# ---- block 1 ----
Figure 1. Cells coloured by class (block 1).
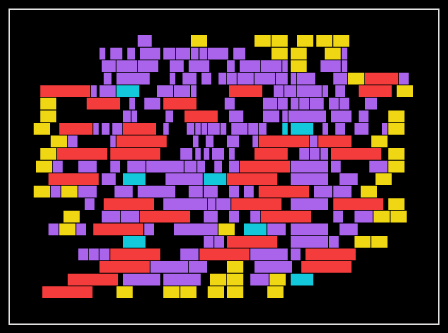
## src/rtl/regfile_sp_param_if.sv

```systemverilog
`default_nettype none
// ============================================================================
//  Module   : regfile_sp_param_if
//  Brief    : Bus bundle for the stack-pointer register file: two read ports,
//             one write port, stack-pointer controls and status outputs.
//  Revision : 1.0 - initial release
// ============================================================================
interface regfile_sp_param_if #(
  parameter int DATA_W = 8,
  parameter int ADDR_W = 2
);
  logic [ADDR_W-1:0] ra;
  logic [ADDR_W-1:0] rb;
  logic [ADDR_W-1:0] wa;
  logic [DATA_W-1:0] wdata;
  logic              wr_en;
  logic              sp_inc;
  logic              sp_dec;
  logic              clr_flags;
  logic [DATA_W-1:0] rd1;
  logic [DATA_W-1:0] rd2;
  logic [DATA_W-1:0] sp;
  logic              sp_ovf;
  logic              sp_unf;

  // Requester side (decode / write-back logic)
  modport master (
    output ra, rb, wa, wdata, wr_en, sp_inc, sp_dec, clr_flags,
    input  rd1, rd2, sp, sp_ovf, sp_unf
  );

  // Register file side
  modport slave (
    input  ra, rb, wa, wdata, wr_en, sp_inc, sp_dec, clr_flags,
    output rd1, rd2, sp, sp_ovf, sp_unf
  );
endinterface
`default_nettype wire

```

## src/rtl/regfile_sp_param.sv

```systemverilog
`default_nettype none
// ============================================================================
//  Module   : regfile_sp_param
//  Brief    : Parametrised register file with one register doubling as a
//             stack pointer (push/pop with sticky wrap flags) and optional
//             write-through forwarding on both read ports.
//  Revision : 1.0 - initial release
// ============================================================================
module regfile_sp_param #(
  parameter int              DATA_W = 8,
  parameter int              ADDR_W = 2,
  parameter int              SP_IDX = (1 << ADDR_W) - 1,
  parameter logic [DATA_W-1:0] SP_RST = {DATA_W{1'b1}},
  parameter bit              BYPASS = 1'b1
) (
  input  logic                 clk,
  input  logic                 rst,
  regfile_sp_param_if.slave    rf_if
);

  localparam int                DEPTH     = 1 << ADDR_W;
  localparam logic [ADDR_W-1:0] C_SP_ADDR = ADDR_W'(SP_IDX);
  localparam logic [DATA_W-1:0] C_SP_MAX  = {DATA_W{1'b1}};
  localparam logic [DATA_W-1:0] C_ONE     = DATA_W'(1);

  logic [DATA_W-1:0] regs_q [DEPTH];
  logic [DATA_W-1:0] sp_d;
  logic              ovf_q, ovf_d;
  logic              unf_q, unf_d;
  logic [DATA_W-1:0] w_sp_cur;
  logic              w_sp_wr;

  assign w_sp_cur = regs_q[C_SP_ADDR];
  assign w_sp_wr  = rf_if.wr_en && (rf_if.wa == C_SP_ADDR);

  // Stack-pointer next value and flag update: explicit write beats inc/dec,
  // simultaneous inc+dec cancel, and a wrap in the same cycle beats clear.
  always_comb begin
    sp_d  = w_sp_cur;
    ovf_d = ovf_q & ~rf_if.clr_flags;
    unf_d = unf_q & ~rf_if.clr_flags;
    if (w_sp_wr) begin
      sp_d = rf_if.wdata;
    end else if (rf_if.sp_inc && !rf_if.sp_dec) begin
      sp_d = w_sp_cur + C_ONE;
      if (w_sp_cur == C_SP_MAX) ovf_d = 1'b1;
    end else if (rf_if.sp_dec && !rf_if.sp_inc) begin
      sp_d = w_sp_cur - C_ONE;
      if (w_sp_cur == '0) unf_d = 1'b1;
    end
  end

  // Register array and flags; the stack-pointer slot always takes sp_d.
  always_ff @(posedge clk) begin
    if (!rst) begin
      for (int i = 0; i < DEPTH; i++) begin
        regs_q[i] <= (i == SP_IDX) ? SP_RST : '0;
      end
      ovf_q <= 1'b0;
      unf_q <= 1'b0;
    end else begin
      for (int i = 0; i < DEPTH; i++) begin
        if ((i != SP_IDX) && rf_if.wr_en && (rf_if.wa == ADDR_W'(i))) begin
          regs_q[i] <= rf_if.wdata;
        end
      end
      regs_q[C_SP_ADDR] <= sp_d;
      ovf_q             <= ovf_d;
      unf_q             <= unf_d;
    end
  end

  // Read ports: forwarding only covers explicit writes, never inc/dec results.
  if (BYPASS) begin : g_bypass
    assign rf_if.rd1 = (rf_if.wr_en && (rf_if.wa == rf_if.ra)) ? rf_if.wdata : regs_q[rf_if.ra];
    assign rf_if.rd2 = (rf_if.wr_en && (rf_if.wa == rf_if.rb)) ? rf_if.wdata : regs_q[rf_if.rb];
  end else begin : g_no_bypass
    assign rf_if.rd1 = regs_q[rf_if.ra];
    assign rf_if.rd2 = regs_q[rf_if.rb];
  end

  assign rf_if.sp     = w_sp_cur;
  assign rf_if.sp_ovf = ovf_q;
  assign rf_if.sp_unf = unf_q;

endmodule
`default_nettype wire

```

## src/flat_wrapper.sv

```systemverilog
// flat-port wrapper written by rule: the top's interface ports become plain ports
module regfile_sp_param_flat 
#(
  parameter int              DATA_W = 8,
  parameter int              ADDR_W = 2,
  parameter int              SP_IDX = (1 << ADDR_W) - 1,
  parameter logic [DATA_W-1:0] SP_RST = {DATA_W{1'b1}},
  parameter bit              BYPASS = 1'b1
)
  (clk, rst, rf_if_ra, rf_if_rb, rf_if_wa, rf_if_wdata, rf_if_wr_en, rf_if_sp_inc, rf_if_sp_dec, rf_if_clr_flags, rf_if_rd1, rf_if_rd2, rf_if_sp, rf_if_sp_ovf, rf_if_sp_unf);
  regfile_sp_param_if #(.DATA_W(DATA_W), .ADDR_W(ADDR_W)) rf_if_i ();
  input  logic clk;
  input  logic rst;
  input wire logic [$bits(rf_if_i.ra)-1:0] rf_if_ra;
  input wire logic [$bits(rf_if_i.rb)-1:0] rf_if_rb;
  input wire logic [$bits(rf_if_i.wa)-1:0] rf_if_wa;
  input wire logic [$bits(rf_if_i.wdata)-1:0] rf_if_wdata;
  input wire logic [$bits(rf_if_i.wr_en)-1:0] rf_if_wr_en;
  input wire logic [$bits(rf_if_i.sp_inc)-1:0] rf_if_sp_inc;
  input wire logic [$bits(rf_if_i.sp_dec)-1:0] rf_if_sp_dec;
  input wire logic [$bits(rf_if_i.clr_flags)-1:0] rf_if_clr_flags;
  output wire logic [$bits(rf_if_i.rd1)-1:0] rf_if_rd1;
  output wire logic [$bits(rf_if_i.rd2)-1:0] rf_if_rd2;
  output wire logic [$bits(rf_if_i.sp)-1:0] rf_if_sp;
  output wire logic [$bits(rf_if_i.sp_ovf)-1:0] rf_if_sp_ovf;
  output wire logic [$bits(rf_if_i.sp_unf)-1:0] rf_if_sp_unf;
  assign rf_if_i.ra = rf_if_ra;
  assign rf_if_i.rb = rf_if_rb;
  assign rf_if_i.wa = rf_if_wa;
  assign rf_if_i.wdata = rf_if_wdata;
  assign rf_if_i.wr_en = rf_if_wr_en;
  assign rf_if_i.sp_inc = rf_if_sp_inc;
  assign rf_if_i.sp_dec = rf_if_sp_dec;
  assign rf_if_i.clr_flags = rf_if_clr_flags;
  assign rf_if_rd1 = rf_if_i.rd1;
  assign rf_if_rd2 = rf_if_i.rd2;
  assign rf_if_sp = rf_if_i.sp;
  assign rf_if_sp_ovf = rf_if_i.sp_ovf;
  assign rf_if_sp_unf = rf_if_i.sp_unf;
  regfile_sp_param #(.DATA_W(DATA_W), .ADDR_W(ADDR_W), .SP_IDX(SP_IDX), .SP_RST(SP_RST), .BYPASS(BYPASS)) u_core (.clk(clk), .rst(rst), .rf_if(rf_if_i));
endmodule
```

## config.mk

```make
export PLATFORM = sky130hd
export DESIGN_NAME = regfile_sp_param_flat
export DESIGN_NICKNAME = d
export VERILOG_FILES = /design/src/rtl/regfile_sp_param_if.sv /design/src/rtl/regfile_sp_param.sv /design/src/flat_wrapper.sv
export SDC_FILE = /design/constraint.sdc
export NUM_CORES = 1
export LEC_CHECK = 0
export CORE_ASPECT_RATIO = 0.7
export CORE_MARGIN = 5
export CORE_UTILIZATION = 50
export CTS_BUF_LIST = sky130_fd_sc_hd__clkbuf_4 sky130_fd_sc_hd__clkbuf_8 sky130_fd_sc_hd__clkbuf_16
export DETAILED_ROUTE_END_ITERATION = 8
export PLACE_DENSITY = 0.77
export SLEW_MARGIN = 10
export SYNTH_ARGS = -nofsm -noshare
export SYNTH_HDL_FRONTEND = slang
export SYNTH_SLANG_ARGS = --single-unit
```

## constraint.sdc

```tcl
create_clock -name clk -period 5.9 [get_ports clk]
set_clock_uncertainty 0.2 [all_clocks]
set_input_delay 0.885 -clock clk [delete_from_list [all_inputs] [get_ports clk]]
set_output_delay 0.885 -clock clk [all_outputs]
set_load 0.02 [all_outputs]
```

==> run summary <==
impl run done, here's what came out: signal buffers share of area=0.152, crit path buf inv count=2, Yosys Instances=204, total track usage=0.211, CP Cell Sequence=clkdlybuf4s50_1 -> xnor2_1 -> nand3_1 -> mux2_2 -> clkdlybuf4s50_1, seq_cells=34, outcome=finished clean, simple-gate share of the synthesized area=0.170, yosys aoi share=0.0846, mi-comb count=155, ANT nets after route=0, actual slew at the worst max-slew pin=927 ps, fin worst setup slack=1510 ps, DP Cell Count=295, Main logic family=multiplexers, Most common cell on crit path=clkdlybuf4s50_1, post-synthesis instance total=204, average wire per standard cell=19.7 um, Layout Cells excl Fill=303, Fmax achieved=228 MHz, internal power=525 uW, met2 Usage GRT=0.333, overall die width=92.7 um, Seq area share=0.310, Final Util=0.631
About Figure 1:
cyan -> clock drivers and dummy loads  # cells 8
yellow -> remaining buffers and delay cells  # cells 45
red -> sequential cells  # cells 34
purple -> remaining logic cells  # cells 159

[kinds of logic after synthesis]
logic type	Yosys count
xor gates and xnor gates	9
muxes	36
buffers and inverters	15
adders and majority gates	10
and+or+nand+nor	72
AOI/OAI and AO/OA	28
DFF	34
[sequential cells by signal, summed over array words and instances, names as in the netlist]
| signal | cells |
|---|---|
| u_core.regs_q | 32 |
| u_core.rf_if.sp_unf | 1 |
| u_core.rf_if.sp_ovf | 1 |

# ---- block 2 ----
Figure 2. Routing congestion map (block 2).
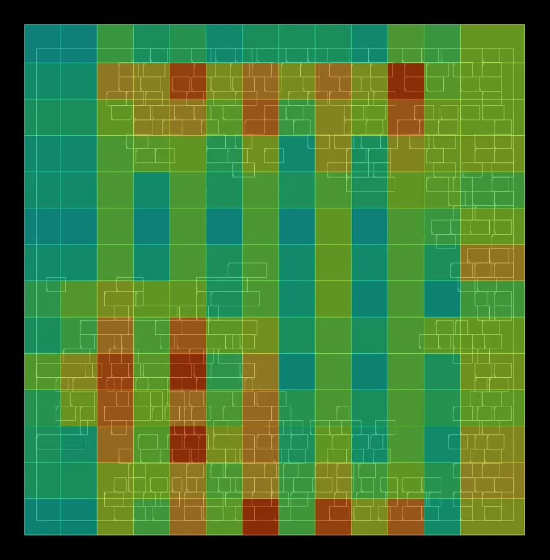
Figure 3. Cell density map (block 2).
Scale bar: 20 um. 10 x 10 tiles, from black (low) to pale yellow (high), 0 to 100% covered.
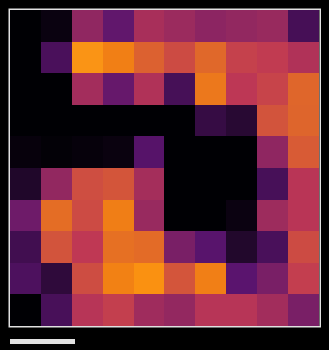
## src/rtl/mem_arb_pkg.sv

```systemverilog
// Shared encodings for the Y86 memory-port arbiter.
// Latency: n/a (types and constants only).
// Backpressure: n/a.
package mem_arb_pkg;

    typedef enum logic [1:0] {
        IDLE   = 2'd0,
        BUSY_F = 2'd1,
        BUSY_D = 2'd2
    } arb_state_e;

    localparam logic GRANT_F = 1'b0;
    localparam logic GRANT_D = 1'b1;

endpackage

```

## src/rtl/mux2.sv

```systemverilog
// Generic N-bit 2-to-1 mux: y = s ? d1 : d0.
// Latency: purely combinational.
// Backpressure: none.
module mux2 #(
    parameter int N = 32
) (
    input  logic [N-1:0] d0,
    input  logic [N-1:0] d1,
    input  logic         s,
    output logic [N-1:0] y
);

    assign y = s ? d1 : d0;

endmodule

```

## src/rtl/mem_port_arbiter.sv

```systemverilog
// Shares one memory port between fetch (F) and data (D); round-robin on ties, watchdog abort.
// Latency: grant one cycle after request; ack/err returned combinationally with mem_ack/timeout.
// Backpressure: requesters hold req until their ack/err; one memory transaction in flight.
module mem_port_arbiter
    import mem_arb_pkg::*;
#(
    parameter int AW       = 32,
    parameter int DW       = 32,
    parameter int MAX_WAIT = 15
) (
    input  logic          clk,
    input  logic          reset_n,
    input  logic          f_req,
    input  logic [AW-1:0] f_addr,
    output logic          f_ack,
    output logic          f_err,
    input  logic          d_req,
    input  logic          d_we,
    input  logic [AW-1:0] d_addr,
    input  logic [DW-1:0] d_wdata,
    output logic          d_ack,
    output logic          d_err,
    output logic [DW-1:0] rdata,
    output logic          sel,
    output logic          mem_req,
    output logic          mem_we,
    output logic [AW-1:0] mem_addr,
    output logic [DW-1:0] mem_wdata,
    input  logic [DW-1:0] mem_rdata,
    input  logic          mem_ack
);

    localparam int CW = $clog2(MAX_WAIT + 1);
    localparam logic [CW-1:0] CNT_LAST = CW'(MAX_WAIT - 1);
    localparam logic [CW-1:0] CNT_MAX  = CW'(MAX_WAIT);

    arb_state_e    state_q, state_d;
    logic          sel_q, sel_d;
    logic          last_grant_q, last_grant_d;
    logic [CW-1:0] wait_cnt_q, wait_cnt_d;

    logic          go;
    logic          go_sel;
    logic          timeout;

    always_ff @(posedge clk or negedge reset_n) begin
        if (!reset_n) begin
            state_q      <= IDLE;
            sel_q        <= GRANT_F;
            last_grant_q <= GRANT_F;
            wait_cnt_q   <= '0;
        end else begin
            state_q      <= state_d;
            sel_q        <= sel_d;
            last_grant_q <= last_grant_d;
            wait_cnt_q   <= wait_cnt_d;
        end
    end

    assign timeout = (wait_cnt_q == CNT_LAST);

    always_comb begin
        state_d      = state_q;
        sel_d        = sel_q;
        last_grant_d = last_grant_q;
        wait_cnt_d   = wait_cnt_q;
        go           = 1'b0;
        go_sel       = GRANT_F;
        f_ack        = 1'b0;
        f_err        = 1'b0;
        d_ack        = 1'b0;
        d_err        = 1'b0;

        case (state_q)
            IDLE: begin
                wait_cnt_d = '0;
                if (f_req && d_req) begin
                    go     = 1'b1;
                    go_sel = (last_grant_q == GRANT_F) ? GRANT_D : GRANT_F;
                end else if (f_req || d_req) begin
                    go     = 1'b1;
                    go_sel = d_req ? GRANT_D : GRANT_F;
                end
            end
            BUSY_F: begin
                if (mem_ack) begin
                    f_ack        = 1'b1;
                    last_grant_d = GRANT_F;
                    // The acked requester sits out this arbitration round.
                    if (d_req) begin
                        go     = 1'b1;
                        go_sel = GRANT_D;
                    end else begin
                        state_d = IDLE;
                    end
                end else if (timeout) begin
                    f_err        = 1'b1;
                    last_grant_d = GRANT_F;
                    state_d      = IDLE;
                end else if (wait_cnt_q != CNT_MAX) begin
                    wait_cnt_d = wait_cnt_q + CW'(1);
                end
            end
            BUSY_D: begin
                if (mem_ack) begin
                    d_ack        = 1'b1;
                    last_grant_d = GRANT_D;
                    if (f_req) begin
                        go     = 1'b1;
                        go_sel = GRANT_F;
                    end else begin
                        state_d = IDLE;
                    end
                end else if (timeout) begin
                    d_err        = 1'b1;
                    last_grant_d = GRANT_D;
                    state_d      = IDLE;
                end else if (wait_cnt_q != CNT_MAX) begin
                    wait_cnt_d = wait_cnt_q + CW'(1);
                end
            end
            default: state_d = IDLE;
        endcase

        if (go) begin
            state_d    = (go_sel == GRANT_D) ? BUSY_D : BUSY_F;
            sel_d      = go_sel;
            wait_cnt_d = '0;
        end
    end

    assign sel       = sel_q;
    assign mem_req   = (state_q != IDLE);
    assign mem_we    = d_we & (state_q == BUSY_D);
    assign mem_wdata = (state_q == BUSY_D) ? d_wdata : '0;
    assign rdata     = mem_rdata;

    mux2 #(
        .N (AW)
    ) u_addr_mux (
        .d0 (f_addr),
        .d1 (d_addr),
        .s  (sel_q),
        .y  (mem_addr)
    );

endmodule
```

## config.mk

```make
export PLATFORM = sky130hd
export DESIGN_NAME = mem_port_arbiter
export DESIGN_NICKNAME = d
export VERILOG_FILES = /design/src/rtl/mem_arb_pkg.sv /design/src/rtl/mux2.sv /design/src/rtl/mem_port_arbiter.sv
export SDC_FILE = /design/constraint.sdc
export NUM_CORES = 1
export LEC_CHECK = 0
export CAP_MARGIN = 20
export CORE_AREA = 2 2 93 95
export CTS_CLUSTER_DIAMETER = 40
export DETAILED_ROUTE_END_ITERATION = 16
export DIE_AREA = 0 0 95 97
export PLACE_DENSITY = 0.68
export SLEW_MARGIN = 30
export SYNTH_ARGS = -nofsm -noshare
export SYNTH_HDL_FRONTEND = slang
export SYNTH_SLANG_ARGS = --single-unit
export TNS_END_PERCENT = 30
```

## constraint.sdc

```tcl
create_clock -name clk -period 1.8 [get_ports clk]
set_input_delay 0.27 -clock clk [delete_from_list [all_inputs] [get_ports clk]]
set_output_delay 0.27 -clock clk [all_outputs]
set_load 0.01 [all_outputs]
```

==> run summary <==
impl run done, here's what came out: DP Cell Count=415, outcome=finished clean, Area leader share=0.246, Fin Clk Skew=2.84 ps, worst-case clock buffer depth=2, LEAKAGE=1.49 nW, actual slew at the worst max-slew pin=382 ps, total grt overflow=0, largest net degree at the start of global routing=34, Max-Cap Viols=0, Post-CTS Resized=76, Max stage delay on crit path=410 ps, Logic inverters=8, first-pass GRT wire length=8.63 mm, post-synthesis instance total=168, CTS clk-pin slew, worst paths=40 ps, # fillers=850, main flop type=dfrtp_1, simple-gate share of the synthesized area=0.220, Via Count=1714, signal buffers share of area=0.568, RSZ-0062 raised after global routing=yes, clk tree area frac=0.0129
## Picture notes: Figure 2
GR Layer Usage met1: 0.122
total track usage: 0.115
most used routing layer: met2
average wire per standard cell: 14.5 um
met3 GRT Util: 0.0273

## Picture notes: Figure 3
densest ninth of the die = bottom middle
nearly empty tiles = 22%
fullest tile = 77%
tiles over 75% full = 2.0%
mean over tiles = 33%

## state kept, by name, summed over array words and instances (netlist names)
signal and count:
last_grant_q 1, sel 1, wait_cnt_q 4, state_q 2
## report_power, final
group / internal [mW] / switching [mW]
sequential: 0.237 / 0.0489
clock: 0.145 / 0.0729
combinational: 1.33 / 0.975
total: 1.71 / 1.10
## per-layer routing
layer	wire [um]	vias to the layer above	part of all wire
met5	0	-	0
li1	-	842	-
met2	3410	93	0.56
met3	598	4	0.098
met4	24	0	0.0039
met1	2090	775	0.34

# ---- block 3 ----
Figure 4. Floorplan with the power grid (block 3).
Scale bar: 50 um. Pins as bars on the die edge.
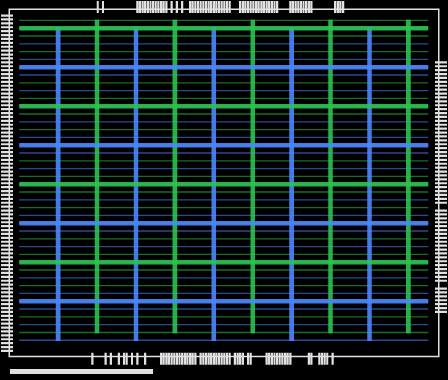
**src/rtl/dmem_arb_pkg.sv**
```systemverilog
// Shared types, address map and decode for the data-memory arbiter.
// Holds the FSM state encoding, the RAM_TOP default and the MMIO register addresses.
package dmem_arb_pkg;

  typedef enum logic [1:0] {
    ST_IDLE   = 2'd0,
    ST_ACCESS = 2'd1,
    ST_RESP   = 2'd2
  } arb_state_e;

  localparam logic [31:0] RAM_TOP_DEFAULT = 32'h0000_07ff;

  localparam logic [31:0] MMIO_ADDR0 = 32'h4000_0000;
  localparam logic [31:0] MMIO_ADDR1 = 32'h4000_0004;
  localparam logic [31:0] MMIO_ADDR2 = 32'h4000_0008;
  localparam logic [31:0] MMIO_ADDR3 = 32'h4000_0010;

  // An address is mapped when it falls inside RAM or hits one of the MMIO registers.
  function automatic logic addr_mapped(input logic [31:0] addr, input logic [31:0] ram_top);
    return (addr <= ram_top) ||
           (addr == MMIO_ADDR0) || (addr == MMIO_ADDR1) ||
           (addr == MMIO_ADDR2) || (addr == MMIO_ADDR3);
  endfunction

endpackage

```
**src/rtl/dmem_arbiter_if.sv**
```systemverilog
// Bundle of the two requester ports, the shared response and the memory-side signals.
// slave = arbiter view, master = requesters plus memory model view.
interface dmem_arbiter_if;

  logic        p0_req,    p1_req;
  logic        p0_we,     p1_we;
  logic [31:0] p0_addr,   p1_addr;
  logic [31:0] p0_wdata,  p1_wdata;
  logic        p0_gnt,    p1_gnt;
  logic        p0_rvalid, p1_rvalid;
  logic [31:0] rdata;
  logic        err;
  logic [31:0] mem_addr;
  logic [31:0] mem_wdata;
  logic        mem_read;
  logic        mem_write;
  logic [31:0] mem_rdata;

  modport slave (
    input  p0_req, p1_req, p0_we, p1_we, p0_addr, p1_addr, p0_wdata, p1_wdata,
    input  mem_rdata,
    output p0_gnt, p1_gnt, p0_rvalid, p1_rvalid, rdata, err,
    output mem_addr, mem_wdata, mem_read, mem_write
  );

  modport master (
    output p0_req, p1_req, p0_we, p1_we, p0_addr, p1_addr, p0_wdata, p1_wdata,
    output mem_rdata,
    input  p0_gnt, p1_gnt, p0_rvalid, p1_rvalid, rdata, err,
    input  mem_addr, mem_wdata, mem_read, mem_write
  );

endinterface

```
**src/rtl/dmem_rr_pick.sv**
```systemverilog
// Two-way round-robin picker: on a tie the port not granted last wins, a lone requester always wins.
// Purely combinational; win_o is the winning port index and is meaningful only when any_o is high.
module dmem_rr_pick (
  input  logic [1:0] req_i,
  input  logic       last_i,
  output logic       any_o,
  output logic       win_o
);

  always_comb begin
    any_o = |req_i;
    if (&req_i) begin
      win_o = ~last_i;
    end else begin
      win_o = req_i[1];
    end
  end

endmodule

```
**src/rtl/dmem_arbiter.sv**
```systemverilog
// Arbitrates CPU (port 0) and DMA (port 1) onto one data memory: IDLE -> ACCESS -> RESP, one access per 3 cycles.
// Define DMEM_ARB_FIXED_PRIO_EN to make port 0 win every tie instead of round-robin.
module dmem_arbiter
  import dmem_arb_pkg::*;
#(
  parameter logic [31:0] RAM_TOP = RAM_TOP_DEFAULT
) (
  input  logic           clk,
  input  logic           reset,
  dmem_arbiter_if.slave  bus
);

  arb_state_e  state_q, state_d;
  logic        win_q, win_d;
  logic        we_q, we_d;
  logic [31:0] addr_q, addr_d;
  logic [31:0] wdata_q, wdata_d;
  logic [31:0] rdata_q, rdata_d;
  logic        err_q, err_d;
  logic [1:0]  gnt_q, gnt_d;
  logic [1:0]  rvalid_q, rvalid_d;

  logic        pick_last;
  logic        any_req;
  logic        pick_win;
  logic        mapped;
  logic        in_access;
  logic        accept;

  assign accept = (state_q == ST_IDLE) && any_req;

`ifdef DMEM_ARB_FIXED_PRIO_EN
  // Pretending port 1 was always granted last turns the picker into fixed port-0 priority.
  assign pick_last = 1'b1;
`else
  logic last_q, last_d;

  assign last_d = accept ? pick_win : last_q;

  always_ff @(posedge clk or negedge reset) begin
    if (!reset) begin
      last_q <= 1'b1;
    end else begin
      last_q <= last_d;
    end
  end

  assign pick_last = last_q;
`endif

  dmem_rr_pick u_pick (
    .req_i  ({bus.p1_req, bus.p0_req}),
    .last_i (pick_last),
    .any_o  (any_req),
    .win_o  (pick_win)
  );

  assign mapped    = addr_mapped(addr_q, RAM_TOP);
  assign in_access = (state_q == ST_ACCESS);

  always_comb begin
    state_d  = state_q;
    win_d    = win_q;
    we_d     = we_q;
    addr_d   = addr_q;
    wdata_d  = wdata_q;
    rdata_d  = rdata_q;
    err_d    = err_q;
    gnt_d    = 2'b00;
    rvalid_d = 2'b00;

    case (state_q)
      ST_IDLE: begin
        if (accept) begin
          state_d         = ST_ACCESS;
          win_d           = pick_win;
          gnt_d[pick_win] = 1'b1;
          we_d            = pick_win ? bus.p1_we    : bus.p0_we;
          addr_d          = pick_win ? bus.p1_addr  : bus.p0_addr;
          wdata_d         = pick_win ? bus.p1_wdata : bus.p0_wdata;
        end
      end
      ST_ACCESS: begin
        state_d         = ST_RESP;
        rvalid_d[win_q] = 1'b1;
        rdata_d         = (!we_q && mapped) ? bus.mem_rdata : 32'h0;
        err_d           = ~mapped;
      end
      ST_RESP: begin
        // Response fields are cleared so they only ever show alongside rvalid.
        state_d = ST_IDLE;
        rdata_d = 32'h0;
        err_d   = 1'b0;
      end
      default: begin
        state_d = ST_IDLE;
      end
    endcase
  end

  always_ff @(posedge clk or negedge reset) begin
    if (!reset) begin
      state_q  <= ST_IDLE;
      win_q    <= 1'b0;
      we_q     <= 1'b0;
      addr_q   <= 32'h0;
      wdata_q  <= 32'h0;
      rdata_q  <= 32'h0;
      err_q    <= 1'b0;
      gnt_q    <= 2'b00;
      rvalid_q <= 2'b00;
    end else begin
      state_q  <= state_d;
      win_q    <= win_d;
      we_q     <= we_d;
      addr_q   <= addr_d;
      wdata_q  <= wdata_d;
      rdata_q  <= rdata_d;
      err_q    <= err_d;
      gnt_q    <= gnt_d;
      rvalid_q <= rvalid_d;
    end
  end

  assign bus.p0_gnt    = gnt_q[0];
  assign bus.p1_gnt    = gnt_q[1];
  assign bus.p0_rvalid = rvalid_q[0];
  assign bus.p1_rvalid = rvalid_q[1];
  assign bus.rdata     = rdata_q;
  assign bus.err       = err_q;

  assign bus.mem_addr  = in_access ? addr_q  : 32'h0;
  assign bus.mem_wdata = in_access ? wdata_q : 32'h0;
  assign bus.mem_read  = in_access && !we_q && mapped;
  assign bus.mem_write = in_access &&  we_q && mapped;

endmodule
```
**src/flat_wrapper.sv**
```systemverilog
// flat-port wrapper written by rule: the top's interface ports become plain ports
module dmem_arbiter_flat import dmem_arb_pkg::*;
#(
  parameter logic [31:0] RAM_TOP = RAM_TOP_DEFAULT
)
  (clk, reset, bus_p0_req, bus_p1_req, bus_p0_we, bus_p1_we, bus_p0_addr, bus_p1_addr, bus_p0_wdata, bus_p1_wdata, bus_mem_rdata, bus_p0_gnt, bus_p1_gnt, bus_p0_rvalid, bus_p1_rvalid, bus_rdata, bus_err, bus_mem_addr, bus_mem_wdata, bus_mem_read, bus_mem_write);
  dmem_arbiter_if bus_i ();
  input  logic clk;
  input  logic reset;
  input wire logic [$bits(bus_i.p0_req)-1:0] bus_p0_req;
  input wire logic [$bits(bus_i.p1_req)-1:0] bus_p1_req;
  input wire logic [$bits(bus_i.p0_we)-1:0] bus_p0_we;
  input wire logic [$bits(bus_i.p1_we)-1:0] bus_p1_we;
  input wire logic [$bits(bus_i.p0_addr)-1:0] bus_p0_addr;
  input wire logic [$bits(bus_i.p1_addr)-1:0] bus_p1_addr;
  input wire logic [$bits(bus_i.p0_wdata)-1:0] bus_p0_wdata;
  input wire logic [$bits(bus_i.p1_wdata)-1:0] bus_p1_wdata;
  input wire logic [$bits(bus_i.mem_rdata)-1:0] bus_mem_rdata;
  output wire logic [$bits(bus_i.p0_gnt)-1:0] bus_p0_gnt;
  output wire logic [$bits(bus_i.p1_gnt)-1:0] bus_p1_gnt;
  output wire logic [$bits(bus_i.p0_rvalid)-1:0] bus_p0_rvalid;
  output wire logic [$bits(bus_i.p1_rvalid)-1:0] bus_p1_rvalid;
  output wire logic [$bits(bus_i.rdata)-1:0] bus_rdata;
  output wire logic [$bits(bus_i.err)-1:0] bus_err;
  output wire logic [$bits(bus_i.mem_addr)-1:0] bus_mem_addr;
  output wire logic [$bits(bus_i.mem_wdata)-1:0] bus_mem_wdata;
  output wire logic [$bits(bus_i.mem_read)-1:0] bus_mem_read;
  output wire logic [$bits(bus_i.mem_write)-1:0] bus_mem_write;
  assign bus_i.p0_req = bus_p0_req;
  assign bus_i.p1_req = bus_p1_req;
  assign bus_i.p0_we = bus_p0_we;
  assign bus_i.p1_we = bus_p1_we;
  assign bus_i.p0_addr = bus_p0_addr;
  assign bus_i.p1_addr = bus_p1_addr;
  assign bus_i.p0_wdata = bus_p0_wdata;
  assign bus_i.p1_wdata = bus_p1_wdata;
  assign bus_i.mem_rdata = bus_mem_rdata;
  assign bus_p0_gnt = bus_i.p0_gnt;
  assign bus_p1_gnt = bus_i.p1_gnt;
  assign bus_p0_rvalid = bus_i.p0_rvalid;
  assign bus_p1_rvalid = bus_i.p1_rvalid;
  assign bus_rdata = bus_i.rdata;
  assign bus_err = bus_i.err;
  assign bus_mem_addr = bus_i.mem_addr;
  assign bus_mem_wdata = bus_i.mem_wdata;
  assign bus_mem_read = bus_i.mem_read;
  assign bus_mem_write = bus_i.mem_write;
  dmem_arbiter #(.RAM_TOP(RAM_TOP)) u_core (.clk(clk), .reset(reset), .bus(bus_i));
endmodule
```
**config.mk**
```make
export PLATFORM = sky130hd
export DESIGN_NAME = dmem_arbiter_flat
export DESIGN_NICKNAME = d
export VERILOG_FILES = /design/src/rtl/dmem_arb_pkg.sv /design/src/rtl/dmem_arbiter_if.sv /design/src/rtl/dmem_rr_pick.sv /design/src/rtl/dmem_arbiter.sv /design/src/flat_wrapper.sv
export SDC_FILE = /design/constraint.sdc
export NUM_CORES = 1
export LEC_CHECK = 0
export CORE_ASPECT_RATIO = 0.8
export CORE_MARGIN = 3
export CORE_UTILIZATION = 30
export DETAILED_ROUTE_END_ITERATION = 16
export GPL_TIMING_DRIVEN = 0
export PLACE_DENSITY_LB_ADDON = 0.1
export SYNTH_ARGS = -nofsm -noshare
export SYNTH_HDL_FRONTEND = slang
export SYNTH_SLANG_ARGS = --single-unit
```
**constraint.sdc**
```tcl
create_clock -name clk -period 3.8 [get_ports clk]
set_input_delay 0.76 -clock clk [delete_from_list [all_inputs] [get_ports clk]]
set_output_delay 0.76 -clock clk [all_outputs]
set_load 0.005 [all_outputs]
```
==> run summary <==
impl run done, here's what came out: outcome=finished clean, sequential cell area=0.00265 mm2, RSZ-0062 raised after global routing=no, chip height=121 um, Layout area overhead=66.0%, yosys aoi share=0.198, total track usage=0.190, Core Area=0.0159 mm2, synth cell count leaders=133 x inv_1, 105 x dfrtp_1, 65 x a222oi_1, 64 x and2_1, 24 x o22ai_1, worst-case clock buffer depth=2, Comb/total area=0.195, Critical-path top delay cell=clkdlybuf4s50_1, setup violators final=0, Adder-Cell Fraction of Synth Area=0.0122, CTS Sinks=106, Worst path top cell family by delay=buffers and inverters, Post-synth EDFFs=0, hold path start=u_core.win_q, Worst Hold Path Cells=1, Yosys Instances=471, Yosys top cell by area=dfrtp_1, seq_cells=106, ANT nets after route=0, vias per std cell=4.76, main flop type=dfrtp_1, post-synthesis instance total=471, Worst setup EP type=output pin, Worst setup SP type=flop, relative slew slack=0.478, post-place instance area=0.00790 mm2
## Picture notes: Figure 4
green -> VDD
blue -> VSS
signal pins = 269
met1 rails = 42
met5 straps = 8
met4 straps = 10

==> power breakdown <==
group | switching (mW) | total (mW) | internal, mW
clock network | 0.438 | 0.884 | 0.447
registers | 0.244 | 1.76 | 1.51
logic | 1.08 | 2.23 | 1.15
total | 1.76 | 4.87 | 3.11
==> routing by layer <==
layer | GRT usage | share of wire | wire length (um) | up-vias
met1 | 0.237 | 0.41 | 7040 | 2210
met2 | 0.308 | 0.48 | 8280 | 216
met5 | 0 | 0 | 0 | -
met3 | 0.0757 | 0.10 | 1760 | 12
li1 | - | - | - | 2181
met4 | 0.0503 | 0.012 | 213 | 0

# ---- block 4 ----
File: src/rtl/csa_pipe_adder.sv
// Pipelined carry-select adder/subtractor: one WIDTH/STAGES chunk per stage,
// carry registered between chunks, valid/ready on both sides.
module csa_pipe_adder #(
  parameter int WIDTH  = 32,
  parameter int STAGES = 2,
  parameter int SEG    = 8
) (
  input  logic             clk,
  input  logic             rst_n,
  input  logic             in_valid,
  output logic             in_ready,
  input  logic [WIDTH-1:0] din1,
  input  logic [WIDTH-1:0] din2,
  input  logic             carry_in,
  input  logic             sub,
  output logic             out_valid,
  input  logic             out_ready,
  output logic [WIDTH-1:0] dout,
  output logic             carry_out,
  output logic             overflow,
  output logic             zero
);

  localparam int CW   = WIDTH / STAGES;
  localparam int NSEG = CW / SEG;
  localparam int L    = STAGES - 1;

  if ((STAGES < 1) || (STAGES > 4) ||
      (WIDTH % (STAGES * SEG) != 0)) begin : g_bad_params
    $error("csa_pipe_adder: illegal WIDTH/STAGES/SEG");
  end

  // Returns {carry into chunk MSB, chunk carry out, chunk sum}.
  function automatic logic [CW+1:0] chunk_add(
    input logic [CW-1:0] a,
    input logic [CW-1:0] b,
    input logic          ci
  );
    logic [CW-1:0] s;
    logic          c;
    logic [SEG:0]  s0;
    logic [SEG:0]  s1;
    s = '0;
    c = ci;
    for (int i = 0; i < NSEG; i++) begin
      s0 = {1'b0, a[i*SEG +: SEG]} + {1'b0, b[i*SEG +: SEG]};
      s1 = {1'b0, a[i*SEG +: SEG]} + {1'b0, b[i*SEG +: SEG]}
         + {{SEG{1'b0}}, 1'b1};
      s[i*SEG +: SEG] = c ? s1[SEG-1:0] : s0[SEG-1:0];
      c = c ? s1[SEG] : s0[SEG];
    end
    return {a[CW-1] ^ b[CW-1] ^ s[CW-1], c, s};
  endfunction

  logic [STAGES-1:0] v_q;
  logic [STAGES-1:0] v_in;
  logic [STAGES-1:0] free;
  logic [STAGES-1:0] c_q;
  logic [STAGES-1:0] c_in;
  logic [STAGES-1:0] c_d;
  logic [WIDTH-1:0]  a_q  [STAGES];
  logic [WIDTH-1:0]  b_q  [STAGES];
  logic [WIDTH-1:0]  r_q  [STAGES];
  logic [WIDTH-1:0]  a_in [STAGES];
  logic [WIDTH-1:0]  b_in [STAGES];
  logic [WIDTH-1:0]  r_in [STAGES];
  logic [WIDTH-1:0]  r_d  [STAGES];
  logic              cm_q;
  logic              cm_d;

  always_comb begin : stage_src
    v_in[0] = in_valid;
    a_in[0] = din1;
    b_in[0] = sub ? ~din2 : din2;
    c_in[0] = sub | carry_in;
    r_in[0] = '0;
    for (int k = 1; k < STAGES; k++) begin
      v_in[k] = v_q[k-1];
      a_in[k] = a_q[k-1];
      b_in[k] = b_q[k-1];
      c_in[k] = c_q[k-1];
      r_in[k] = r_q[k-1];
    end
  end

  always_comb begin : datapath
    logic [CW+1:0] ch;
    ch = '0;
    for (int k = 0; k < STAGES; k++) begin
      ch = chunk_add(a_in[k][k*CW +: CW],
                     b_in[k][k*CW +: CW], c_in[k]);
      r_d[k] = r_in[k];
      r_d[k][k*CW +: CW] = ch[CW-1:0];
      c_d[k] = ch[CW];
    end
    cm_d = ch[CW+1];
  end

  // A stage may load when it or anything downstream has a free slot.
  always_comb begin : flow
    logic acc;
    acc = out_ready;
    for (int k = L; k >= 0; k--) begin
      acc = acc | ~v_q[k];
      free[k] = acc;
    end
  end

  assign in_ready = free[0];

  always_ff @(posedge clk or negedge rst_n) begin
    if (!rst_n) begin
      v_q  <= '0;
      c_q  <= '0;
      cm_q <= 1'b0;
      for (int k = 0; k < STAGES; k++) begin
        a_q[k] <= '0;
        b_q[k] <= '0;
        r_q[k] <= '0;
      end
    end else begin
      for (int k = 0; k < STAGES; k++) begin
        if (free[k]) begin
          v_q[k] <= v_in[k];
          if (v_in[k]) begin
            a_q[k] <= a_in[k];
            b_q[k] <= b_in[k];
            r_q[k] <= r_d[k];
            c_q[k] <= c_d[k];
          end
        end
      end
      if (free[L] && v_in[L]) cm_q <= cm_d;
    end
  end

  assign out_valid = v_q[L];
  assign dout      = r_q[L];
  assign carry_out = c_q[L];
  assign overflow  = cm_q ^ c_q[L];
  assign zero      = v_q[L] & ~|r_q[L];

endmodule
File: config.mk
export PLATFORM = sky130hd
export DESIGN_NAME = csa_pipe_adder
export DESIGN_NICKNAME = d
export VERILOG_FILES = /design/src/rtl/csa_pipe_adder.sv
export SDC_FILE = /design/constraint.sdc
export NUM_CORES = 1
export LEC_CHECK = 0
export ABC_AREA = 1
export CORE_MARGIN = 2
export CORE_UTILIZATION = 50
export CTS_BUF_LIST = sky130_fd_sc_hd__clkbuf_16
export CTS_CLUSTER_SIZE = 25
export DETAILED_ROUTE_END_ITERATION = 10
export MAX_ROUTING_LAYER = met4
export PLACE_DENSITY = 0.77
export SETUP_SLACK_MARGIN = 0.4
export SLEW_MARGIN = 20
export SYNTH_ARGS = -nofsm -noshare
export SYNTH_HDL_FRONTEND = slang
export SYNTH_SLANG_ARGS = --single-unit
File: constraint.sdc
create_clock -name clk -period 3.75 [get_ports clk]
set_clock_uncertainty 0.2 [all_clocks]
set_input_delay 0.75 -clock clk [delete_from_list [all_inputs] [get_ports clk]]
set_output_delay 0.75 -clock clk [all_outputs]
set_load 0.05 [all_outputs]
Figure 5. Cell density map (block 4).
Scale bar: 20 um. 11 x 11 tiles, from black (low) to pale yellow (high), 0 to 100% covered.
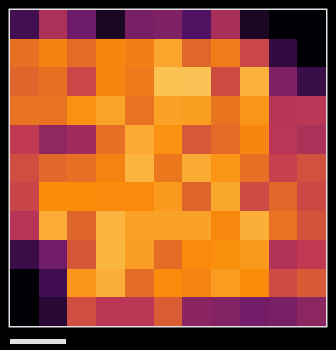
tiles over 75% full = 24%
fullest tile = 87%
mean over tiles = 58%
nearly empty tiles = 4.1%
Final Util: 0.659
Core Area: 0.0116 mm2

==> run summary <==
impl run done, here's what came out: Most common cell on crit path=clkdlybuf4s50_1, DP Cell Count=1066, Total Wirelength=13.6 mm, Yosys Chip Area=0.00599 mm2, fin crit share=0.856, Comb/total area=0.452, Critical-path top delay cell=clkdlybuf4s50_1, end point of the critical path=in_ready, crit path buf inv count=3, worst flop-to-flop path startpoint=a_in[16], average wire per standard cell=12.5 um, first-pass GRT wire length=23.8 mm, CP Cell Sequence=clkdlybuf4s50_1 -> inv_1 -> nand3_1 -> clkdlybuf4s50_1, CTS clk-pin slew, worst paths=60 ps, mi-comb count=629, met3 GRT Util=0.0213, sequential cell area=0.00213 mm2, DRC viols=0, HP Class=primary input to asynchronous set/reset pin, met2 Usage GRT=0.364, outcome=finished clean, dominant kind of cell=logic gates, Worst-Skew Late Latency=330 ps, FF-to-FF path depth=14, total track usage=0.232, Post-CTS Setup Inserts=2, Hold WS=261 ps, XOR/XNOR Fraction of Synth Area=0.0717, fin nets=1050, IR drop worst, VDD=258 uV, number of global-route vias before repair=5214, chip height=113 um, pwr dens=644 mW/mm2, fin worst setup slack=540 ps, Worst Path Required=2800 ps, tap cells=143, PortBufs=106, Yosys top cell by area=dfrtp_1
Figure 6. Cells coloured by class (block 4).
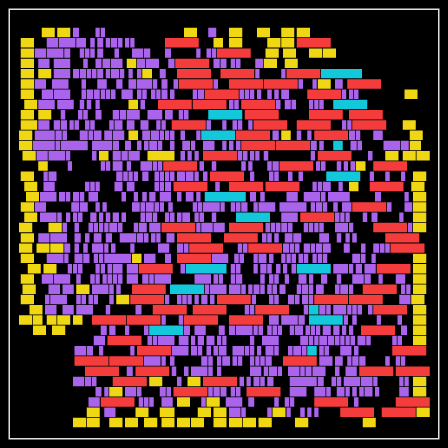
yellow -> remaining buffers and delay cells  # cells 120
cyan -> clock drivers and dummy loads  # cells 15
red -> sequential cells  # cells 85
purple -> remaining logic cells  # cells 722
Finished Cell Area: 0.00762 mm2
Seq area share: 0.279
Core Rows: 39

==> cell usage in the layout, fill, tap and decap left out, types with 17 or more instances in the layout <==
cell type          n
xnor2_1           22
nand3_1           44
nand2_2           18
nor2_1            28
o21ai_0           37
inv_1             87
dfrtp_1           85
ha_1              36
a21oi_1           17
nand4_1           21
clkdlybuf4s50_1  101
xor2_1            26
nand2_1          319
==> report_power, final <==
group / internal (mW) / switching [mW] / leakage, nW
clock network: 0.647 / 0.358 / 0.154
registers: 1.20 / 0.216 / 1.04
logic: 0.884 / 1.60 / 2.73

# ---- block 5 ----
Figure 7. Floorplan with the power grid (block 5).
Scale bar: 20 um. Pins as bars on the die edge.
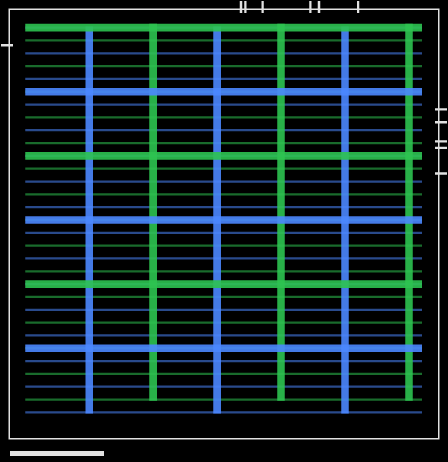
Figure 8. Cell density map (block 5).
Scale bar: 20 um. 9 x 9 tiles, from black (low) to pale yellow (high), 0 to 100% covered.
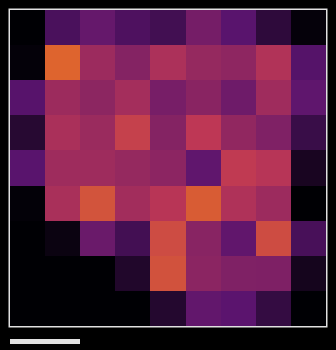
File: src/rtl/key_led_ctrl_if.sv
// key_led_ctrl_if: key pins in, LED drive and debounced key status out
interface key_led_ctrl_if #(
    parameter int N_CH = 2
);
    logic [N_CH-1:0] key;
    logic [N_CH-1:0] led;
    logic [N_CH-1:0] press_pulse;
    logic [N_CH-1:0] release_pulse;
    logic [N_CH-1:0] pressed;

    modport master (
        output key,
        input  led, press_pulse, release_pulse, pressed
    );

    modport slave (
        input  key,
        output led, press_pulse, release_pulse, pressed
    );
endinterface

File: src/rtl/key_led_ctrl.sv
// key_led_ctrl: per-channel key sync/debounce/edge detect driving LEDs in momentary, toggle or exclusive mode
module key_led_ctrl #(
    parameter int N_CH            = 2,
    parameter int DEBOUNCE_CYCLES = 50000,
    parameter int KEY_ACTIVE_LOW  = 1,
    parameter int MODE            = 2,
    parameter int INIT_SEL        = 0
) (
    input logic           clk,
    input logic           rst,
    key_led_ctrl_if.slave io
);
    localparam int CW = DEBOUNCE_CYCLES > 1 ? $clog2(DEBOUNCE_CYCLES) : 1;
    localparam logic [CW-1:0] CNT_MAX = CW'(DEBOUNCE_CYCLES - 1);
    localparam logic [N_CH-1:0] LED_INIT = (MODE == 2 && INIT_SEL < N_CH) ? N_CH'(1) << INIT_SEL : '0;

    logic [N_CH-1:0] p;
    logic [N_CH-1:0] s1_q, s2_q;
    logic [N_CH-1:0] pressed_q, pressed_d;
    logic [N_CH-1:0] press_q, press_d;
    logic [N_CH-1:0] rel_q, rel_d;
    logic [N_CH-1:0] led_q, led_d;
    logic [CW-1:0]   cnt_q [N_CH];
    logic [CW-1:0]   cnt_d [N_CH];

    assign p = KEY_ACTIVE_LOW != 0 ? ~io.key : io.key;

    // debounce: count while the synchronised level differs, accept once it has held long enough
    always_comb begin
        pressed_d = pressed_q;
        press_d   = '0;
        rel_d     = '0;
        for (int i = 0; i < N_CH; i++) begin
            cnt_d[i] = '0;
            if (s2_q[i] != pressed_q[i]) begin
                if (cnt_q[i] == CNT_MAX) begin
                    pressed_d[i] = s2_q[i];
                    press_d[i]   = s2_q[i];
                    rel_d[i]     = ~s2_q[i];
                end else begin
                    cnt_d[i] = cnt_q[i] + 1'b1;
                end
            end
        end
    end

    // LED next state; descending scan makes the lowest simultaneous press win in exclusive mode
    always_comb begin
        led_d = MODE == 0 ? pressed_d : MODE == 1 ? led_q ^ press_d : led_q;
        if (MODE == 2) begin
            for (int i = N_CH - 1; i >= 0; i--) begin
                if (press_d[i]) led_d = N_CH'(1) << i;
            end
        end
    end

    // all state registered; reset also discards any debounce in progress
    always_ff @(posedge clk) begin
        if (rst) begin
            s1_q      <= '0;
            s2_q      <= '0;
            pressed_q <= '0;
            press_q   <= '0;
            rel_q     <= '0;
            led_q     <= LED_INIT;
            cnt_q     <= '{default: '0};
        end else begin
            s1_q      <= p;
            s2_q      <= s1_q;
            pressed_q <= pressed_d;
            press_q   <= press_d;
            rel_q     <= rel_d;
            led_q     <= led_d;
            cnt_q     <= cnt_d;
        end
    end

    assign io.led           = led_q;
    assign io.press_pulse   = press_q;
    assign io.release_pulse = rel_q;
    assign io.pressed       = pressed_q;
endmodule

File: src/flat_wrapper.sv
// flat-port wrapper written by rule: the top's interface ports become plain ports
module key_led_ctrl_flat 
#(
    parameter int N_CH            = 2,
    parameter int DEBOUNCE_CYCLES = 50000,
    parameter int KEY_ACTIVE_LOW  = 1,
    parameter int MODE            = 2,
    parameter int INIT_SEL        = 0
)
  (clk, rst, io_key, io_led, io_press_pulse, io_release_pulse, io_pressed);
  key_led_ctrl_if #(.N_CH(N_CH)) io_i ();
  input logic clk;
  input logic rst;
  input wire logic [$bits(io_i.key)-1:0] io_key;
  output wire logic [$bits(io_i.led)-1:0] io_led;
  output wire logic [$bits(io_i.press_pulse)-1:0] io_press_pulse;
  output wire logic [$bits(io_i.release_pulse)-1:0] io_release_pulse;
  output wire logic [$bits(io_i.pressed)-1:0] io_pressed;
  assign io_i.key = io_key;
  assign io_led = io_i.led;
  assign io_press_pulse = io_i.press_pulse;
  assign io_release_pulse = io_i.release_pulse;
  assign io_pressed = io_i.pressed;
  key_led_ctrl #(.N_CH(N_CH), .DEBOUNCE_CYCLES(DEBOUNCE_CYCLES), .KEY_ACTIVE_LOW(KEY_ACTIVE_LOW), .MODE(MODE), .INIT_SEL(INIT_SEL)) u_core (.clk(clk), .rst(rst), .io(io_i));
endmodule
File: config.mk
export PLATFORM = sky130hd
export DESIGN_NAME = key_led_ctrl_flat
export DESIGN_NICKNAME = d
export VERILOG_FILES = /design/src/rtl/key_led_ctrl_if.sv /design/src/rtl/key_led_ctrl.sv /design/src/flat_wrapper.sv
export SDC_FILE = /design/constraint.sdc
export NUM_CORES = 1
export LEC_CHECK = 0
export ABC_AREA = 1
export CAP_MARGIN = 20
export CORE_MARGIN = 3
export CORE_UTILIZATION = 29
export CTS_CLUSTER_SIZE = 8
export DETAILED_ROUTE_END_ITERATION = 8
export GPL_TIMING_DRIVEN = 0
export PLACE_DENSITY = 0.41
export SYNTH_ARGS = -nofsm -noshare
export SYNTH_HDL_FRONTEND = slang
export SYNTH_SLANG_ARGS = --single-unit
File: constraint.sdc
create_clock -name clk -period 1.5 [get_ports clk]
set_input_delay 0.225 -clock clk [delete_from_list [all_inputs] [get_ports clk]]
set_output_delay 0.225 -clock clk [all_outputs]
set_load 0.005 [all_outputs]
==> run summary <==
impl run done, here's what came out: mi-comb count=213, ANT nets after route=0, relative slew slack=0.724, total grt overflow=0, M1 wire length=2.06 mm, outcome=finished clean, worst reg2reg setup slack=120 ps, number of global-route vias before repair=1615, actual slew at the worst max-slew pin=414 ps, LEAKAGE=0.797 nW, Max stage delay on crit path=510 ps, Total Wirelength=4.07 mm, dominant kind of cell=logic gates, Worst path top cell family by delay=buffers and inverters, Via Count=1701, Buffers excl. clock=14, CTS tree=done, Core Rows=30, synth unique cells=26, post-route setup TNS=0 ps
## Picture notes: Figure 7
green -> VDD
blue -> VSS
met5 straps = 6
rows = 30
met4 straps = 6
Core Area: 0.00687 mm2
IR drop worst, VDD: 345 uV

## Picture notes: Figure 8
densest ninth of the die = middle
mean over tiles = 28%
emptiest ninth of the die = bottom left
nearly empty tiles = 17%
fullest tile = 63%
Core Util at FP: 0.303
Final Util: 0.358

power by group through the flow:
stage	Sequential (mW)	Combinational [mW]	Clock, mW
after global routing	1.18	0.0464	0.991
after detailed placement	1.20	0.0410	0
after CTS	1.18	0.0412	0.950
after floorplan	1.20	0.0277	0
final	1.18	0.0415	0.915
after global placement	1.20	0.0411	0
registers in the layout, summed over array words and instances, names as in the netlist:
name,cells
u_core.cnt_q,32
u_core.io.led,2
u_core.io.press_pulse,2
u_core.io.pressed,2
u_core.io.release_pulse,2
u_core.s1_q,2
u_core.s2_q,2

# ---- block 6 ----
Figure 9. Nets reached from selected ports (block 6).
Scale bar: 20 um.
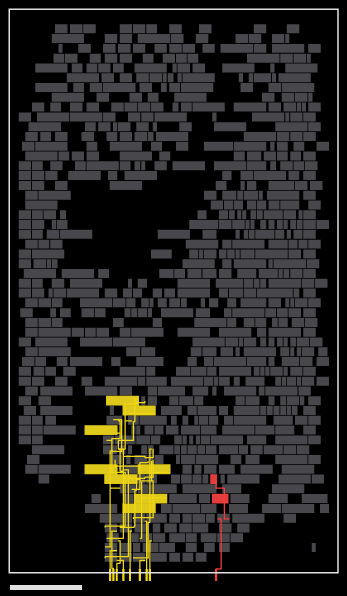
Figure 10. Floorplan with the power grid (block 6).
Scale bar: 20 um. Pins as bars on the die edge.
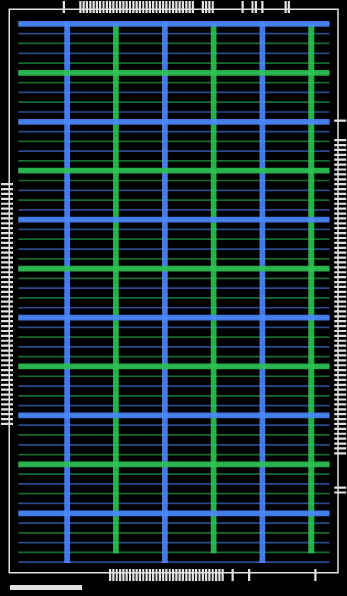
Figure 11. Routing congestion map (block 6).
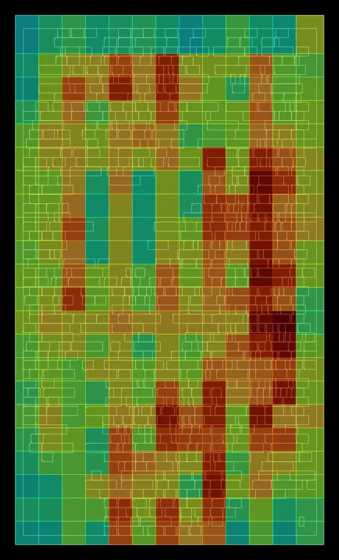
===== src/rtl/sram_lsu_adapter_if.sv =====
// ---------------------------------------------------------------------------
// sram_lsu_adapter_if
// Bundles the signals between the CPU, the load/store adapter and the
// scratchpad SRAM controller.
//   CPU request : req_valid, req_ready, req_we, req_size, req_signed,
//                 req_addr, req_wdata
//   CPU response: rsp_valid, rsp_ready, rsp_rdata, rsp_err
//   SRAM port   : sram_req, sram_we, sram_be, sram_addr, sram_wdata,
//                 sram_rdata
//   Status      : pd_en, ret_en, mbist_en (inputs), err_count (output)
// modport slave  : adapter side
// modport master : CPU/SRAM/environment side
// ---------------------------------------------------------------------------
interface sram_lsu_adapter_if #(
  parameter int ADDR_W   = 32,
  parameter int SRAM_AW  = 13,
  parameter int ERRCNT_W = 8
);
  logic                req_valid;
  logic                req_ready;
  logic                req_we;
  logic [1:0]          req_size;
  logic                req_signed;
  logic [ADDR_W-1:0]   req_addr;
  logic [31:0]         req_wdata;

  logic                rsp_valid;
  logic                rsp_ready;
  logic [31:0]         rsp_rdata;
  logic [1:0]          rsp_err;

  logic                sram_req;
  logic                sram_we;
  logic [3:0]          sram_be;
  logic [SRAM_AW-1:0]  sram_addr;
  logic [31:0]         sram_wdata;
  logic [31:0]         sram_rdata;

  logic                pd_en;
  logic                ret_en;
  logic                mbist_en;
  logic [ERRCNT_W-1:0] err_count;

  modport slave (
    input  req_valid, req_we, req_size, req_signed, req_addr, req_wdata,
    output req_ready,
    output rsp_valid, rsp_rdata, rsp_err,
    input  rsp_ready,
    output sram_req, sram_we, sram_be, sram_addr, sram_wdata,
    input  sram_rdata,
    input  pd_en, ret_en, mbist_en,
    output err_count
  );

  modport master (
    output req_valid, req_we, req_size, req_signed, req_addr, req_wdata,
    input  req_ready,
    input  rsp_valid, rsp_rdata, rsp_err,
    output rsp_ready,
    input  sram_req, sram_we, sram_be, sram_addr, sram_wdata,
    output sram_rdata,
    output pd_en, ret_en, mbist_en,
    input  err_count
  );
endinterface


===== src/rtl/sram_lsu_adapter.sv =====
// ---------------------------------------------------------------------------
// sram_lsu_adapter
// Load/store front-end for the 8 KB scratchpad SRAM. Accepts one CPU
// byte/half/word access at a time, classifies it (unavailable / out of range /
// misaligned), issues a single-cycle SRAM request with byte enables and
// lane-replicated write data, aligns and extends load data, and returns the
// result with an error code on a valid/ready response channel.
// Ports:
//   clk   : clock
//   rst_n : asynchronous active-low reset
//   bus   : sram_lsu_adapter_if.slave (CPU request/response, SRAM port,
//           power/MBIST status, saturating error counter)
// ---------------------------------------------------------------------------
module sram_lsu_adapter #(
  parameter int ADDR_W   = 32,
  parameter int SRAM_AW  = 13,
  parameter int ERRCNT_W = 8
) (
  input  logic               clk,
  input  logic               rst_n,
  sram_lsu_adapter_if.slave  bus
);

  typedef enum logic [1:0] {IDLE, ISSUE, CAPTURE, RESP} state_t;

  localparam logic [1:0] ERR_OK      = 2'b00;
  localparam logic [1:0] ERR_ALIGN   = 2'b01;
  localparam logic [1:0] ERR_RANGE   = 2'b10;
  localparam logic [1:0] ERR_UNAVAIL = 2'b11;

  state_t              state_q;
  logic                we_q;
  logic [1:0]          size_q;
  logic                signed_q;
  logic [1:0]          addr_q;       // only the lane offset is needed after issue
  logic                req_ready_q;
  logic                rsp_valid_q;
  logic [31:0]         rsp_rdata_q;
  logic [1:0]          rsp_err_q;
  logic                sram_req_q;
  logic                sram_we_q;
  logic [3:0]          sram_be_q;
  logic [SRAM_AW-1:0]  sram_addr_q;
  logic [31:0]         sram_wdata_q;
  logic [ERRCNT_W-1:0] err_count_q;

  logic                unavail;
  logic                out_of_range;
  logic                misaligned;
  logic [1:0]          req_code_d;
  logic [3:0]          be_d;
  logic [31:0]         wdata_d;
  logic [7:0]          lane_byte;
  logic [15:0]         lane_half;
  logic [31:0]         load_d;
  logic [ERRCNT_W-1:0] err_count_d;

  assign unavail      = ~bus.pd_en | bus.ret_en | bus.mbist_en;
  assign out_of_range = |bus.req_addr[ADDR_W-1:SRAM_AW];
  assign misaligned   = (bus.req_size == 2'b11) ||
                        (bus.req_size == 2'b01 && bus.req_addr[0]) ||
                        (bus.req_size == 2'b10 && bus.req_addr[1:0] != 2'b00);

  // Classification of the incoming request, highest priority first.
  always_comb begin
    req_code_d = ERR_OK;
    if (unavail)           req_code_d = ERR_UNAVAIL;
    else if (out_of_range) req_code_d = ERR_RANGE;
    else if (misaligned)   req_code_d = ERR_ALIGN;
  end

  // Byte enables and replicated write data, computed from the live request so
  // the SRAM port is already driven during the ISSUE cycle.
  always_comb begin
    be_d    = 4'b1111;
    wdata_d = bus.req_wdata;
    case (bus.req_size)
      2'b00: begin
        be_d    = 4'b0001 << bus.req_addr[1:0];
        wdata_d = {4{bus.req_wdata[7:0]}};
      end
      2'b01: begin
        be_d    = 4'b0011 << {bus.req_addr[1], 1'b0};
        wdata_d = {2{bus.req_wdata[15:0]}};
      end
      default: ;
    endcase
  end

  // Lane selection and sign/zero extension of the registered SRAM read data.
  always_comb begin
    lane_byte = bus.sram_rdata[7:0];
    case (addr_q)
      2'b01:   lane_byte = bus.sram_rdata[15:8];
      2'b10:   lane_byte = bus.sram_rdata[23:16];
      2'b11:   lane_byte = bus.sram_rdata[31:24];
      default: ;
    endcase
    lane_half = addr_q[1] ? bus.sram_rdata[31:16] : bus.sram_rdata[15:0];
    case (size_q)
      2'b00:   load_d = {{24{signed_q & lane_byte[7]}}, lane_byte};
      2'b01:   load_d = {{16{signed_q & lane_half[15]}}, lane_half};
      default: load_d = bus.sram_rdata;
    endcase
  end

  assign err_count_d = (&err_count_q) ? err_count_q : err_count_q + 1'b1;

  always_ff @(posedge clk or negedge rst_n) begin
    if (!rst_n) begin
      state_q      <= IDLE;
      we_q         <= 1'b0;
      size_q       <= 2'b00;
      signed_q     <= 1'b0;
      addr_q       <= 2'b00;
      req_ready_q  <= 1'b1;
      rsp_valid_q  <= 1'b0;
      rsp_rdata_q  <= '0;
      rsp_err_q    <= ERR_OK;
      sram_req_q   <= 1'b0;
      sram_we_q    <= 1'b0;
      sram_be_q    <= '0;
      sram_addr_q  <= '0;
      sram_wdata_q <= '0;
      err_count_q  <= '0;
    end else begin
      case (state_q)
        IDLE: begin
          if (bus.req_valid) begin
            we_q        <= bus.req_we;
            size_q      <= bus.req_size;
            signed_q    <= bus.req_signed;
            addr_q      <= bus.req_addr[1:0];
            req_ready_q <= 1'b0;
            if (req_code_d != ERR_OK) begin
              state_q     <= RESP;
              rsp_valid_q <= 1'b1;
              rsp_err_q   <= req_code_d;
              rsp_rdata_q <= '0;
              err_count_q <= err_count_d;
            end else begin
              state_q      <= ISSUE;
              sram_req_q   <= 1'b1;
              sram_we_q    <= bus.req_we;
              sram_be_q    <= be_d;
              sram_addr_q  <= {bus.req_addr[SRAM_AW-1:2], 2'b00};
              sram_wdata_q <= wdata_d;
            end
          end
        end
        ISSUE: begin
          sram_req_q   <= 1'b0;
          sram_we_q    <= 1'b0;
          sram_be_q    <= '0;
          sram_addr_q  <= '0;
          sram_wdata_q <= '0;
          if (unavail) begin
            state_q     <= RESP;
            rsp_valid_q <= 1'b1;
            rsp_err_q   <= ERR_UNAVAIL;
            rsp_rdata_q <= '0;
            err_count_q <= err_count_d;
          end else if (we_q) begin
            state_q     <= RESP;
            rsp_valid_q <= 1'b1;
            rsp_err_q   <= ERR_OK;
            rsp_rdata_q <= '0;
          end else begin
            state_q <= CAPTURE;
          end
        end
        CAPTURE: begin
          state_q     <= RESP;
          rsp_valid_q <= 1'b1;
          if (unavail) begin
            rsp_err_q   <= ERR_UNAVAIL;
            rsp_rdata_q <= '0;
            err_count_q <= err_count_d;
          end else begin
            rsp_err_q   <= ERR_OK;
            rsp_rdata_q <= load_d;
          end
        end
        RESP: begin
          if (bus.rsp_ready) begin
            state_q     <= IDLE;
            rsp_valid_q <= 1'b0;
            rsp_rdata_q <= '0;
            rsp_err_q   <= ERR_OK;
            req_ready_q <= 1'b1;
          end
        end
        default: state_q <= IDLE;
      endcase
    end
  end

  assign bus.req_ready  = req_ready_q;
  assign bus.rsp_valid  = rsp_valid_q;
  assign bus.rsp_rdata  = rsp_rdata_q;
  assign bus.rsp_err    = rsp_err_q;
  // The request strobe is registered, but power loss during the ISSUE cycle
  // must still keep the SRAM from being accessed, so it is qualified here.
  assign bus.sram_req   = sram_req_q & ~unavail;
  assign bus.sram_we    = sram_we_q;
  assign bus.sram_be    = sram_be_q;
  assign bus.sram_addr  = sram_addr_q;
  assign bus.sram_wdata = sram_wdata_q;
  assign bus.err_count  = err_count_q;

endmodule


===== src/flat_wrapper.sv =====
// flat-port wrapper written by rule: the top's interface ports become plain ports
module sram_lsu_adapter_flat 
#(
  parameter int ADDR_W   = 32,
  parameter int SRAM_AW  = 13,
  parameter int ERRCNT_W = 8
)
  (clk, rst_n, bus_req_valid, bus_req_we, bus_req_size, bus_req_signed, bus_req_addr, bus_req_wdata, bus_req_ready, bus_rsp_valid, bus_rsp_rdata, bus_rsp_err, bus_rsp_ready, bus_sram_req, bus_sram_we, bus_sram_be, bus_sram_addr, bus_sram_wdata, bus_sram_rdata, bus_pd_en, bus_ret_en, bus_mbist_en, bus_err_count);
  sram_lsu_adapter_if #(.ADDR_W(ADDR_W), .SRAM_AW(SRAM_AW), .ERRCNT_W(ERRCNT_W)) bus_i ();
  input  logic clk;
  input  logic rst_n;
  input wire logic [$bits(bus_i.req_valid)-1:0] bus_req_valid;
  input wire logic [$bits(bus_i.req_we)-1:0] bus_req_we;
  input wire logic [$bits(bus_i.req_size)-1:0] bus_req_size;
  input wire logic [$bits(bus_i.req_signed)-1:0] bus_req_signed;
  input wire logic [$bits(bus_i.req_addr)-1:0] bus_req_addr;
  input wire logic [$bits(bus_i.req_wdata)-1:0] bus_req_wdata;
  output wire logic [$bits(bus_i.req_ready)-1:0] bus_req_ready;
  output wire logic [$bits(bus_i.rsp_valid)-1:0] bus_rsp_valid;
  output wire logic [$bits(bus_i.rsp_rdata)-1:0] bus_rsp_rdata;
  output wire logic [$bits(bus_i.rsp_err)-1:0] bus_rsp_err;
  input wire logic [$bits(bus_i.rsp_ready)-1:0] bus_rsp_ready;
  output wire logic [$bits(bus_i.sram_req)-1:0] bus_sram_req;
  output wire logic [$bits(bus_i.sram_we)-1:0] bus_sram_we;
  output wire logic [$bits(bus_i.sram_be)-1:0] bus_sram_be;
  output wire logic [$bits(bus_i.sram_addr)-1:0] bus_sram_addr;
  output wire logic [$bits(bus_i.sram_wdata)-1:0] bus_sram_wdata;
  input wire logic [$bits(bus_i.sram_rdata)-1:0] bus_sram_rdata;
  input wire logic [$bits(bus_i.pd_en)-1:0] bus_pd_en;
  input wire logic [$bits(bus_i.ret_en)-1:0] bus_ret_en;
  input wire logic [$bits(bus_i.mbist_en)-1:0] bus_mbist_en;
  output wire logic [$bits(bus_i.err_count)-1:0] bus_err_count;
  assign bus_i.req_valid = bus_req_valid;
  assign bus_i.req_we = bus_req_we;
  assign bus_i.req_size = bus_req_size;
  assign bus_i.req_signed = bus_req_signed;
  assign bus_i.req_addr = bus_req_addr;
  assign bus_i.req_wdata = bus_req_wdata;
  assign bus_req_ready = bus_i.req_ready;
  assign bus_rsp_valid = bus_i.rsp_valid;
  assign bus_rsp_rdata = bus_i.rsp_rdata;
  assign bus_rsp_err = bus_i.rsp_err;
  assign bus_i.rsp_ready = bus_rsp_ready;
  assign bus_sram_req = bus_i.sram_req;
  assign bus_sram_we = bus_i.sram_we;
  assign bus_sram_be = bus_i.sram_be;
  assign bus_sram_addr = bus_i.sram_addr;
  assign bus_sram_wdata = bus_i.sram_wdata;
  assign bus_i.sram_rdata = bus_sram_rdata;
  assign bus_i.pd_en = bus_pd_en;
  assign bus_i.ret_en = bus_ret_en;
  assign bus_i.mbist_en = bus_mbist_en;
  assign bus_err_count = bus_i.err_count;
  sram_lsu_adapter #(.ADDR_W(ADDR_W), .SRAM_AW(SRAM_AW), .ERRCNT_W(ERRCNT_W)) u_core (.clk(clk), .rst_n(rst_n), .bus(bus_i));
endmodule

===== config.mk =====
export PLATFORM = sky130hd
export DESIGN_NAME = sram_lsu_adapter_flat
export DESIGN_NICKNAME = d
export VERILOG_FILES = /design/src/rtl/sram_lsu_adapter_if.sv /design/src/rtl/sram_lsu_adapter.sv /design/src/flat_wrapper.sv
export SDC_FILE = /design/constraint.sdc
export NUM_CORES = 1
export LEC_CHECK = 0
export CAP_MARGIN = 30
export CORE_ASPECT_RATIO = 1.75
export CORE_MARGIN = 2
export CORE_UTILIZATION = 40
export CTS_BUF_LIST = sky130_fd_sc_hd__clkbuf_16
export CTS_CLUSTER_DIAMETER = 40
export DETAILED_ROUTE_END_ITERATION = 10
export GPL_ROUTABILITY_DRIVEN = 0
export PLACE_DENSITY = 0.81
export SYNTH_ARGS = -nofsm -noshare
export SYNTH_HDL_FRONTEND = slang
export SYNTH_SLANG_ARGS = --single-unit

===== constraint.sdc =====
create_clock -name clk -period 1.9 [get_ports clk]
set_input_delay 0.285 -clock clk [delete_from_list [all_inputs] [get_ports clk]]
set_output_delay 0.285 -clock clk [all_outputs]
set_load 0.02 [all_outputs]

==> run summary <==
impl run done, here's what came out: actual slew at the worst max-slew pin=956 ps, outcome=complete, but fails checks, Via Count=4681, synth cell count leaders=100 x dfrtp_1, 48 x mux2i_1, 40 x a21oi_1, 40 x inv_1, 30 x a22o_1, number of global-route vias before repair=4977, setup violators final=1, worst-case clock buffer depth=2, first-pass GRT wire length=25.6 mm, largest net degree at the start of global routing=102, biggest area cells=dfrtp_1 47%, mux2i_1 9.1%, a22o_1 5.0%, mux2_4 4.3%, a21oi_1 3.8%, M1 wire length=5.99 mm, share of cells above drive strength 1=0.202, final hold violation count=20, Post-synth EDFFs=0, Max Slew Vio Count=0, # fillers=1017, LEAKAGE=3.69 nW, end point of the critical path=u_core.bus.rsp_rdata[30], RSZ-0062 raised after global routing=yes, initial antenna violation count=0, pwr dens=1020 mW/mm2, Yosys top cell by area=dfrtp_1, Total Wirelength=16.5 mm, dpl hpwl=12.3 mm, failing checks=negative hold slack, negative setup slack, Reg-to-Reg End=u_core.bus.rsp_rdata[30], Worst setup SP type=flop, Hold WS=-56.5 ps, fin worst setup slack=-12.0 ps, Clock net power=1.68 mW, FF-to-FF path depth=6, XOR/XNOR Fraction of Synth Area=0.0116, Num CTS Buffers=9, vias per std cell=5.35, fin nets=812, Yosys Instances=459, WP data arrival=2140 ps, seq pwr=2.68 mW
## Picture notes: Figure 9
red -> `bus_rsp_ready`  # bits 1, direction input, edge bottom, end cells 2, buffers 1, wire 31.8 um
yellow -> `bus_err_count`  # bits 8, direction output, edge bottom, end cells 8, buffers 8, wire 436 um

## Picture notes: Figure 10
green -> VDD
blue -> VSS
rows = 55
signal pins = 202
met1 rails = 56
met5 straps = 11

## Picture notes: Figure 11
GR Layer Usage met1: 0.245
most used routing layer: met2
met2 Usage GRT: 0.419
met3 GRT Util: 0.0469

==> critical path: stages (launching register included) <==
cell	delay (ps)
dfrtp_1	400
buf_4	130
mux4_2	520
a31oi_4	230
buf_4	160
a21oi_1	60
mux2_4	290
==> repair_timing <==
action	in CTS	in global routing
endpoints found under the hold margin	0	0
buffers inserted	6	5
gates resized	32	22
gates cloned	1	0
setup endpoints to repair	72	87
pin swaps	10	9

# ---- block 7 ----
**config.mk**
```make
export PLATFORM = sky130hd
export DESIGN_NAME = bsram_loader
export DESIGN_NICKNAME = d
export VERILOG_FILES = /design/src/rtl/bsram_pkg.sv /design/src/rtl/bsram_loader.sv
export SDC_FILE = /design/constraint.sdc
export NUM_CORES = 1
export LEC_CHECK = 0
export CORE_ASPECT_RATIO = 0.9
export CORE_MARGIN = 2
export CORE_UTILIZATION = 48
export CTS_BUF_LIST = sky130_fd_sc_hd__clkbuf_16
export CTS_CLUSTER_SIZE = 10
export DETAILED_ROUTE_END_ITERATION = 10
export GPL_ROUTABILITY_DRIVEN = 0
export GPL_TIMING_DRIVEN = 0
export PLACE_DENSITY = 0.79
export SETUP_SLACK_MARGIN = 0.3
export SLEW_MARGIN = 5
export SYNTH_ARGS = -nofsm -noshare
export SYNTH_HDL_FRONTEND = slang
export SYNTH_SLANG_ARGS = --single-unit
```
**constraint.sdc**
```tcl
create_clock -name clk -period 2 [get_ports clk]
set_clock_uncertainty 0.05 [all_clocks]
set_input_delay 0.4 -clock clk [delete_from_list [all_inputs] [get_ports clk]]
set_output_delay 0.4 -clock clk [all_outputs]
set_load 0.01 [all_outputs]
```
**src/rtl/bsram_pkg.sv**
```systemverilog
// Shared constants and state encoding for the BSRAM program/data loader.
package bsram_pkg;

  localparam int ADDR_W      = 13;
  localparam int DATA_W      = 8;
  localparam int LEN_W       = 14;
  localparam int BSRAM_BYTES = 8192;

  // Default program origin the CPU starts executing from.
  localparam logic [ADDR_W-1:0] PROG_BASE = 13'h0200;

  typedef enum logic [1:0] {
    IDLE   = 2'd0,
    LOAD   = 2'd1,
    FINISH = 2'd2
  } loader_state_t;

endpackage

```
**src/rtl/bsram_loader.sv**
```systemverilog
// Streams a byte sequence into the BSRAM write port (cea/ada/din) while
// holding the CPU in reset; releases the CPU after a complete load.
module bsram_loader #(
  parameter int ADDR_W = bsram_pkg::ADDR_W,
  parameter int DATA_W = bsram_pkg::DATA_W,
  parameter int LEN_W  = bsram_pkg::LEN_W
) (
  input  logic              clk,
  input  logic              rst_n,
  input  logic              start,
  input  logic              abort,
  input  logic [ADDR_W-1:0] load_base,
  input  logic [LEN_W-1:0]  load_len,
  input  logic              in_valid,
  input  logic [DATA_W-1:0] in_data,
  output logic              in_ready,
  output logic              cea,
  output logic [ADDR_W-1:0] ada,
  output logic [DATA_W-1:0] din,
  output logic              busy,
  output logic              done,
  output logic              cpu_rst_n,
  output logic [DATA_W-1:0] checksum
);

  import bsram_pkg::*;

  // Largest legal load: the whole SRAM.
  localparam logic [LEN_W-1:0] MAX_LEN = LEN_W'(1) << ADDR_W;

  loader_state_t     state_q, state_d;
  logic [ADDR_W-1:0] base_q, base_d;
  logic [LEN_W-1:0]  len_q, len_d;
  logic [LEN_W-1:0]  count_q, count_d;
  logic              cea_q, cea_d;
  logic [ADDR_W-1:0] ada_q, ada_d;
  logic [DATA_W-1:0] din_q, din_d;
  logic              busy_q, busy_d;
  logic              done_q, done_d;
  logic              cpu_rst_n_q, cpu_rst_n_d;
  logic [DATA_W-1:0] checksum_q, checksum_d;

  logic [LEN_W-1:0]  len_sat_s;
  logic [LEN_W-1:0]  count_inc_s;
  logic              in_ready_s;
  logic              accept_s;

  // Saturate the requested length, advance the count and decode handshake.
  always_comb begin
    len_sat_s   = (load_len > MAX_LEN) ? MAX_LEN : load_len;
    count_inc_s = count_q + LEN_W'(1);
    in_ready_s  = (state_q == LOAD);
    accept_s    = in_valid && in_ready_s;
  end

  // Next-state and datapath updates; write strobe and done default low.
  always_comb begin
    state_d     = state_q;
    base_d      = base_q;
    len_d       = len_q;
    count_d     = count_q;
    cea_d       = 1'b0;
    ada_d       = ada_q;
    din_d       = din_q;
    busy_d      = busy_q;
    done_d      = 1'b0;
    cpu_rst_n_d = cpu_rst_n_q;
    checksum_d  = checksum_q;

    case (state_q)
      IDLE: begin
        // start beats a simultaneous abort because abort is not examined here.
        if (start) begin
          base_d      = load_base;
          len_d       = len_sat_s;
          count_d     = {LEN_W{1'b0}};
          checksum_d  = {DATA_W{1'b0}};
          cpu_rst_n_d = 1'b0;
          busy_d      = 1'b1;
          state_d     = (len_sat_s == {LEN_W{1'b0}}) ? FINISH : LOAD;
        end else begin
          state_d = IDLE;
        end
      end
      LOAD: begin
        if (abort) begin
          // A byte handshaken in the abort cycle is dropped, not written.
          state_d = IDLE;
          busy_d  = 1'b0;
        end else if (accept_s) begin
          cea_d      = 1'b1;
          ada_d      = base_q + count_q[ADDR_W-1:0];
          din_d      = in_data;
          checksum_d = checksum_q + in_data;
          count_d    = count_inc_s;
          state_d    = (count_inc_s == len_q) ? FINISH : LOAD;
        end else begin
          state_d = LOAD;
        end
      end
      FINISH: begin
        if (abort) begin
          state_d = IDLE;
          busy_d  = 1'b0;
        end else begin
          state_d     = IDLE;
          busy_d      = 1'b0;
          done_d      = 1'b1;
          cpu_rst_n_d = 1'b1;
        end
      end
      default: begin
        state_d = IDLE;
        busy_d  = 1'b0;
      end
    endcase
  end

  // State and output registers with asynchronous reset.
  always_ff @(posedge clk or negedge rst_n) begin
    if (!rst_n) begin
      state_q     <= IDLE;
      base_q      <= {ADDR_W{1'b0}};
      len_q       <= {LEN_W{1'b0}};
      count_q     <= {LEN_W{1'b0}};
      cea_q       <= 1'b0;
      ada_q       <= {ADDR_W{1'b0}};
      din_q       <= {DATA_W{1'b0}};
      busy_q      <= 1'b0;
      done_q      <= 1'b0;
      cpu_rst_n_q <= 1'b0;
      checksum_q  <= {DATA_W{1'b0}};
    end else begin
      state_q     <= state_d;
      base_q      <= base_d;
      len_q       <= len_d;
      count_q     <= count_d;
      cea_q       <= cea_d;
      ada_q       <= ada_d;
      din_q       <= din_d;
      busy_q      <= busy_d;
      done_q      <= done_d;
      cpu_rst_n_q <= cpu_rst_n_d;
      checksum_q  <= checksum_d;
    end
  end

  assign in_ready  = in_ready_s;
  assign cea       = cea_q;
  assign ada       = ada_q;
  assign din       = din_q;
  assign busy      = busy_q;
  assign done      = done_q;
  assign cpu_rst_n = cpu_rst_n_q;
  assign checksum  = checksum_q;

endmodule

```
==> run summary <==
impl run done, here's what came out: outcome=complete, but fails checks, failing checks=negative setup slack, fin nets=627, first-pass GRT wire length=17.4 mm, Via Count=3854, setup violators final=4, tap cells=119, Comb pwr share=0.358, dpl hpwl=7.55 mm, PortBufs=73, mi-comb count=346, RSZ-0062 raised after global routing=yes, post-synthesis sequential area ratio=0.447, OpenROAD warning count=29, worst-case clock buffer depth=2, seq_cells=76, fin worst setup slack=-38.8 ps, CTS H-tree depth=3, Crit Path Max Fanout=2, CTS clk-pin slew, worst paths=60 ps
==> cell families after synthesis <==
group                    share of synthesized area
AND/OR/NAND/NOR                              0.211
multiplexers                                0.0417
flip-flops                                   0.447
adder cells (fa/ha/maj)                     0.0682
AND-OR/OR-AND                                0.141
buffers and inverters                       0.0238
XOR/XNOR                                    0.0679
==> registers in the layout, summed over array words and instances, names as in the netlist <==
register and count:
ada 13, base_q 13, busy 1, cea 1, checksum 8, count_q 14, cpu_rst_n 1, din 8
done 1, len_q 14, state_q 2
Figure 12. Routing congestion map (block 7).
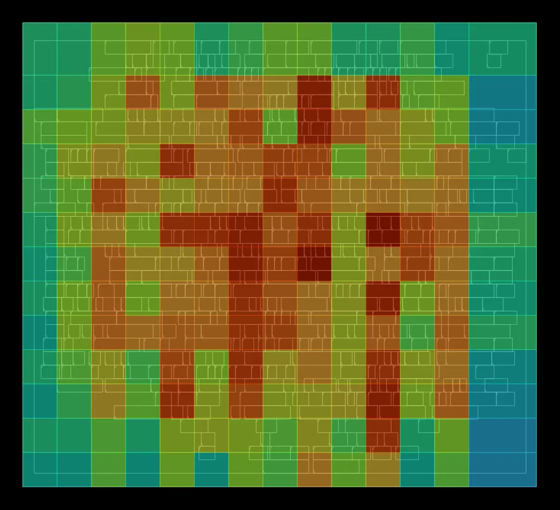
most used routing layer: met2
total track usage: 0.232
met3 GRT Util: 0.0553

Figure 13. Floorplan with the power grid (block 7).
Scale bar: 20 um. Pins as bars on the die edge.
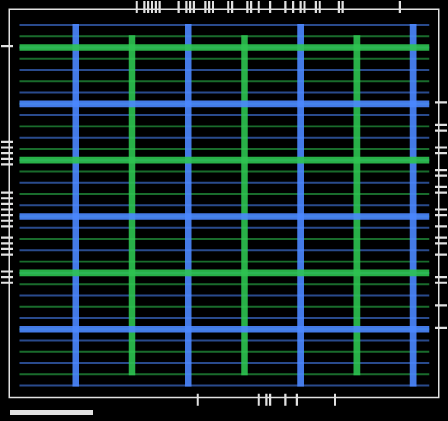
green -> VDD
blue -> VSS
met1 rails = 33
met4 straps = 7
rows = 32
signal pins = 74
met5 straps = 6


# ---- block 8 ----
Figure 14. Cell density map (block 8).
Scale bar: 100 um. 36 x 36 tiles, from black (low) to pale yellow (high), 0 to 100% covered.
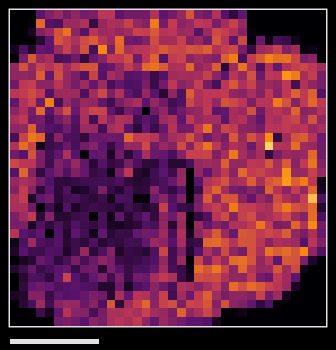
Figure 15. Floorplan with the power grid (block 8).
Scale bar: 100 um. Pins as bars on the die edge.
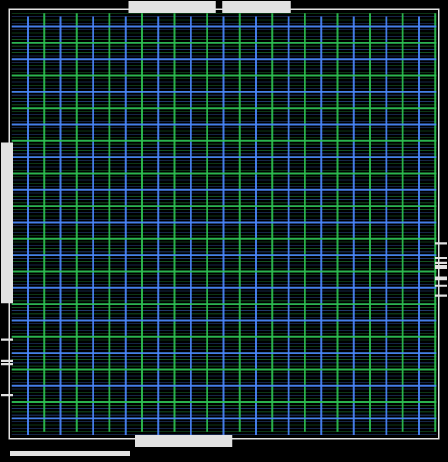
[src/rtl/exe_pkg.sv]
// Shared constants and types for the execute stage.
// Holds ALU opcodes, shift types, NZCV bit indices and the FSM state enum.
package exe_pkg;

   localparam logic [3:0] OP_MOV = 4'b0001;
   localparam logic [3:0] OP_ADD = 4'b0010;
   localparam logic [3:0] OP_ADC = 4'b0011;
   localparam logic [3:0] OP_SUB = 4'b0100;
   localparam logic [3:0] OP_SBC = 4'b0101;
   localparam logic [3:0] OP_AND = 4'b0110;
   localparam logic [3:0] OP_ORR = 4'b0111;
   localparam logic [3:0] OP_EOR = 4'b1000;
   localparam logic [3:0] OP_MVN = 4'b1001;

   localparam logic [1:0] SH_LSL = 2'b00;
   localparam logic [1:0] SH_LSR = 2'b01;
   localparam logic [1:0] SH_ASR = 2'b10;
   localparam logic [1:0] SH_ROR = 2'b11;

   localparam int F_N = 3;
   localparam int F_Z = 2;
   localparam int F_C = 1;
   localparam int F_V = 0;

   typedef enum logic {
      S_IDLE,
      S_MUL
   } state_t;

endpackage

[src/rtl/exe_stage_pipe_if.sv]
// Execute-stage bus: upstream handshake, operands, controls and results.
// master = issuing side (drives instruction), slave = the execute stage.
interface exe_stage_pipe_if #(
   parameter int DATA_W = 32,
   parameter int REG_W  = 4
) ();

   logic              in_valid;
   logic              in_ready;
   logic              freeze;
   logic              flush;
   logic [DATA_W-1:0] pc_in;
   logic [23:0]       imm24;
   logic [3:0]        ex_cmd;
   logic              mul_en;
   logic              s_en;
   logic [3:0]        sr_in;
   logic [11:0]       shifter_operand;
   logic              imm;
   logic              mem_read_in;
   logic              mem_write_in;
   logic              wb_en_in;
   logic              b_in;
   logic [REG_W-1:0]  dst_in;
   logic [DATA_W-1:0] val_rn_in;
   logic [DATA_W-1:0] val_rm_in;
   logic [1:0]        sel_src1;
   logic [1:0]        sel_src2;
   logic [DATA_W-1:0] mem_fwd_val;
   logic [DATA_W-1:0] wb_fwd_val;

   logic              out_valid;
   logic [DATA_W-1:0] alu_res;
   logic [DATA_W-1:0] store_val;
   logic [DATA_W-1:0] branch_addr;
   logic [3:0]        sr_out;
   logic              sr_we;
   logic              mem_read_out;
   logic              mem_write_out;
   logic              wb_en_out;
   logic              b_out;
   logic [REG_W-1:0]  dst_out;
   logic              busy;

   modport master (
      output in_valid, freeze, flush, pc_in, imm24, ex_cmd, mul_en,
      output s_en, sr_in, shifter_operand, imm, mem_read_in,
      output mem_write_in, wb_en_in, b_in, dst_in, val_rn_in,
      output val_rm_in, sel_src1, sel_src2, mem_fwd_val, wb_fwd_val,
      input  in_ready, out_valid, alu_res, store_val, branch_addr,
      input  sr_out, sr_we, mem_read_out, mem_write_out, wb_en_out,
      input  b_out, dst_out, busy
   );

   modport slave (
      input  in_valid, freeze, flush, pc_in, imm24, ex_cmd, mul_en,
      input  s_en, sr_in, shifter_operand, imm, mem_read_in,
      input  mem_write_in, wb_en_in, b_in, dst_in, val_rn_in,
      input  val_rm_in, sel_src1, sel_src2, mem_fwd_val, wb_fwd_val,
      output in_ready, out_valid, alu_res, store_val, branch_addr,
      output sr_out, sr_we, mem_read_out, mem_write_out, wb_en_out,
      output b_out, dst_out, busy
   );

endinterface

[src/rtl/val2_gen.sv]
// Operand-2 generator: memory offset, rotated immediate or shifted register.
// Ports: opb (register operand), shifter_operand, imm, mem_acc -> val2.
module val2_gen
   import exe_pkg::*;
#(
   parameter int DATA_W = 32
) (
   input  logic [DATA_W-1:0] opb,
   input  logic [11:0]       shifter_operand,
   input  logic              imm,
   input  logic              mem_acc,
   output logic [DATA_W-1:0] val2
);

   logic [DATA_W-1:0] imm8;
   logic [DATA_W-1:0] rot_val;
   logic [DATA_W-1:0] sh_val;
   logic [5:0]        rot_amt;
   logic [4:0]        sh_amt;

   always_comb begin
      imm8    = DATA_W'(shifter_operand[7:0]);
      rot_amt = {1'b0, shifter_operand[11:8], 1'b0};
      sh_amt  = shifter_operand[11:7];
      // a left shift by DATA_W yields zero, so a zero rotate is safe
      rot_val = (imm8 >> rot_amt)
              | (imm8 << (DATA_W - int'(rot_amt)));
      sh_val  = opb;
      unique case (shifter_operand[6:5])
         SH_LSL: sh_val = opb << sh_amt;
         SH_LSR: sh_val = opb >> sh_amt;
         SH_ASR: sh_val = DATA_W'($signed(opb) >>> sh_amt);
         SH_ROR: sh_val = (opb >> sh_amt)
                        | (opb << (DATA_W - int'(sh_amt)));
         default: sh_val = opb;
      endcase
      if (mem_acc)
         val2 = DATA_W'(shifter_operand);
      else if (imm)
         val2 = rot_val;
      else
         val2 = sh_val;
   end

endmodule

[src/rtl/exe_stage_pipe.sv]
// Execute stage: forwarding muxes, ALU with NZCV, branch adder, multicycle MUL.
// Ports: clk, rst (sync active-low), bus (exe_stage_pipe_if.slave).
module exe_stage_pipe
   import exe_pkg::*;
#(
   parameter int DATA_W   = 32,
   parameter int REG_W    = 4,
   parameter int MUL_LAT  = 4,
   parameter int BR_SHIFT = 0
) (
   input logic            clk,
   input logic            rst,
   exe_stage_pipe_if.slave bus
);

   localparam int CNT_W = $clog2(MUL_LAT);
   localparam logic [CNT_W-1:0] LAST = CNT_W'(MUL_LAT - 2);
   localparam int MSB = DATA_W - 1;

   state_t            state;
   logic [CNT_W-1:0]  cnt;
   logic [DATA_W-1:0] op1, opb, val2, addb, res, br, prod;
   logic [DATA_W:0]   sum;
   logic [3:0]        cmd, flags, mflags;
   logic              mem_acc, cin, arith, known, accept;

   logic [DATA_W-1:0] m_op1, m_opb, m_br;
   logic [3:0]        m_sr;
   logic [REG_W-1:0]  m_dst;
   logic              m_s_en, m_wb, m_b;

   assign mem_acc = bus.mem_read_in | bus.mem_write_in;
   assign bus.in_ready = rst & (state == S_IDLE) & ~bus.freeze;
   assign bus.busy = (state == S_MUL);
   assign accept = bus.in_valid & bus.in_ready;

   always_comb begin
      case (bus.sel_src1)
         2'b01:   op1 = bus.mem_fwd_val;
         2'b10:   op1 = bus.wb_fwd_val;
         default: op1 = bus.val_rn_in;
      endcase
      case (bus.sel_src2)
         2'b01:   opb = bus.mem_fwd_val;
         2'b10:   opb = bus.wb_fwd_val;
         default: opb = bus.val_rm_in;
      endcase
   end

   val2_gen #(.DATA_W(DATA_W)) u_val2 (
      .opb             (opb),
      .shifter_operand (bus.shifter_operand),
      .imm             (bus.imm),
      .mem_acc         (mem_acc),
      .val2            (val2)
   );

   // subtraction is op1 + ~val2 + cin, so carry-out means "no borrow"
   always_comb begin
      cmd   = mem_acc ? OP_ADD : bus.ex_cmd;
      addb  = val2;
      cin   = 1'b0;
      arith = 1'b0;
      known = 1'b1;
      res   = '0;
      unique case (cmd)
         OP_ADD: arith = 1'b1;
         OP_ADC: begin arith = 1'b1; cin = bus.sr_in[F_C]; end
         OP_SUB: begin arith = 1'b1; addb = ~val2; cin = 1'b1; end
         OP_SBC: begin
            arith = 1'b1;
            addb  = ~val2;
            cin   = bus.sr_in[F_C];
         end
         OP_MOV: res = val2;
         OP_MVN: res = ~val2;
         OP_AND: res = op1 & val2;
         OP_ORR: res = op1 | val2;
         OP_EOR: res = op1 ^ val2;
         default: known = 1'b0;
      endcase
      sum = {1'b0, op1} + {1'b0, addb} + (DATA_W + 1)'(cin);
      flags = bus.sr_in;
      if (arith) begin
         res = sum[MSB:0];
         flags[F_C] = sum[DATA_W];
         flags[F_V] = (op1[MSB] == addb[MSB]) & (res[MSB] != op1[MSB]);
      end
      if (known) begin
         flags[F_N] = res[MSB];
         flags[F_Z] = (res == '0);
      end
   end

   always_comb begin
      br = bus.pc_in
         + ({{(DATA_W - 24){bus.imm24[23]}}, bus.imm24} << BR_SHIFT);
      prod = m_op1 * m_opb;
      mflags = {prod[MSB], prod == '0, m_sr[F_C], m_sr[F_V]};
   end

   always_ff @(posedge clk) begin
      if (!rst) begin
         state             <= S_IDLE;
         cnt               <= '0;
         m_op1             <= '0;
         m_opb             <= '0;
         m_br              <= '0;
         m_sr              <= '0;
         m_dst             <= '0;
         m_s_en            <= 1'b0;
         m_wb              <= 1'b0;
         m_b               <= 1'b0;
         bus.out_valid     <= 1'b0;
         bus.alu_res       <= '0;
         bus.store_val     <= '0;
         bus.branch_addr   <= '0;
         bus.sr_out        <= '0;
         bus.sr_we         <= 1'b0;
         bus.mem_read_out  <= 1'b0;
         bus.mem_write_out <= 1'b0;
         bus.wb_en_out     <= 1'b0;
         bus.b_out         <= 1'b0;
         bus.dst_out       <= '0;
      end else if (bus.flush) begin
         state             <= S_IDLE;
         cnt               <= '0;
         bus.out_valid     <= 1'b0;
         bus.sr_we         <= 1'b0;
         bus.mem_read_out  <= 1'b0;
         bus.mem_write_out <= 1'b0;
         bus.wb_en_out     <= 1'b0;
         bus.b_out         <= 1'b0;
      end else begin
         unique case (state)
            S_IDLE: begin
               if (accept && bus.mul_en) begin
                  state         <= S_MUL;
                  cnt           <= '0;
                  m_op1         <= op1;
                  m_opb         <= opb;
                  m_br          <= br;
                  m_sr          <= bus.sr_in;
                  m_dst         <= bus.dst_in;
                  m_s_en        <= bus.s_en;
                  m_wb          <= bus.wb_en_in;
                  m_b           <= bus.b_in;
                  bus.out_valid <= 1'b0;
                  bus.sr_we     <= 1'b0;
               end else if (accept) begin
                  bus.out_valid     <= 1'b1;
                  bus.alu_res       <= res;
                  bus.store_val     <= opb;
                  bus.branch_addr   <= br;
                  bus.sr_out        <= flags;
                  bus.sr_we         <= bus.s_en;
                  bus.mem_read_out  <= bus.mem_read_in;
                  bus.mem_write_out <= bus.mem_write_in;
                  bus.wb_en_out     <= bus.wb_en_in;
                  bus.b_out         <= bus.b_in;
                  bus.dst_out       <= bus.dst_in;
               end else if (!bus.freeze) begin
                  bus.out_valid <= 1'b0;
                  bus.sr_we     <= 1'b0;
               end
            end
            S_MUL: begin
               if (cnt != LAST) begin
                  cnt <= cnt + 1'b1;
                  if (!bus.freeze) begin
                     bus.out_valid <= 1'b0;
                     bus.sr_we     <= 1'b0;
                  end
               end else if (!bus.freeze) begin
                  // completion; under freeze the counter stays at LAST
                  state             <= S_IDLE;
                  cnt               <= '0;
                  bus.out_valid     <= 1'b1;
                  bus.alu_res       <= prod;
                  bus.store_val     <= m_opb;
                  bus.branch_addr   <= m_br;
                  bus.sr_out        <= mflags;
                  bus.sr_we         <= m_s_en;
                  bus.mem_read_out  <= 1'b0;
                  bus.mem_write_out <= 1'b0;
                  bus.wb_en_out     <= m_wb;
                  bus.b_out         <= m_b;
                  bus.dst_out       <= m_dst;
               end
            end
            default: state <= S_IDLE;
         endcase
      end
   end

endmodule

[src/flat_wrapper.sv]
// flat-port wrapper written by rule: the top's interface ports become plain ports
module exe_stage_pipe_flat import exe_pkg::*;
#(
   parameter int DATA_W   = 32,
   parameter int REG_W    = 4,
   parameter int MUL_LAT  = 4,
   parameter int BR_SHIFT = 0
)
  (clk, rst, bus_in_valid, bus_freeze, bus_flush, bus_pc_in, bus_imm24, bus_ex_cmd, bus_mul_en, bus_s_en, bus_sr_in, bus_shifter_operand, bus_imm, bus_mem_read_in, bus_mem_write_in, bus_wb_en_in, bus_b_in, bus_dst_in, bus_val_rn_in, bus_val_rm_in, bus_sel_src1, bus_sel_src2, bus_mem_fwd_val, bus_wb_fwd_val, bus_in_ready, bus_out_valid, bus_alu_res, bus_store_val, bus_branch_addr, bus_sr_out, bus_sr_we, bus_mem_read_out, bus_mem_write_out, bus_wb_en_out, bus_b_out, bus_dst_out, bus_busy);
  exe_stage_pipe_if #(.DATA_W(DATA_W), .REG_W(REG_W)) bus_i ();
  input logic clk;
  input logic rst;
  input wire logic [$bits(bus_i.in_valid)-1:0] bus_in_valid;
  input wire logic [$bits(bus_i.freeze)-1:0] bus_freeze;
  input wire logic [$bits(bus_i.flush)-1:0] bus_flush;
  input wire logic [$bits(bus_i.pc_in)-1:0] bus_pc_in;
  input wire logic [$bits(bus_i.imm24)-1:0] bus_imm24;
  input wire logic [$bits(bus_i.ex_cmd)-1:0] bus_ex_cmd;
  input wire logic [$bits(bus_i.mul_en)-1:0] bus_mul_en;
  input wire logic [$bits(bus_i.s_en)-1:0] bus_s_en;
  input wire logic [$bits(bus_i.sr_in)-1:0] bus_sr_in;
  input wire logic [$bits(bus_i.shifter_operand)-1:0] bus_shifter_operand;
  input wire logic [$bits(bus_i.imm)-1:0] bus_imm;
  input wire logic [$bits(bus_i.mem_read_in)-1:0] bus_mem_read_in;
  input wire logic [$bits(bus_i.mem_write_in)-1:0] bus_mem_write_in;
  input wire logic [$bits(bus_i.wb_en_in)-1:0] bus_wb_en_in;
  input wire logic [$bits(bus_i.b_in)-1:0] bus_b_in;
  input wire logic [$bits(bus_i.dst_in)-1:0] bus_dst_in;
  input wire logic [$bits(bus_i.val_rn_in)-1:0] bus_val_rn_in;
  input wire logic [$bits(bus_i.val_rm_in)-1:0] bus_val_rm_in;
  input wire logic [$bits(bus_i.sel_src1)-1:0] bus_sel_src1;
  input wire logic [$bits(bus_i.sel_src2)-1:0] bus_sel_src2;
  input wire logic [$bits(bus_i.mem_fwd_val)-1:0] bus_mem_fwd_val;
  input wire logic [$bits(bus_i.wb_fwd_val)-1:0] bus_wb_fwd_val;
  output wire logic [$bits(bus_i.in_ready)-1:0] bus_in_ready;
  output wire logic [$bits(bus_i.out_valid)-1:0] bus_out_valid;
  output wire logic [$bits(bus_i.alu_res)-1:0] bus_alu_res;
  output wire logic [$bits(bus_i.store_val)-1:0] bus_store_val;
  output wire logic [$bits(bus_i.branch_addr)-1:0] bus_branch_addr;
  output wire logic [$bits(bus_i.sr_out)-1:0] bus_sr_out;
  output wire logic [$bits(bus_i.sr_we)-1:0] bus_sr_we;
  output wire logic [$bits(bus_i.mem_read_out)-1:0] bus_mem_read_out;
  output wire logic [$bits(bus_i.mem_write_out)-1:0] bus_mem_write_out;
  output wire logic [$bits(bus_i.wb_en_out)-1:0] bus_wb_en_out;
  output wire logic [$bits(bus_i.b_out)-1:0] bus_b_out;
  output wire logic [$bits(bus_i.dst_out)-1:0] bus_dst_out;
  output wire logic [$bits(bus_i.busy)-1:0] bus_busy;
  assign bus_i.in_valid = bus_in_valid;
  assign bus_i.freeze = bus_freeze;
  assign bus_i.flush = bus_flush;
  assign bus_i.pc_in = bus_pc_in;
  assign bus_i.imm24 = bus_imm24;
  assign bus_i.ex_cmd = bus_ex_cmd;
  assign bus_i.mul_en = bus_mul_en;
  assign bus_i.s_en = bus_s_en;
  assign bus_i.sr_in = bus_sr_in;
  assign bus_i.shifter_operand = bus_shifter_operand;
  assign bus_i.imm = bus_imm;
  assign bus_i.mem_read_in = bus_mem_read_in;
  assign bus_i.mem_write_in = bus_mem_write_in;
  assign bus_i.wb_en_in = bus_wb_en_in;
  assign bus_i.b_in = bus_b_in;
  assign bus_i.dst_in = bus_dst_in;
  assign bus_i.val_rn_in = bus_val_rn_in;
  assign bus_i.val_rm_in = bus_val_rm_in;
  assign bus_i.sel_src1 = bus_sel_src1;
  assign bus_i.sel_src2 = bus_sel_src2;
  assign bus_i.mem_fwd_val = bus_mem_fwd_val;
  assign bus_i.wb_fwd_val = bus_wb_fwd_val;
  assign bus_in_ready = bus_i.in_ready;
  assign bus_out_valid = bus_i.out_valid;
  assign bus_alu_res = bus_i.alu_res;
  assign bus_store_val = bus_i.store_val;
  assign bus_branch_addr = bus_i.branch_addr;
  assign bus_sr_out = bus_i.sr_out;
  assign bus_sr_we = bus_i.sr_we;
  assign bus_mem_read_out = bus_i.mem_read_out;
  assign bus_mem_write_out = bus_i.mem_write_out;
  assign bus_wb_en_out = bus_i.wb_en_out;
  assign bus_b_out = bus_i.b_out;
  assign bus_dst_out = bus_i.dst_out;
  assign bus_busy = bus_i.busy;
  exe_stage_pipe #(.DATA_W(DATA_W), .REG_W(REG_W), .MUL_LAT(MUL_LAT), .BR_SHIFT(BR_SHIFT)) u_core (.clk(clk), .rst(rst), .bus(bus_i));
endmodule
[config.mk]
export PLATFORM = sky130hd
export DESIGN_NAME = exe_stage_pipe_flat
export DESIGN_NICKNAME = d
export VERILOG_FILES = /design/src/rtl/exe_pkg.sv /design/src/rtl/exe_stage_pipe_if.sv /design/src/rtl/val2_gen.sv /design/src/rtl/exe_stage_pipe.sv /design/src/flat_wrapper.sv
export SDC_FILE = /design/constraint.sdc
export NUM_CORES = 2
export LEC_CHECK = 0
export ABC_AREA = 1
export CAP_MARGIN = 20
export CORE_UTILIZATION = 30
export DETAILED_ROUTE_END_ITERATION = 7
export GPL_TIMING_DRIVEN = 0
export PLACE_DENSITY = 0.48
export SETUP_SLACK_MARGIN = 0.3
export SYNTH_ARGS = -nofsm -noshare
export SYNTH_HDL_FRONTEND = slang
export SYNTH_SLANG_ARGS = --single-unit
[constraint.sdc]
create_clock -name clk -period 9 [get_ports clk]
set_input_delay 1.35 -clock clk [delete_from_list [all_inputs] [get_ports clk]]
set_output_delay 1.35 -clock clk [all_outputs]
set_load 0.02 [all_outputs]
==> run summary <==
impl run done, here's what came out: FF-to-FF path depth=35, crit path buf inv count=7, synth cell count leaders=1565 x nand2_1, 762 x inv_1, 582 x nand3_1, 411 x fa_1, 354 x a21oi_1, share of cells above drive strength 1=0.0487, WP data arrival=8950 ps, XOR/XNOR Fraction of Synth Area=0.0376, M1 wire length=94.1 mm, post-synthesis sequential area ratio=0.116, signal buffers share of area=0.117, number of global-route vias before repair=41100, Comb pwr share=0.477, Reg-to-Reg End=u_core.bus.sr_out[3], outcome=finished clean, PortBufs=330, fin nets=6950, main flop type=dfxtp_1, Post-synth EDFFs=0, met2 wire len=96.9 mm, Fmax achieved=119 MHz, hold path endpoint=u_core.cnt[0], fin worst setup slack=595 ps, initial drt markers=4253, Critical-path top delay cell=clkdlybuf4s50_1, DRC viols=0, post-route setup TNS=0 ps
Notes on Figure 14 above:
nearly empty tiles = 8.6%
densest ninth of the die = right middle
mean over tiles = 33%
fullest tile = 90%
tiles over 75% full = 0.50%
emptiest ninth of the die = bottom left
Core Area: 0.124 mm2
Core Util at FP: 0.304
Final Util: 0.359

Notes on Figure 15 above:
green -> VDD
blue -> VSS
rows = 129
met4 straps = 26
met5 straps = 25
signal pins = 336

[worst max-delay path by stage]
stage | cells after the start | from | slack, ps | endpoint
floorplan | 31 | u_core.m_op1[12] | 2130 | u_core.bus.sr_out[2]
global placement | 40 | bus_shifter_operand[8] | -780 | u_core.bus.sr_out[2]
detailed placement | 40 | bus_shifter_operand[8] | -650 | u_core.bus.sr_out[2]
CTS | 35 | u_core.m_op1[4] | 320 | u_core.bus.sr_out[3]
global route | 30 | u_core.m_op1[11] | 300 | u_core.bus.sr_out[2]
finish | 42 | bus_sel_src2[0] | 600 | u_core.bus.sr_out[2]

# ---- block 9 ----
Figure 16. Cells coloured by class (block 9).
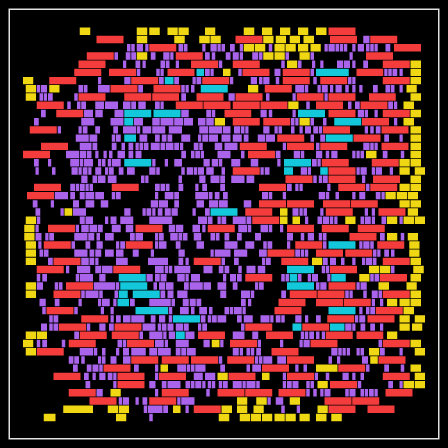
Figure 17. Floorplan with the power grid (block 9).
Scale bar: 50 um. Pins as bars on the die edge.
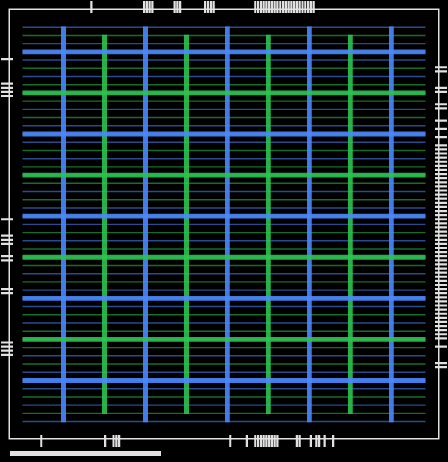
==> src/rtl/seq_divider_pkg.sv <==
// Shared constants for the sequential divider: FSM encoding and default widths.
package seq_divider_pkg;
  localparam int DIV_WIDTH = 32;
  localparam int CNT_W     = $clog2(DIV_WIDTH);

  typedef logic [1:0] state_t;
  localparam state_t ST_IDLE = 2'd0;
  localparam state_t ST_RUN  = 2'd1;
  localparam state_t ST_DONE = 2'd2;
endpackage

==> src/rtl/seq_divider_subtractor.sv <==
// Ripple adder and the subtractor built from it (B inverted, carry-in set).
module nbit_adder #(
  parameter int N = 32
) (
  output logic [N-1:0] sum,
  output logic         C_out,
  input  logic [N-1:0] A,
  input  logic [N-1:0] B,
  input  logic         C_in
);
  assign {C_out, sum} = {1'b0, A} + {1'b0, B} + {{N{1'b0}}, C_in};
endmodule

module nbit_subtractor #(
  parameter int N = 32
) (
  output logic [N-1:0] diff,
  output logic         C_out,
  input  logic [N-1:0] A,
  input  logic [N-1:0] B
);
  // C_out=1 means A>=B (no borrow)
  nbit_adder #(.N(N)) u_add (
    .sum  (diff),
    .C_out(C_out),
    .A    (A),
    .B    (~B),
    .C_in (1'b1)
  );
endmodule

==> src/rtl/seq_divider.sv <==
// Restoring divider: one quotient bit per clock, start/busy/done handshake.
module seq_divider
  import seq_divider_pkg::*;
#(
  parameter int WIDTH = DIV_WIDTH
) (
  input  logic             clk,
  input  logic             rst_n,
  input  logic             start,
  input  logic [WIDTH-1:0] dividend,
  input  logic [WIDTH-1:0] divisor,
  output logic             busy,
  output logic             done,
  output logic [WIDTH-1:0] quotient,
  output logic [WIDTH-1:0] remainder,
  output logic             div_by_zero
);
  localparam int CW = $clog2(WIDTH);

  state_t           state_q, state_d;
  logic [CW-1:0]    cnt_q, cnt_d;
  logic [WIDTH-1:0] q_reg_q, q_reg_d, r_reg_q, r_reg_d, div_q, div_d;
  logic [WIDTH-1:0] quot_q, quot_d, rem_q, rem_d;
  logic             dbz_q, dbz_d, done_q, done_d;

  logic             msb, c_out, take;
  logic [WIDTH-1:0] r_sh, q_sh, diff, r_nxt, q_nxt;

  // msb is bit WIDTH of the shifted partial remainder; when set it always exceeds the divisor
  assign msb   = r_reg_q[WIDTH-1];
  assign r_sh  = {r_reg_q[WIDTH-2:0], q_reg_q[WIDTH-1]};
  assign q_sh  = {q_reg_q[WIDTH-2:0], 1'b0};
  assign take  = msb | c_out;
  assign r_nxt = take ? diff : r_sh;
  assign q_nxt = q_sh | {{(WIDTH-1){1'b0}}, take};

  nbit_subtractor #(.N(WIDTH)) u_sub (
    .diff (diff),
    .C_out(c_out),
    .A    (r_sh),
    .B    (div_q)
  );

  always_comb begin
    state_d = state_q;
    cnt_d   = cnt_q;
    q_reg_d = q_reg_q;
    r_reg_d = r_reg_q;
    div_d   = div_q;
    quot_d  = quot_q;
    rem_d   = rem_q;
    dbz_d   = dbz_q;
    done_d  = 1'b0;
    case (state_q)
      ST_IDLE: if (start) begin
        q_reg_d = dividend;
        r_reg_d = '0;
        div_d   = divisor;
        cnt_d   = CW'(WIDTH-1);
        if (divisor == '0) begin
          quot_d  = '1;
          rem_d   = dividend;
          dbz_d   = 1'b1;
          done_d  = 1'b1;
          state_d = ST_DONE;
        end else begin
          state_d = ST_RUN;
        end
      end
      ST_RUN: begin
        q_reg_d = q_nxt;
        r_reg_d = r_nxt;
        if (cnt_q == '0) begin
          quot_d  = q_nxt;
          rem_d   = r_nxt;
          dbz_d   = 1'b0;
          done_d  = 1'b1;
          state_d = ST_DONE;
        end else begin
          cnt_d = cnt_q - CW'(1);
        end
      end
      ST_DONE: state_d = ST_IDLE;
      default: state_d = ST_IDLE;
    endcase
  end

  always_ff @(posedge clk or negedge rst_n) begin
    if (!rst_n) begin
      state_q <= ST_IDLE;
      cnt_q   <= '0;
      q_reg_q <= '0;
      r_reg_q <= '0;
      div_q   <= '0;
      quot_q  <= '0;
      rem_q   <= '0;
      dbz_q   <= 1'b0;
      done_q  <= 1'b0;
    end else begin
      state_q <= state_d;
      cnt_q   <= cnt_d;
      q_reg_q <= q_reg_d;
      r_reg_q <= r_reg_d;
      div_q   <= div_d;
      quot_q  <= quot_d;
      rem_q   <= rem_d;
      dbz_q   <= dbz_d;
      done_q  <= done_d;
    end
  end

  assign busy        = (state_q != ST_IDLE);
  assign done        = done_q;
  assign quotient    = quot_q;
  assign remainder   = rem_q;
  assign div_by_zero = dbz_q;
endmodule
==> config.mk <==
export PLATFORM = sky130hd
export DESIGN_NAME = seq_divider
export DESIGN_NICKNAME = d
export VERILOG_FILES = /design/src/rtl/seq_divider_pkg.sv /design/src/rtl/seq_divider_subtractor.sv /design/src/rtl/seq_divider.sv
export SDC_FILE = /design/constraint.sdc
export NUM_CORES = 1
export LEC_CHECK = 0
export CAP_MARGIN = 30
export CORE_MARGIN = 4
export CORE_UTILIZATION = 50
export CTS_CLUSTER_SIZE = 16
export DETAILED_ROUTE_END_ITERATION = 6
export HOLD_SLACK_MARGIN = 0.03
export PLACE_DENSITY = 0.73
export SYNTH_ARGS = -nofsm -noshare
export SYNTH_HDL_FRONTEND = slang
export SYNTH_SLANG_ARGS = --single-unit
==> constraint.sdc <==
create_clock -name clk -period 4.9 [get_ports clk]
set_clock_uncertainty 0.15 [all_clocks]
set_input_delay 0.735 -clock clk [delete_from_list [all_inputs] [get_ports clk]]
set_output_delay 0.735 -clock clk [all_outputs]
set_load 0.1 [all_outputs]
==> run summary <==
impl run done, here's what came out: Post-CTS Setup Inserts=0, post-synthesis sequential area ratio=0.473, diode count=0, die area=0.0201 mm2, WP data arrival=3670 ps, Layout area overhead=23.5%, most used routing layer=met1, OpenROAD warning count=26, synth unique cells=57, Comb gate area=0.00428 mm2, share of synthesized registers carrying an async set or reset=1.00, most common cell in the netlist=nand2_1, vias per std cell=5.77, first-pass GRT wire length=39.7 mm, FF-to-FF path depth=11, Yosys Instances=1043, outcome=finished clean, Adder-Cell Fraction of Synth Area=0.0484, Finished Cell Area=0.0110 mm2, biggest area cells=dfrtp_1 47%, nand2_1 7.8%, nor2_1 6.1%, a21oi_1 5.4%, ha_1 4.6%, Post-synth EDFFs=0, Yosys reg bits=169, number of global-route vias before repair=7436, M1 wire length=11.5 mm, post-route setup TNS=0 ps
Notes on Figure 16 above:
cyan -> clock drivers and dummy loads  # cells 32
purple -> remaining logic cells  # cells 814
red -> sequential cells  # cells 169
yellow -> remaining buffers and delay cells  # cells 145
Seq area share: 0.383
Core Area: 0.0174 mm2
Core Rows: 48

Notes on Figure 17 above:
blue -> VSS
green -> VDD
met5 straps = 9
met4 straps = 9
signal pins = 134
met1 rails = 49
rows = 48

==> layout make-up <==
type | instances | area share
Tap cell | 225 | 0.0255
Clock buffer | 19 | 0.0410
Sequential cell | 169 | 0.383
Multi-Input combinational cell | 766 | 0.388
Inverter | 48 | 0.0163
Timing Repair Buffer | 145 | 0.132
Clock inverter | 13 | 0.0143
==> worst max-delay path: cells and delay by family (launching register included) <==
family                   cells  cell delay [ps]
AND/OR/NAND/NOR              1              200
adder cells (fa/ha/maj)      2              590
buffers and inverters        1               50
AND-OR/OR-AND                7             2040
flip-flops                   1              370

# ---- block 10 ----
===== config.mk =====
export PLATFORM = sky130hd
export DESIGN_NAME = ladner64_mp_add_seq_flat
export DESIGN_NICKNAME = d
export VERILOG_FILES = /design/src/rtl/ladner64_mp_add_seq_if.sv /design/src/rtl/ladner64_mp_add_seq.sv /design/src/flat_wrapper.sv
export SDC_FILE = /design/constraint.sdc
export NUM_CORES = 1
export LEC_CHECK = 0
export ABC_AREA = 1
export CORE_AREA = 2 2 300 302
export CTS_BUF_LIST = sky130_fd_sc_hd__clkbuf_4
export CTS_CLUSTER_DIAMETER = 120
export DETAILED_ROUTE_END_ITERATION = 10
export DIE_AREA = 0 0 302 304
export GPL_ROUTABILITY_DRIVEN = 0
export PLACE_DENSITY_LB_ADDON = 0.3
export SLEW_MARGIN = 20
export SYNTH_ARGS = -nofsm -noshare
export SYNTH_HDL_FRONTEND = slang
export SYNTH_SLANG_ARGS = --single-unit
export TNS_END_PERCENT = 50

===== constraint.sdc =====
create_clock -name clk -period 4.9 [get_ports clk]
set_clock_uncertainty 0.05 [all_clocks]
set_input_delay 1.47 -clock clk [delete_from_list [all_inputs] [get_ports clk]]
set_output_delay 1.47 -clock clk [all_outputs]
set_load 0.02 [all_outputs]

===== src/rtl/ladner64_mp_add_seq_if.sv =====
// Request/response bundle for the multi-precision add/subtract sequencer.
// The requester uses the master view; the sequencer uses the slave view.
interface ladner64_mp_add_seq_if #(
  parameter int WORDS = 4
);
  localparam int W = 64 * WORDS;

  logic         in_valid;
  logic         in_ready;
  logic [W-1:0] in_a;
  logic [W-1:0] in_b;
  logic         in_cin;
  logic         in_sub;
  logic         out_valid;
  logic         out_ready;
  logic [W-1:0] out_sum;
  logic         out_cout;
  logic         out_ovf;

  modport master (
    output in_valid, in_a, in_b, in_cin, in_sub, out_ready,
    input  in_ready, out_valid, out_sum, out_cout, out_ovf
  );

  modport slave (
    input  in_valid, in_a, in_b, in_cin, in_sub, out_ready,
    output in_ready, out_valid, out_sum, out_cout, out_ovf
  );
endinterface


===== src/rtl/ladner64_mp_add_seq.sv =====
// Multi-precision add/subtract sequencer: one 64-bit limb per cycle through
// a shared Ladner-Fischer adder, least significant limb first, carry kept
// in a register between limbs. Also holds the 64-bit adder itself.

// 64-bit Ladner-Fischer parallel-prefix adder with carry-in.
module top_module_ladner64 (
  output logic [63:0] s,
  output logic        cout,
  input  logic [63:0] a,
  input  logic [63:0] b,
  input  logic        cin
);
  // Prefix tree: at level l every bit whose bit l is set combines with the
  // last bit of the preceding 2^l block. The carry-in is folded into bit 0.
  function automatic logic [64:0] lf_add(input logic [63:0] x,
                                         input logic [63:0] y,
                                         input logic        c);
    logic [63:0] g;
    logic [63:0] p;
    logic [63:0] g_n;
    logic [63:0] p_n;
    logic [63:0] hp;
    int          j;
    hp   = x ^ y;
    g    = x & y;
    p    = hp;
    g[0] = g[0] | (p[0] & c);
    for (int l = 0; l < 6; l++) begin
      for (int i = 0; i < 64; i++) begin
        j = ((i >> l) << l) - 1;
        if (((i >> l) & 1) == 1) begin
          g_n[6'(i)] = g[6'(i)] | (p[6'(i)] & g[6'(j)]);
          p_n[6'(i)] = p[6'(i)] & p[6'(j)];
        end else begin
          g_n[6'(i)] = g[6'(i)];
          p_n[6'(i)] = p[6'(i)];
        end
      end
      g = g_n;
      p = p_n;
    end
    return {g[63], hp ^ {g[62:0], c}};
  endfunction

  // Sum and carry-out straight from the prefix network.
  always_comb begin
    {cout, s} = lf_add(a, b, cin);
  end
endmodule

module ladner64_mp_add_seq #(
  parameter int WORDS = 4
) (
  input logic                  clk,
  input logic                  rst,
  ladner64_mp_add_seq_if.slave bus
);
  localparam int IW = $clog2(WORDS);

  localparam logic [1:0] ST_IDLE = 2'd0;
  localparam logic [1:0] ST_RUN  = 2'd1;
  localparam logic [1:0] ST_DONE = 2'd2;

  logic [1:0]             state_q, state_d;
  logic [IW-1:0]          idx_q, idx_d;
  logic                   carry_q, carry_d;
  logic [WORDS-1:0][63:0] a_q, a_d;
  logic [WORDS-1:0][63:0] b_q, b_d;
  logic [WORDS-1:0][63:0] sum_q, sum_d;
  logic                   cout_q, cout_d;
  logic                   ovf_q, ovf_d;
  logic                   in_ready_q, in_ready_d;
  logic                   out_valid_q, out_valid_d;

  logic [IW-1:0]          idx_sel_s;
  logic                   last_s;
  logic [63:0]            add_a_s, add_b_s, add_s_s;
  logic                   add_cin_s, add_cout_s;

  // Clamp the limb index into 0..WORDS-1 and flag the final limb.
  always_comb begin
    if (int'(idx_q) < WORDS) begin
      idx_sel_s = idx_q;
    end else begin
      idx_sel_s = {IW{1'b0}};
    end
    last_s = (int'(idx_q) == (WORDS - 1));
  end

  // Drive the shared adder: current limb in RUN, limb 0 otherwise.
  always_comb begin
    if (state_q == ST_RUN) begin
      add_a_s = a_q[idx_sel_s];
      add_b_s = b_q[idx_sel_s];
    end else begin
      add_a_s = a_q[0];
      add_b_s = b_q[0];
    end
    add_cin_s = carry_q;
  end

  top_module_ladner64 u_add (
    .s    (add_s_s),
    .cout (add_cout_s),
    .a    (add_a_s),
    .b    (add_b_s),
    .cin  (add_cin_s)
  );

  // Next-state logic for the sequencer and its datapath registers.
  always_comb begin
    state_d = state_q;
    idx_d   = idx_q;
    carry_d = carry_q;
    a_d     = a_q;
    b_d     = b_q;
    sum_d   = sum_q;
    cout_d  = cout_q;
    ovf_d   = ovf_q;
    case (state_q)
      ST_IDLE: begin
        if (bus.in_valid && in_ready_q) begin
          // Subtraction becomes A + ~B + ~borrow.
          a_d     = bus.in_a;
          b_d     = bus.in_sub ? ~bus.in_b : bus.in_b;
          carry_d = bus.in_sub ? ~bus.in_cin : bus.in_cin;
          idx_d   = {IW{1'b0}};
          state_d = ST_RUN;
        end else begin
          state_d = ST_IDLE;
        end
      end
      ST_RUN: begin
        sum_d[idx_sel_s] = add_s_s;
        carry_d          = add_cout_s;
        if (last_s) begin
          idx_d   = {IW{1'b0}};
          cout_d  = add_cout_s;
          ovf_d   = (add_a_s[63] == add_b_s[63]) && (add_s_s[63] != add_a_s[63]);
          state_d = ST_DONE;
        end else begin
          idx_d   = idx_q + {{(IW-1){1'b0}}, 1'b1};
          state_d = ST_RUN;
        end
      end
      ST_DONE: begin
        if (bus.out_ready) begin
          state_d = ST_IDLE;
        end else begin
          state_d = ST_DONE;
        end
      end
      default: begin
        state_d = ST_IDLE;
        idx_d   = {IW{1'b0}};
      end
    endcase
    in_ready_d  = (state_d == ST_IDLE);
    out_valid_d = (state_d == ST_DONE);
  end

  // State and datapath registers with synchronous reset.
  always_ff @(posedge clk) begin
    if (rst) begin
      state_q     <= ST_IDLE;
      idx_q       <= {IW{1'b0}};
      carry_q     <= 1'b0;
      a_q         <= '0;
      b_q         <= '0;
      sum_q       <= '0;
      cout_q      <= 1'b0;
      ovf_q       <= 1'b0;
      in_ready_q  <= 1'b1;
      out_valid_q <= 1'b0;
    end else begin
      state_q     <= state_d;
      idx_q       <= idx_d;
      carry_q     <= carry_d;
      a_q         <= a_d;
      b_q         <= b_d;
      sum_q       <= sum_d;
      cout_q      <= cout_d;
      ovf_q       <= ovf_d;
      in_ready_q  <= in_ready_d;
      out_valid_q <= out_valid_d;
    end
  end

  assign bus.in_ready  = in_ready_q;
  assign bus.out_valid = out_valid_q;
  assign bus.out_sum   = sum_q;
  assign bus.out_cout  = cout_q;
  assign bus.out_ovf   = ovf_q;
endmodule


===== src/flat_wrapper.sv =====
// flat-port wrapper written by rule: the top's interface ports become plain ports
module ladner64_mp_add_seq_flat 
#(
  parameter int WORDS = 4
)
  (clk, rst, bus_in_valid, bus_in_a, bus_in_b, bus_in_cin, bus_in_sub, bus_out_ready, bus_in_ready, bus_out_valid, bus_out_sum, bus_out_cout, bus_out_ovf);
  ladner64_mp_add_seq_if #(.WORDS(WORDS)) bus_i ();
  input logic clk;
  input logic rst;
  input wire logic [$bits(bus_i.in_valid)-1:0] bus_in_valid;
  input wire logic [$bits(bus_i.in_a)-1:0] bus_in_a;
  input wire logic [$bits(bus_i.in_b)-1:0] bus_in_b;
  input wire logic [$bits(bus_i.in_cin)-1:0] bus_in_cin;
  input wire logic [$bits(bus_i.in_sub)-1:0] bus_in_sub;
  input wire logic [$bits(bus_i.out_ready)-1:0] bus_out_ready;
  output wire logic [$bits(bus_i.in_ready)-1:0] bus_in_ready;
  output wire logic [$bits(bus_i.out_valid)-1:0] bus_out_valid;
  output wire logic [$bits(bus_i.out_sum)-1:0] bus_out_sum;
  output wire logic [$bits(bus_i.out_cout)-1:0] bus_out_cout;
  output wire logic [$bits(bus_i.out_ovf)-1:0] bus_out_ovf;
  assign bus_i.in_valid = bus_in_valid;
  assign bus_i.in_a = bus_in_a;
  assign bus_i.in_b = bus_in_b;
  assign bus_i.in_cin = bus_in_cin;
  assign bus_i.in_sub = bus_in_sub;
  assign bus_i.out_ready = bus_out_ready;
  assign bus_in_ready = bus_i.in_ready;
  assign bus_out_valid = bus_i.out_valid;
  assign bus_out_sum = bus_i.out_sum;
  assign bus_out_cout = bus_i.out_cout;
  assign bus_out_ovf = bus_i.out_ovf;
  ladner64_mp_add_seq #(.WORDS(WORDS)) u_core (.clk(clk), .rst(rst), .bus(bus_i));
endmodule

Figure 18. Floorplan with the power grid (block 10).
Scale bar: 100 um. Pins as bars on the die edge.
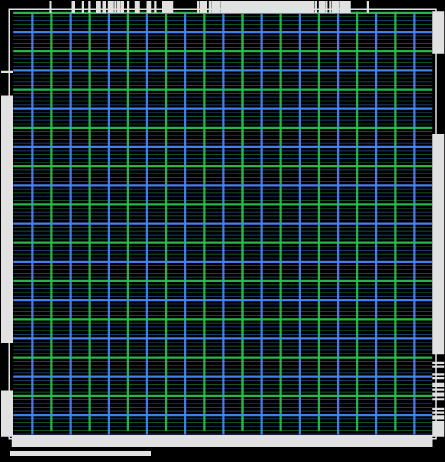
blue -> VSS
green -> VDD
met5 straps = 22
rows = 110
met4 straps = 21
signal pins = 778
met1 rails = 111

Figure 19. Cells coloured by class (block 10).
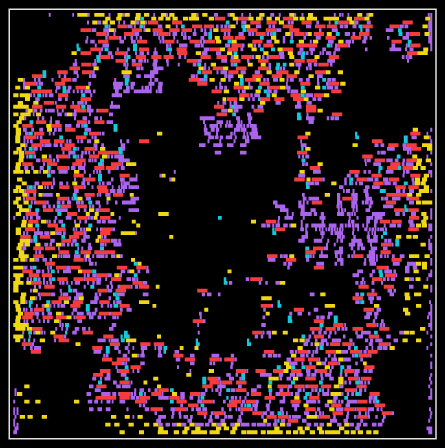
purple -> remaining logic cells  # cells 2049
yellow -> remaining buffers and delay cells  # cells 458
red -> sequential cells  # cells 412
cyan -> clock drivers and dummy loads  # cells 221

==> run summary <==
impl run done, here's what came out: sequential cell area=0.00825 mm2, Worst setup EP type=flop, Buffers excl. clock=458, Yosys Instances=2640, outcome=finished clean, synthesized area=0.0202 mm2, clkbuf count=183, ANT nets after route=0, worst-case clock buffer depth=3, Finished Cell Area=0.0266 mm2, WL met3=4.90 mm, Seq area share=0.310, most common cell in the netlist=dfxtp_1, chip height=304 um, Post-CTS Resized=0, Post-CTS Setup Inserts=0, clk tree area frac=0.0584
Figure 20. Routing congestion map (block 10).
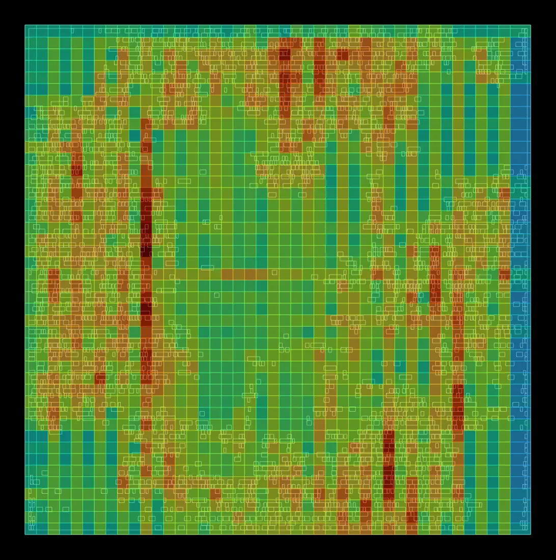
met3 GRT Util: 0.0410
met2 Usage GRT: 0.265

==> cells in the final DEF (no fill, tap or decap), types with 51 or more instances in the layout <==
master           Yosys  routed
clkdlybuf4s50_1      0     410
o21a_1              56      56
dfxtp_1            412     412
inv_1              236     235
xnor2_1             51      51
xor2_1              94      94
nand3_1             94      94
o21ai_0            312     312
a21oi_1            220     220
nand2_1            229     229
nor2_1             357     356
o22ai_1             55      55
conb_1               1     125
clkbuf_4             0     183


==> gallery <==
Floorplan with the power grid.
Scale bar: 20 um. Pins as bars on the die edge.
(a)
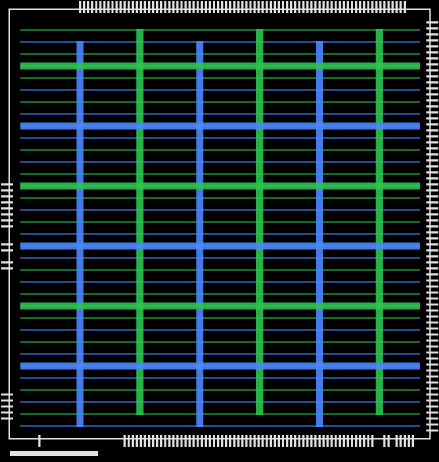
(b)
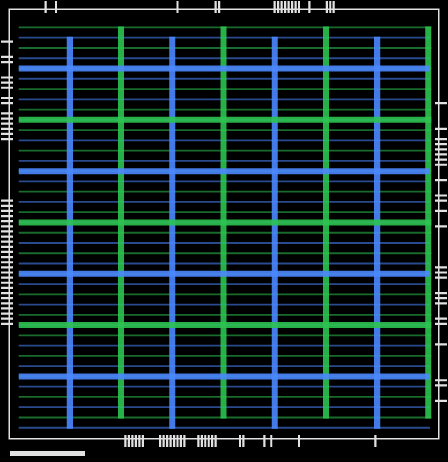
(c)
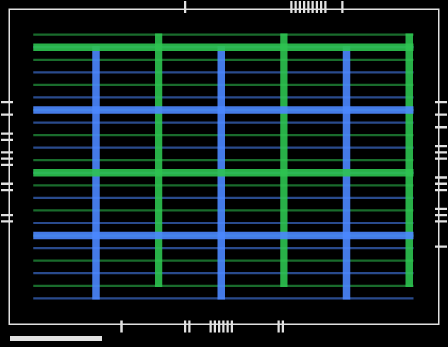
The one with the largest die is (b).
(c): block 1
(a): block 2
(b): block 4


==> layout pictures side by side <==
Nets reached from selected ports.
Plate I
Scale bar: 20 um.
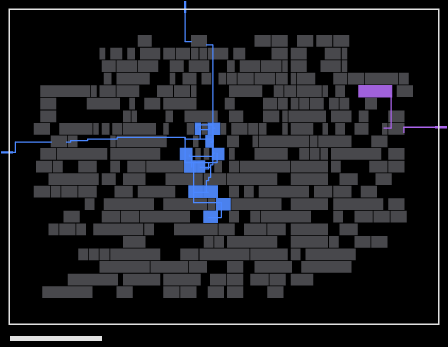
Plate II
Scale bar: 20 um.
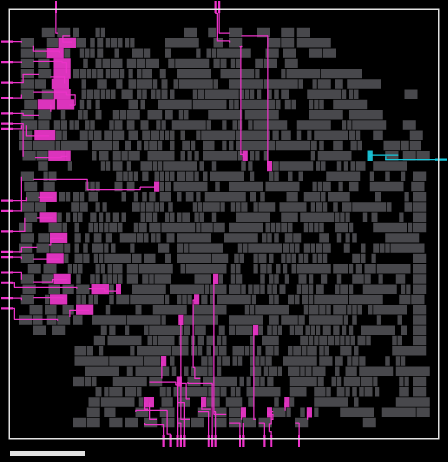
Plate III
Scale bar: 20 um.
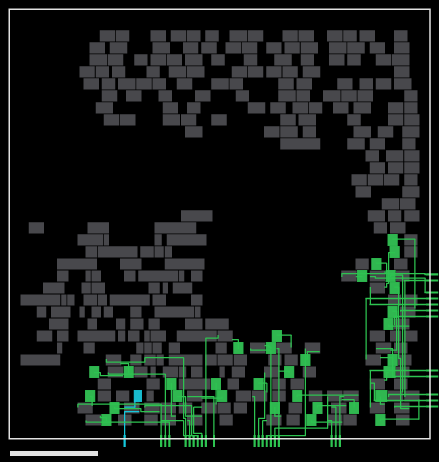
Plate IV
Scale bar: 100 um.
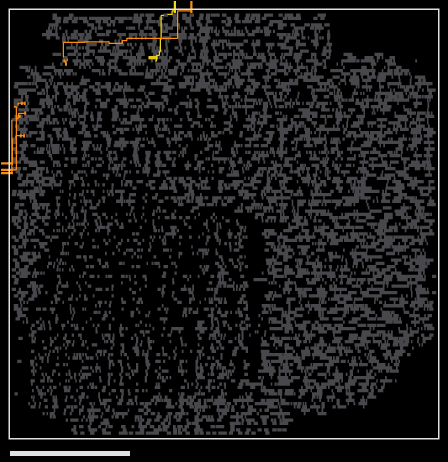
Plate V
Scale bar: 20 um.
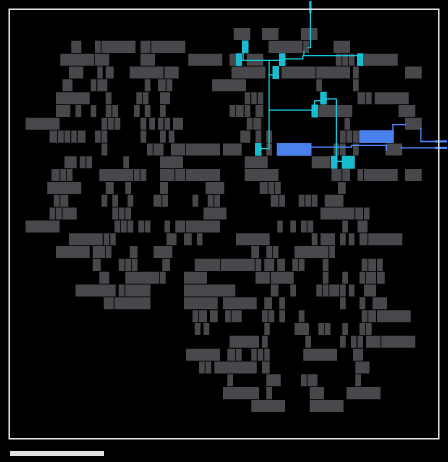
Plate VI
Scale bar: 100 um.
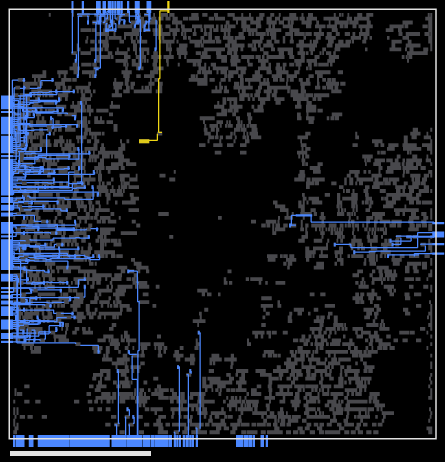
- block 10 = Plate VI
- block 8 = Plate IV
- block 2 = Plate III
- block 1 = Plate I
- block 5 = Plate V
- block 4 = Plate II
Of these, most cells: Plate IV
Of these, largest die: Plate IV

Power and IR drop assume default switching activity.
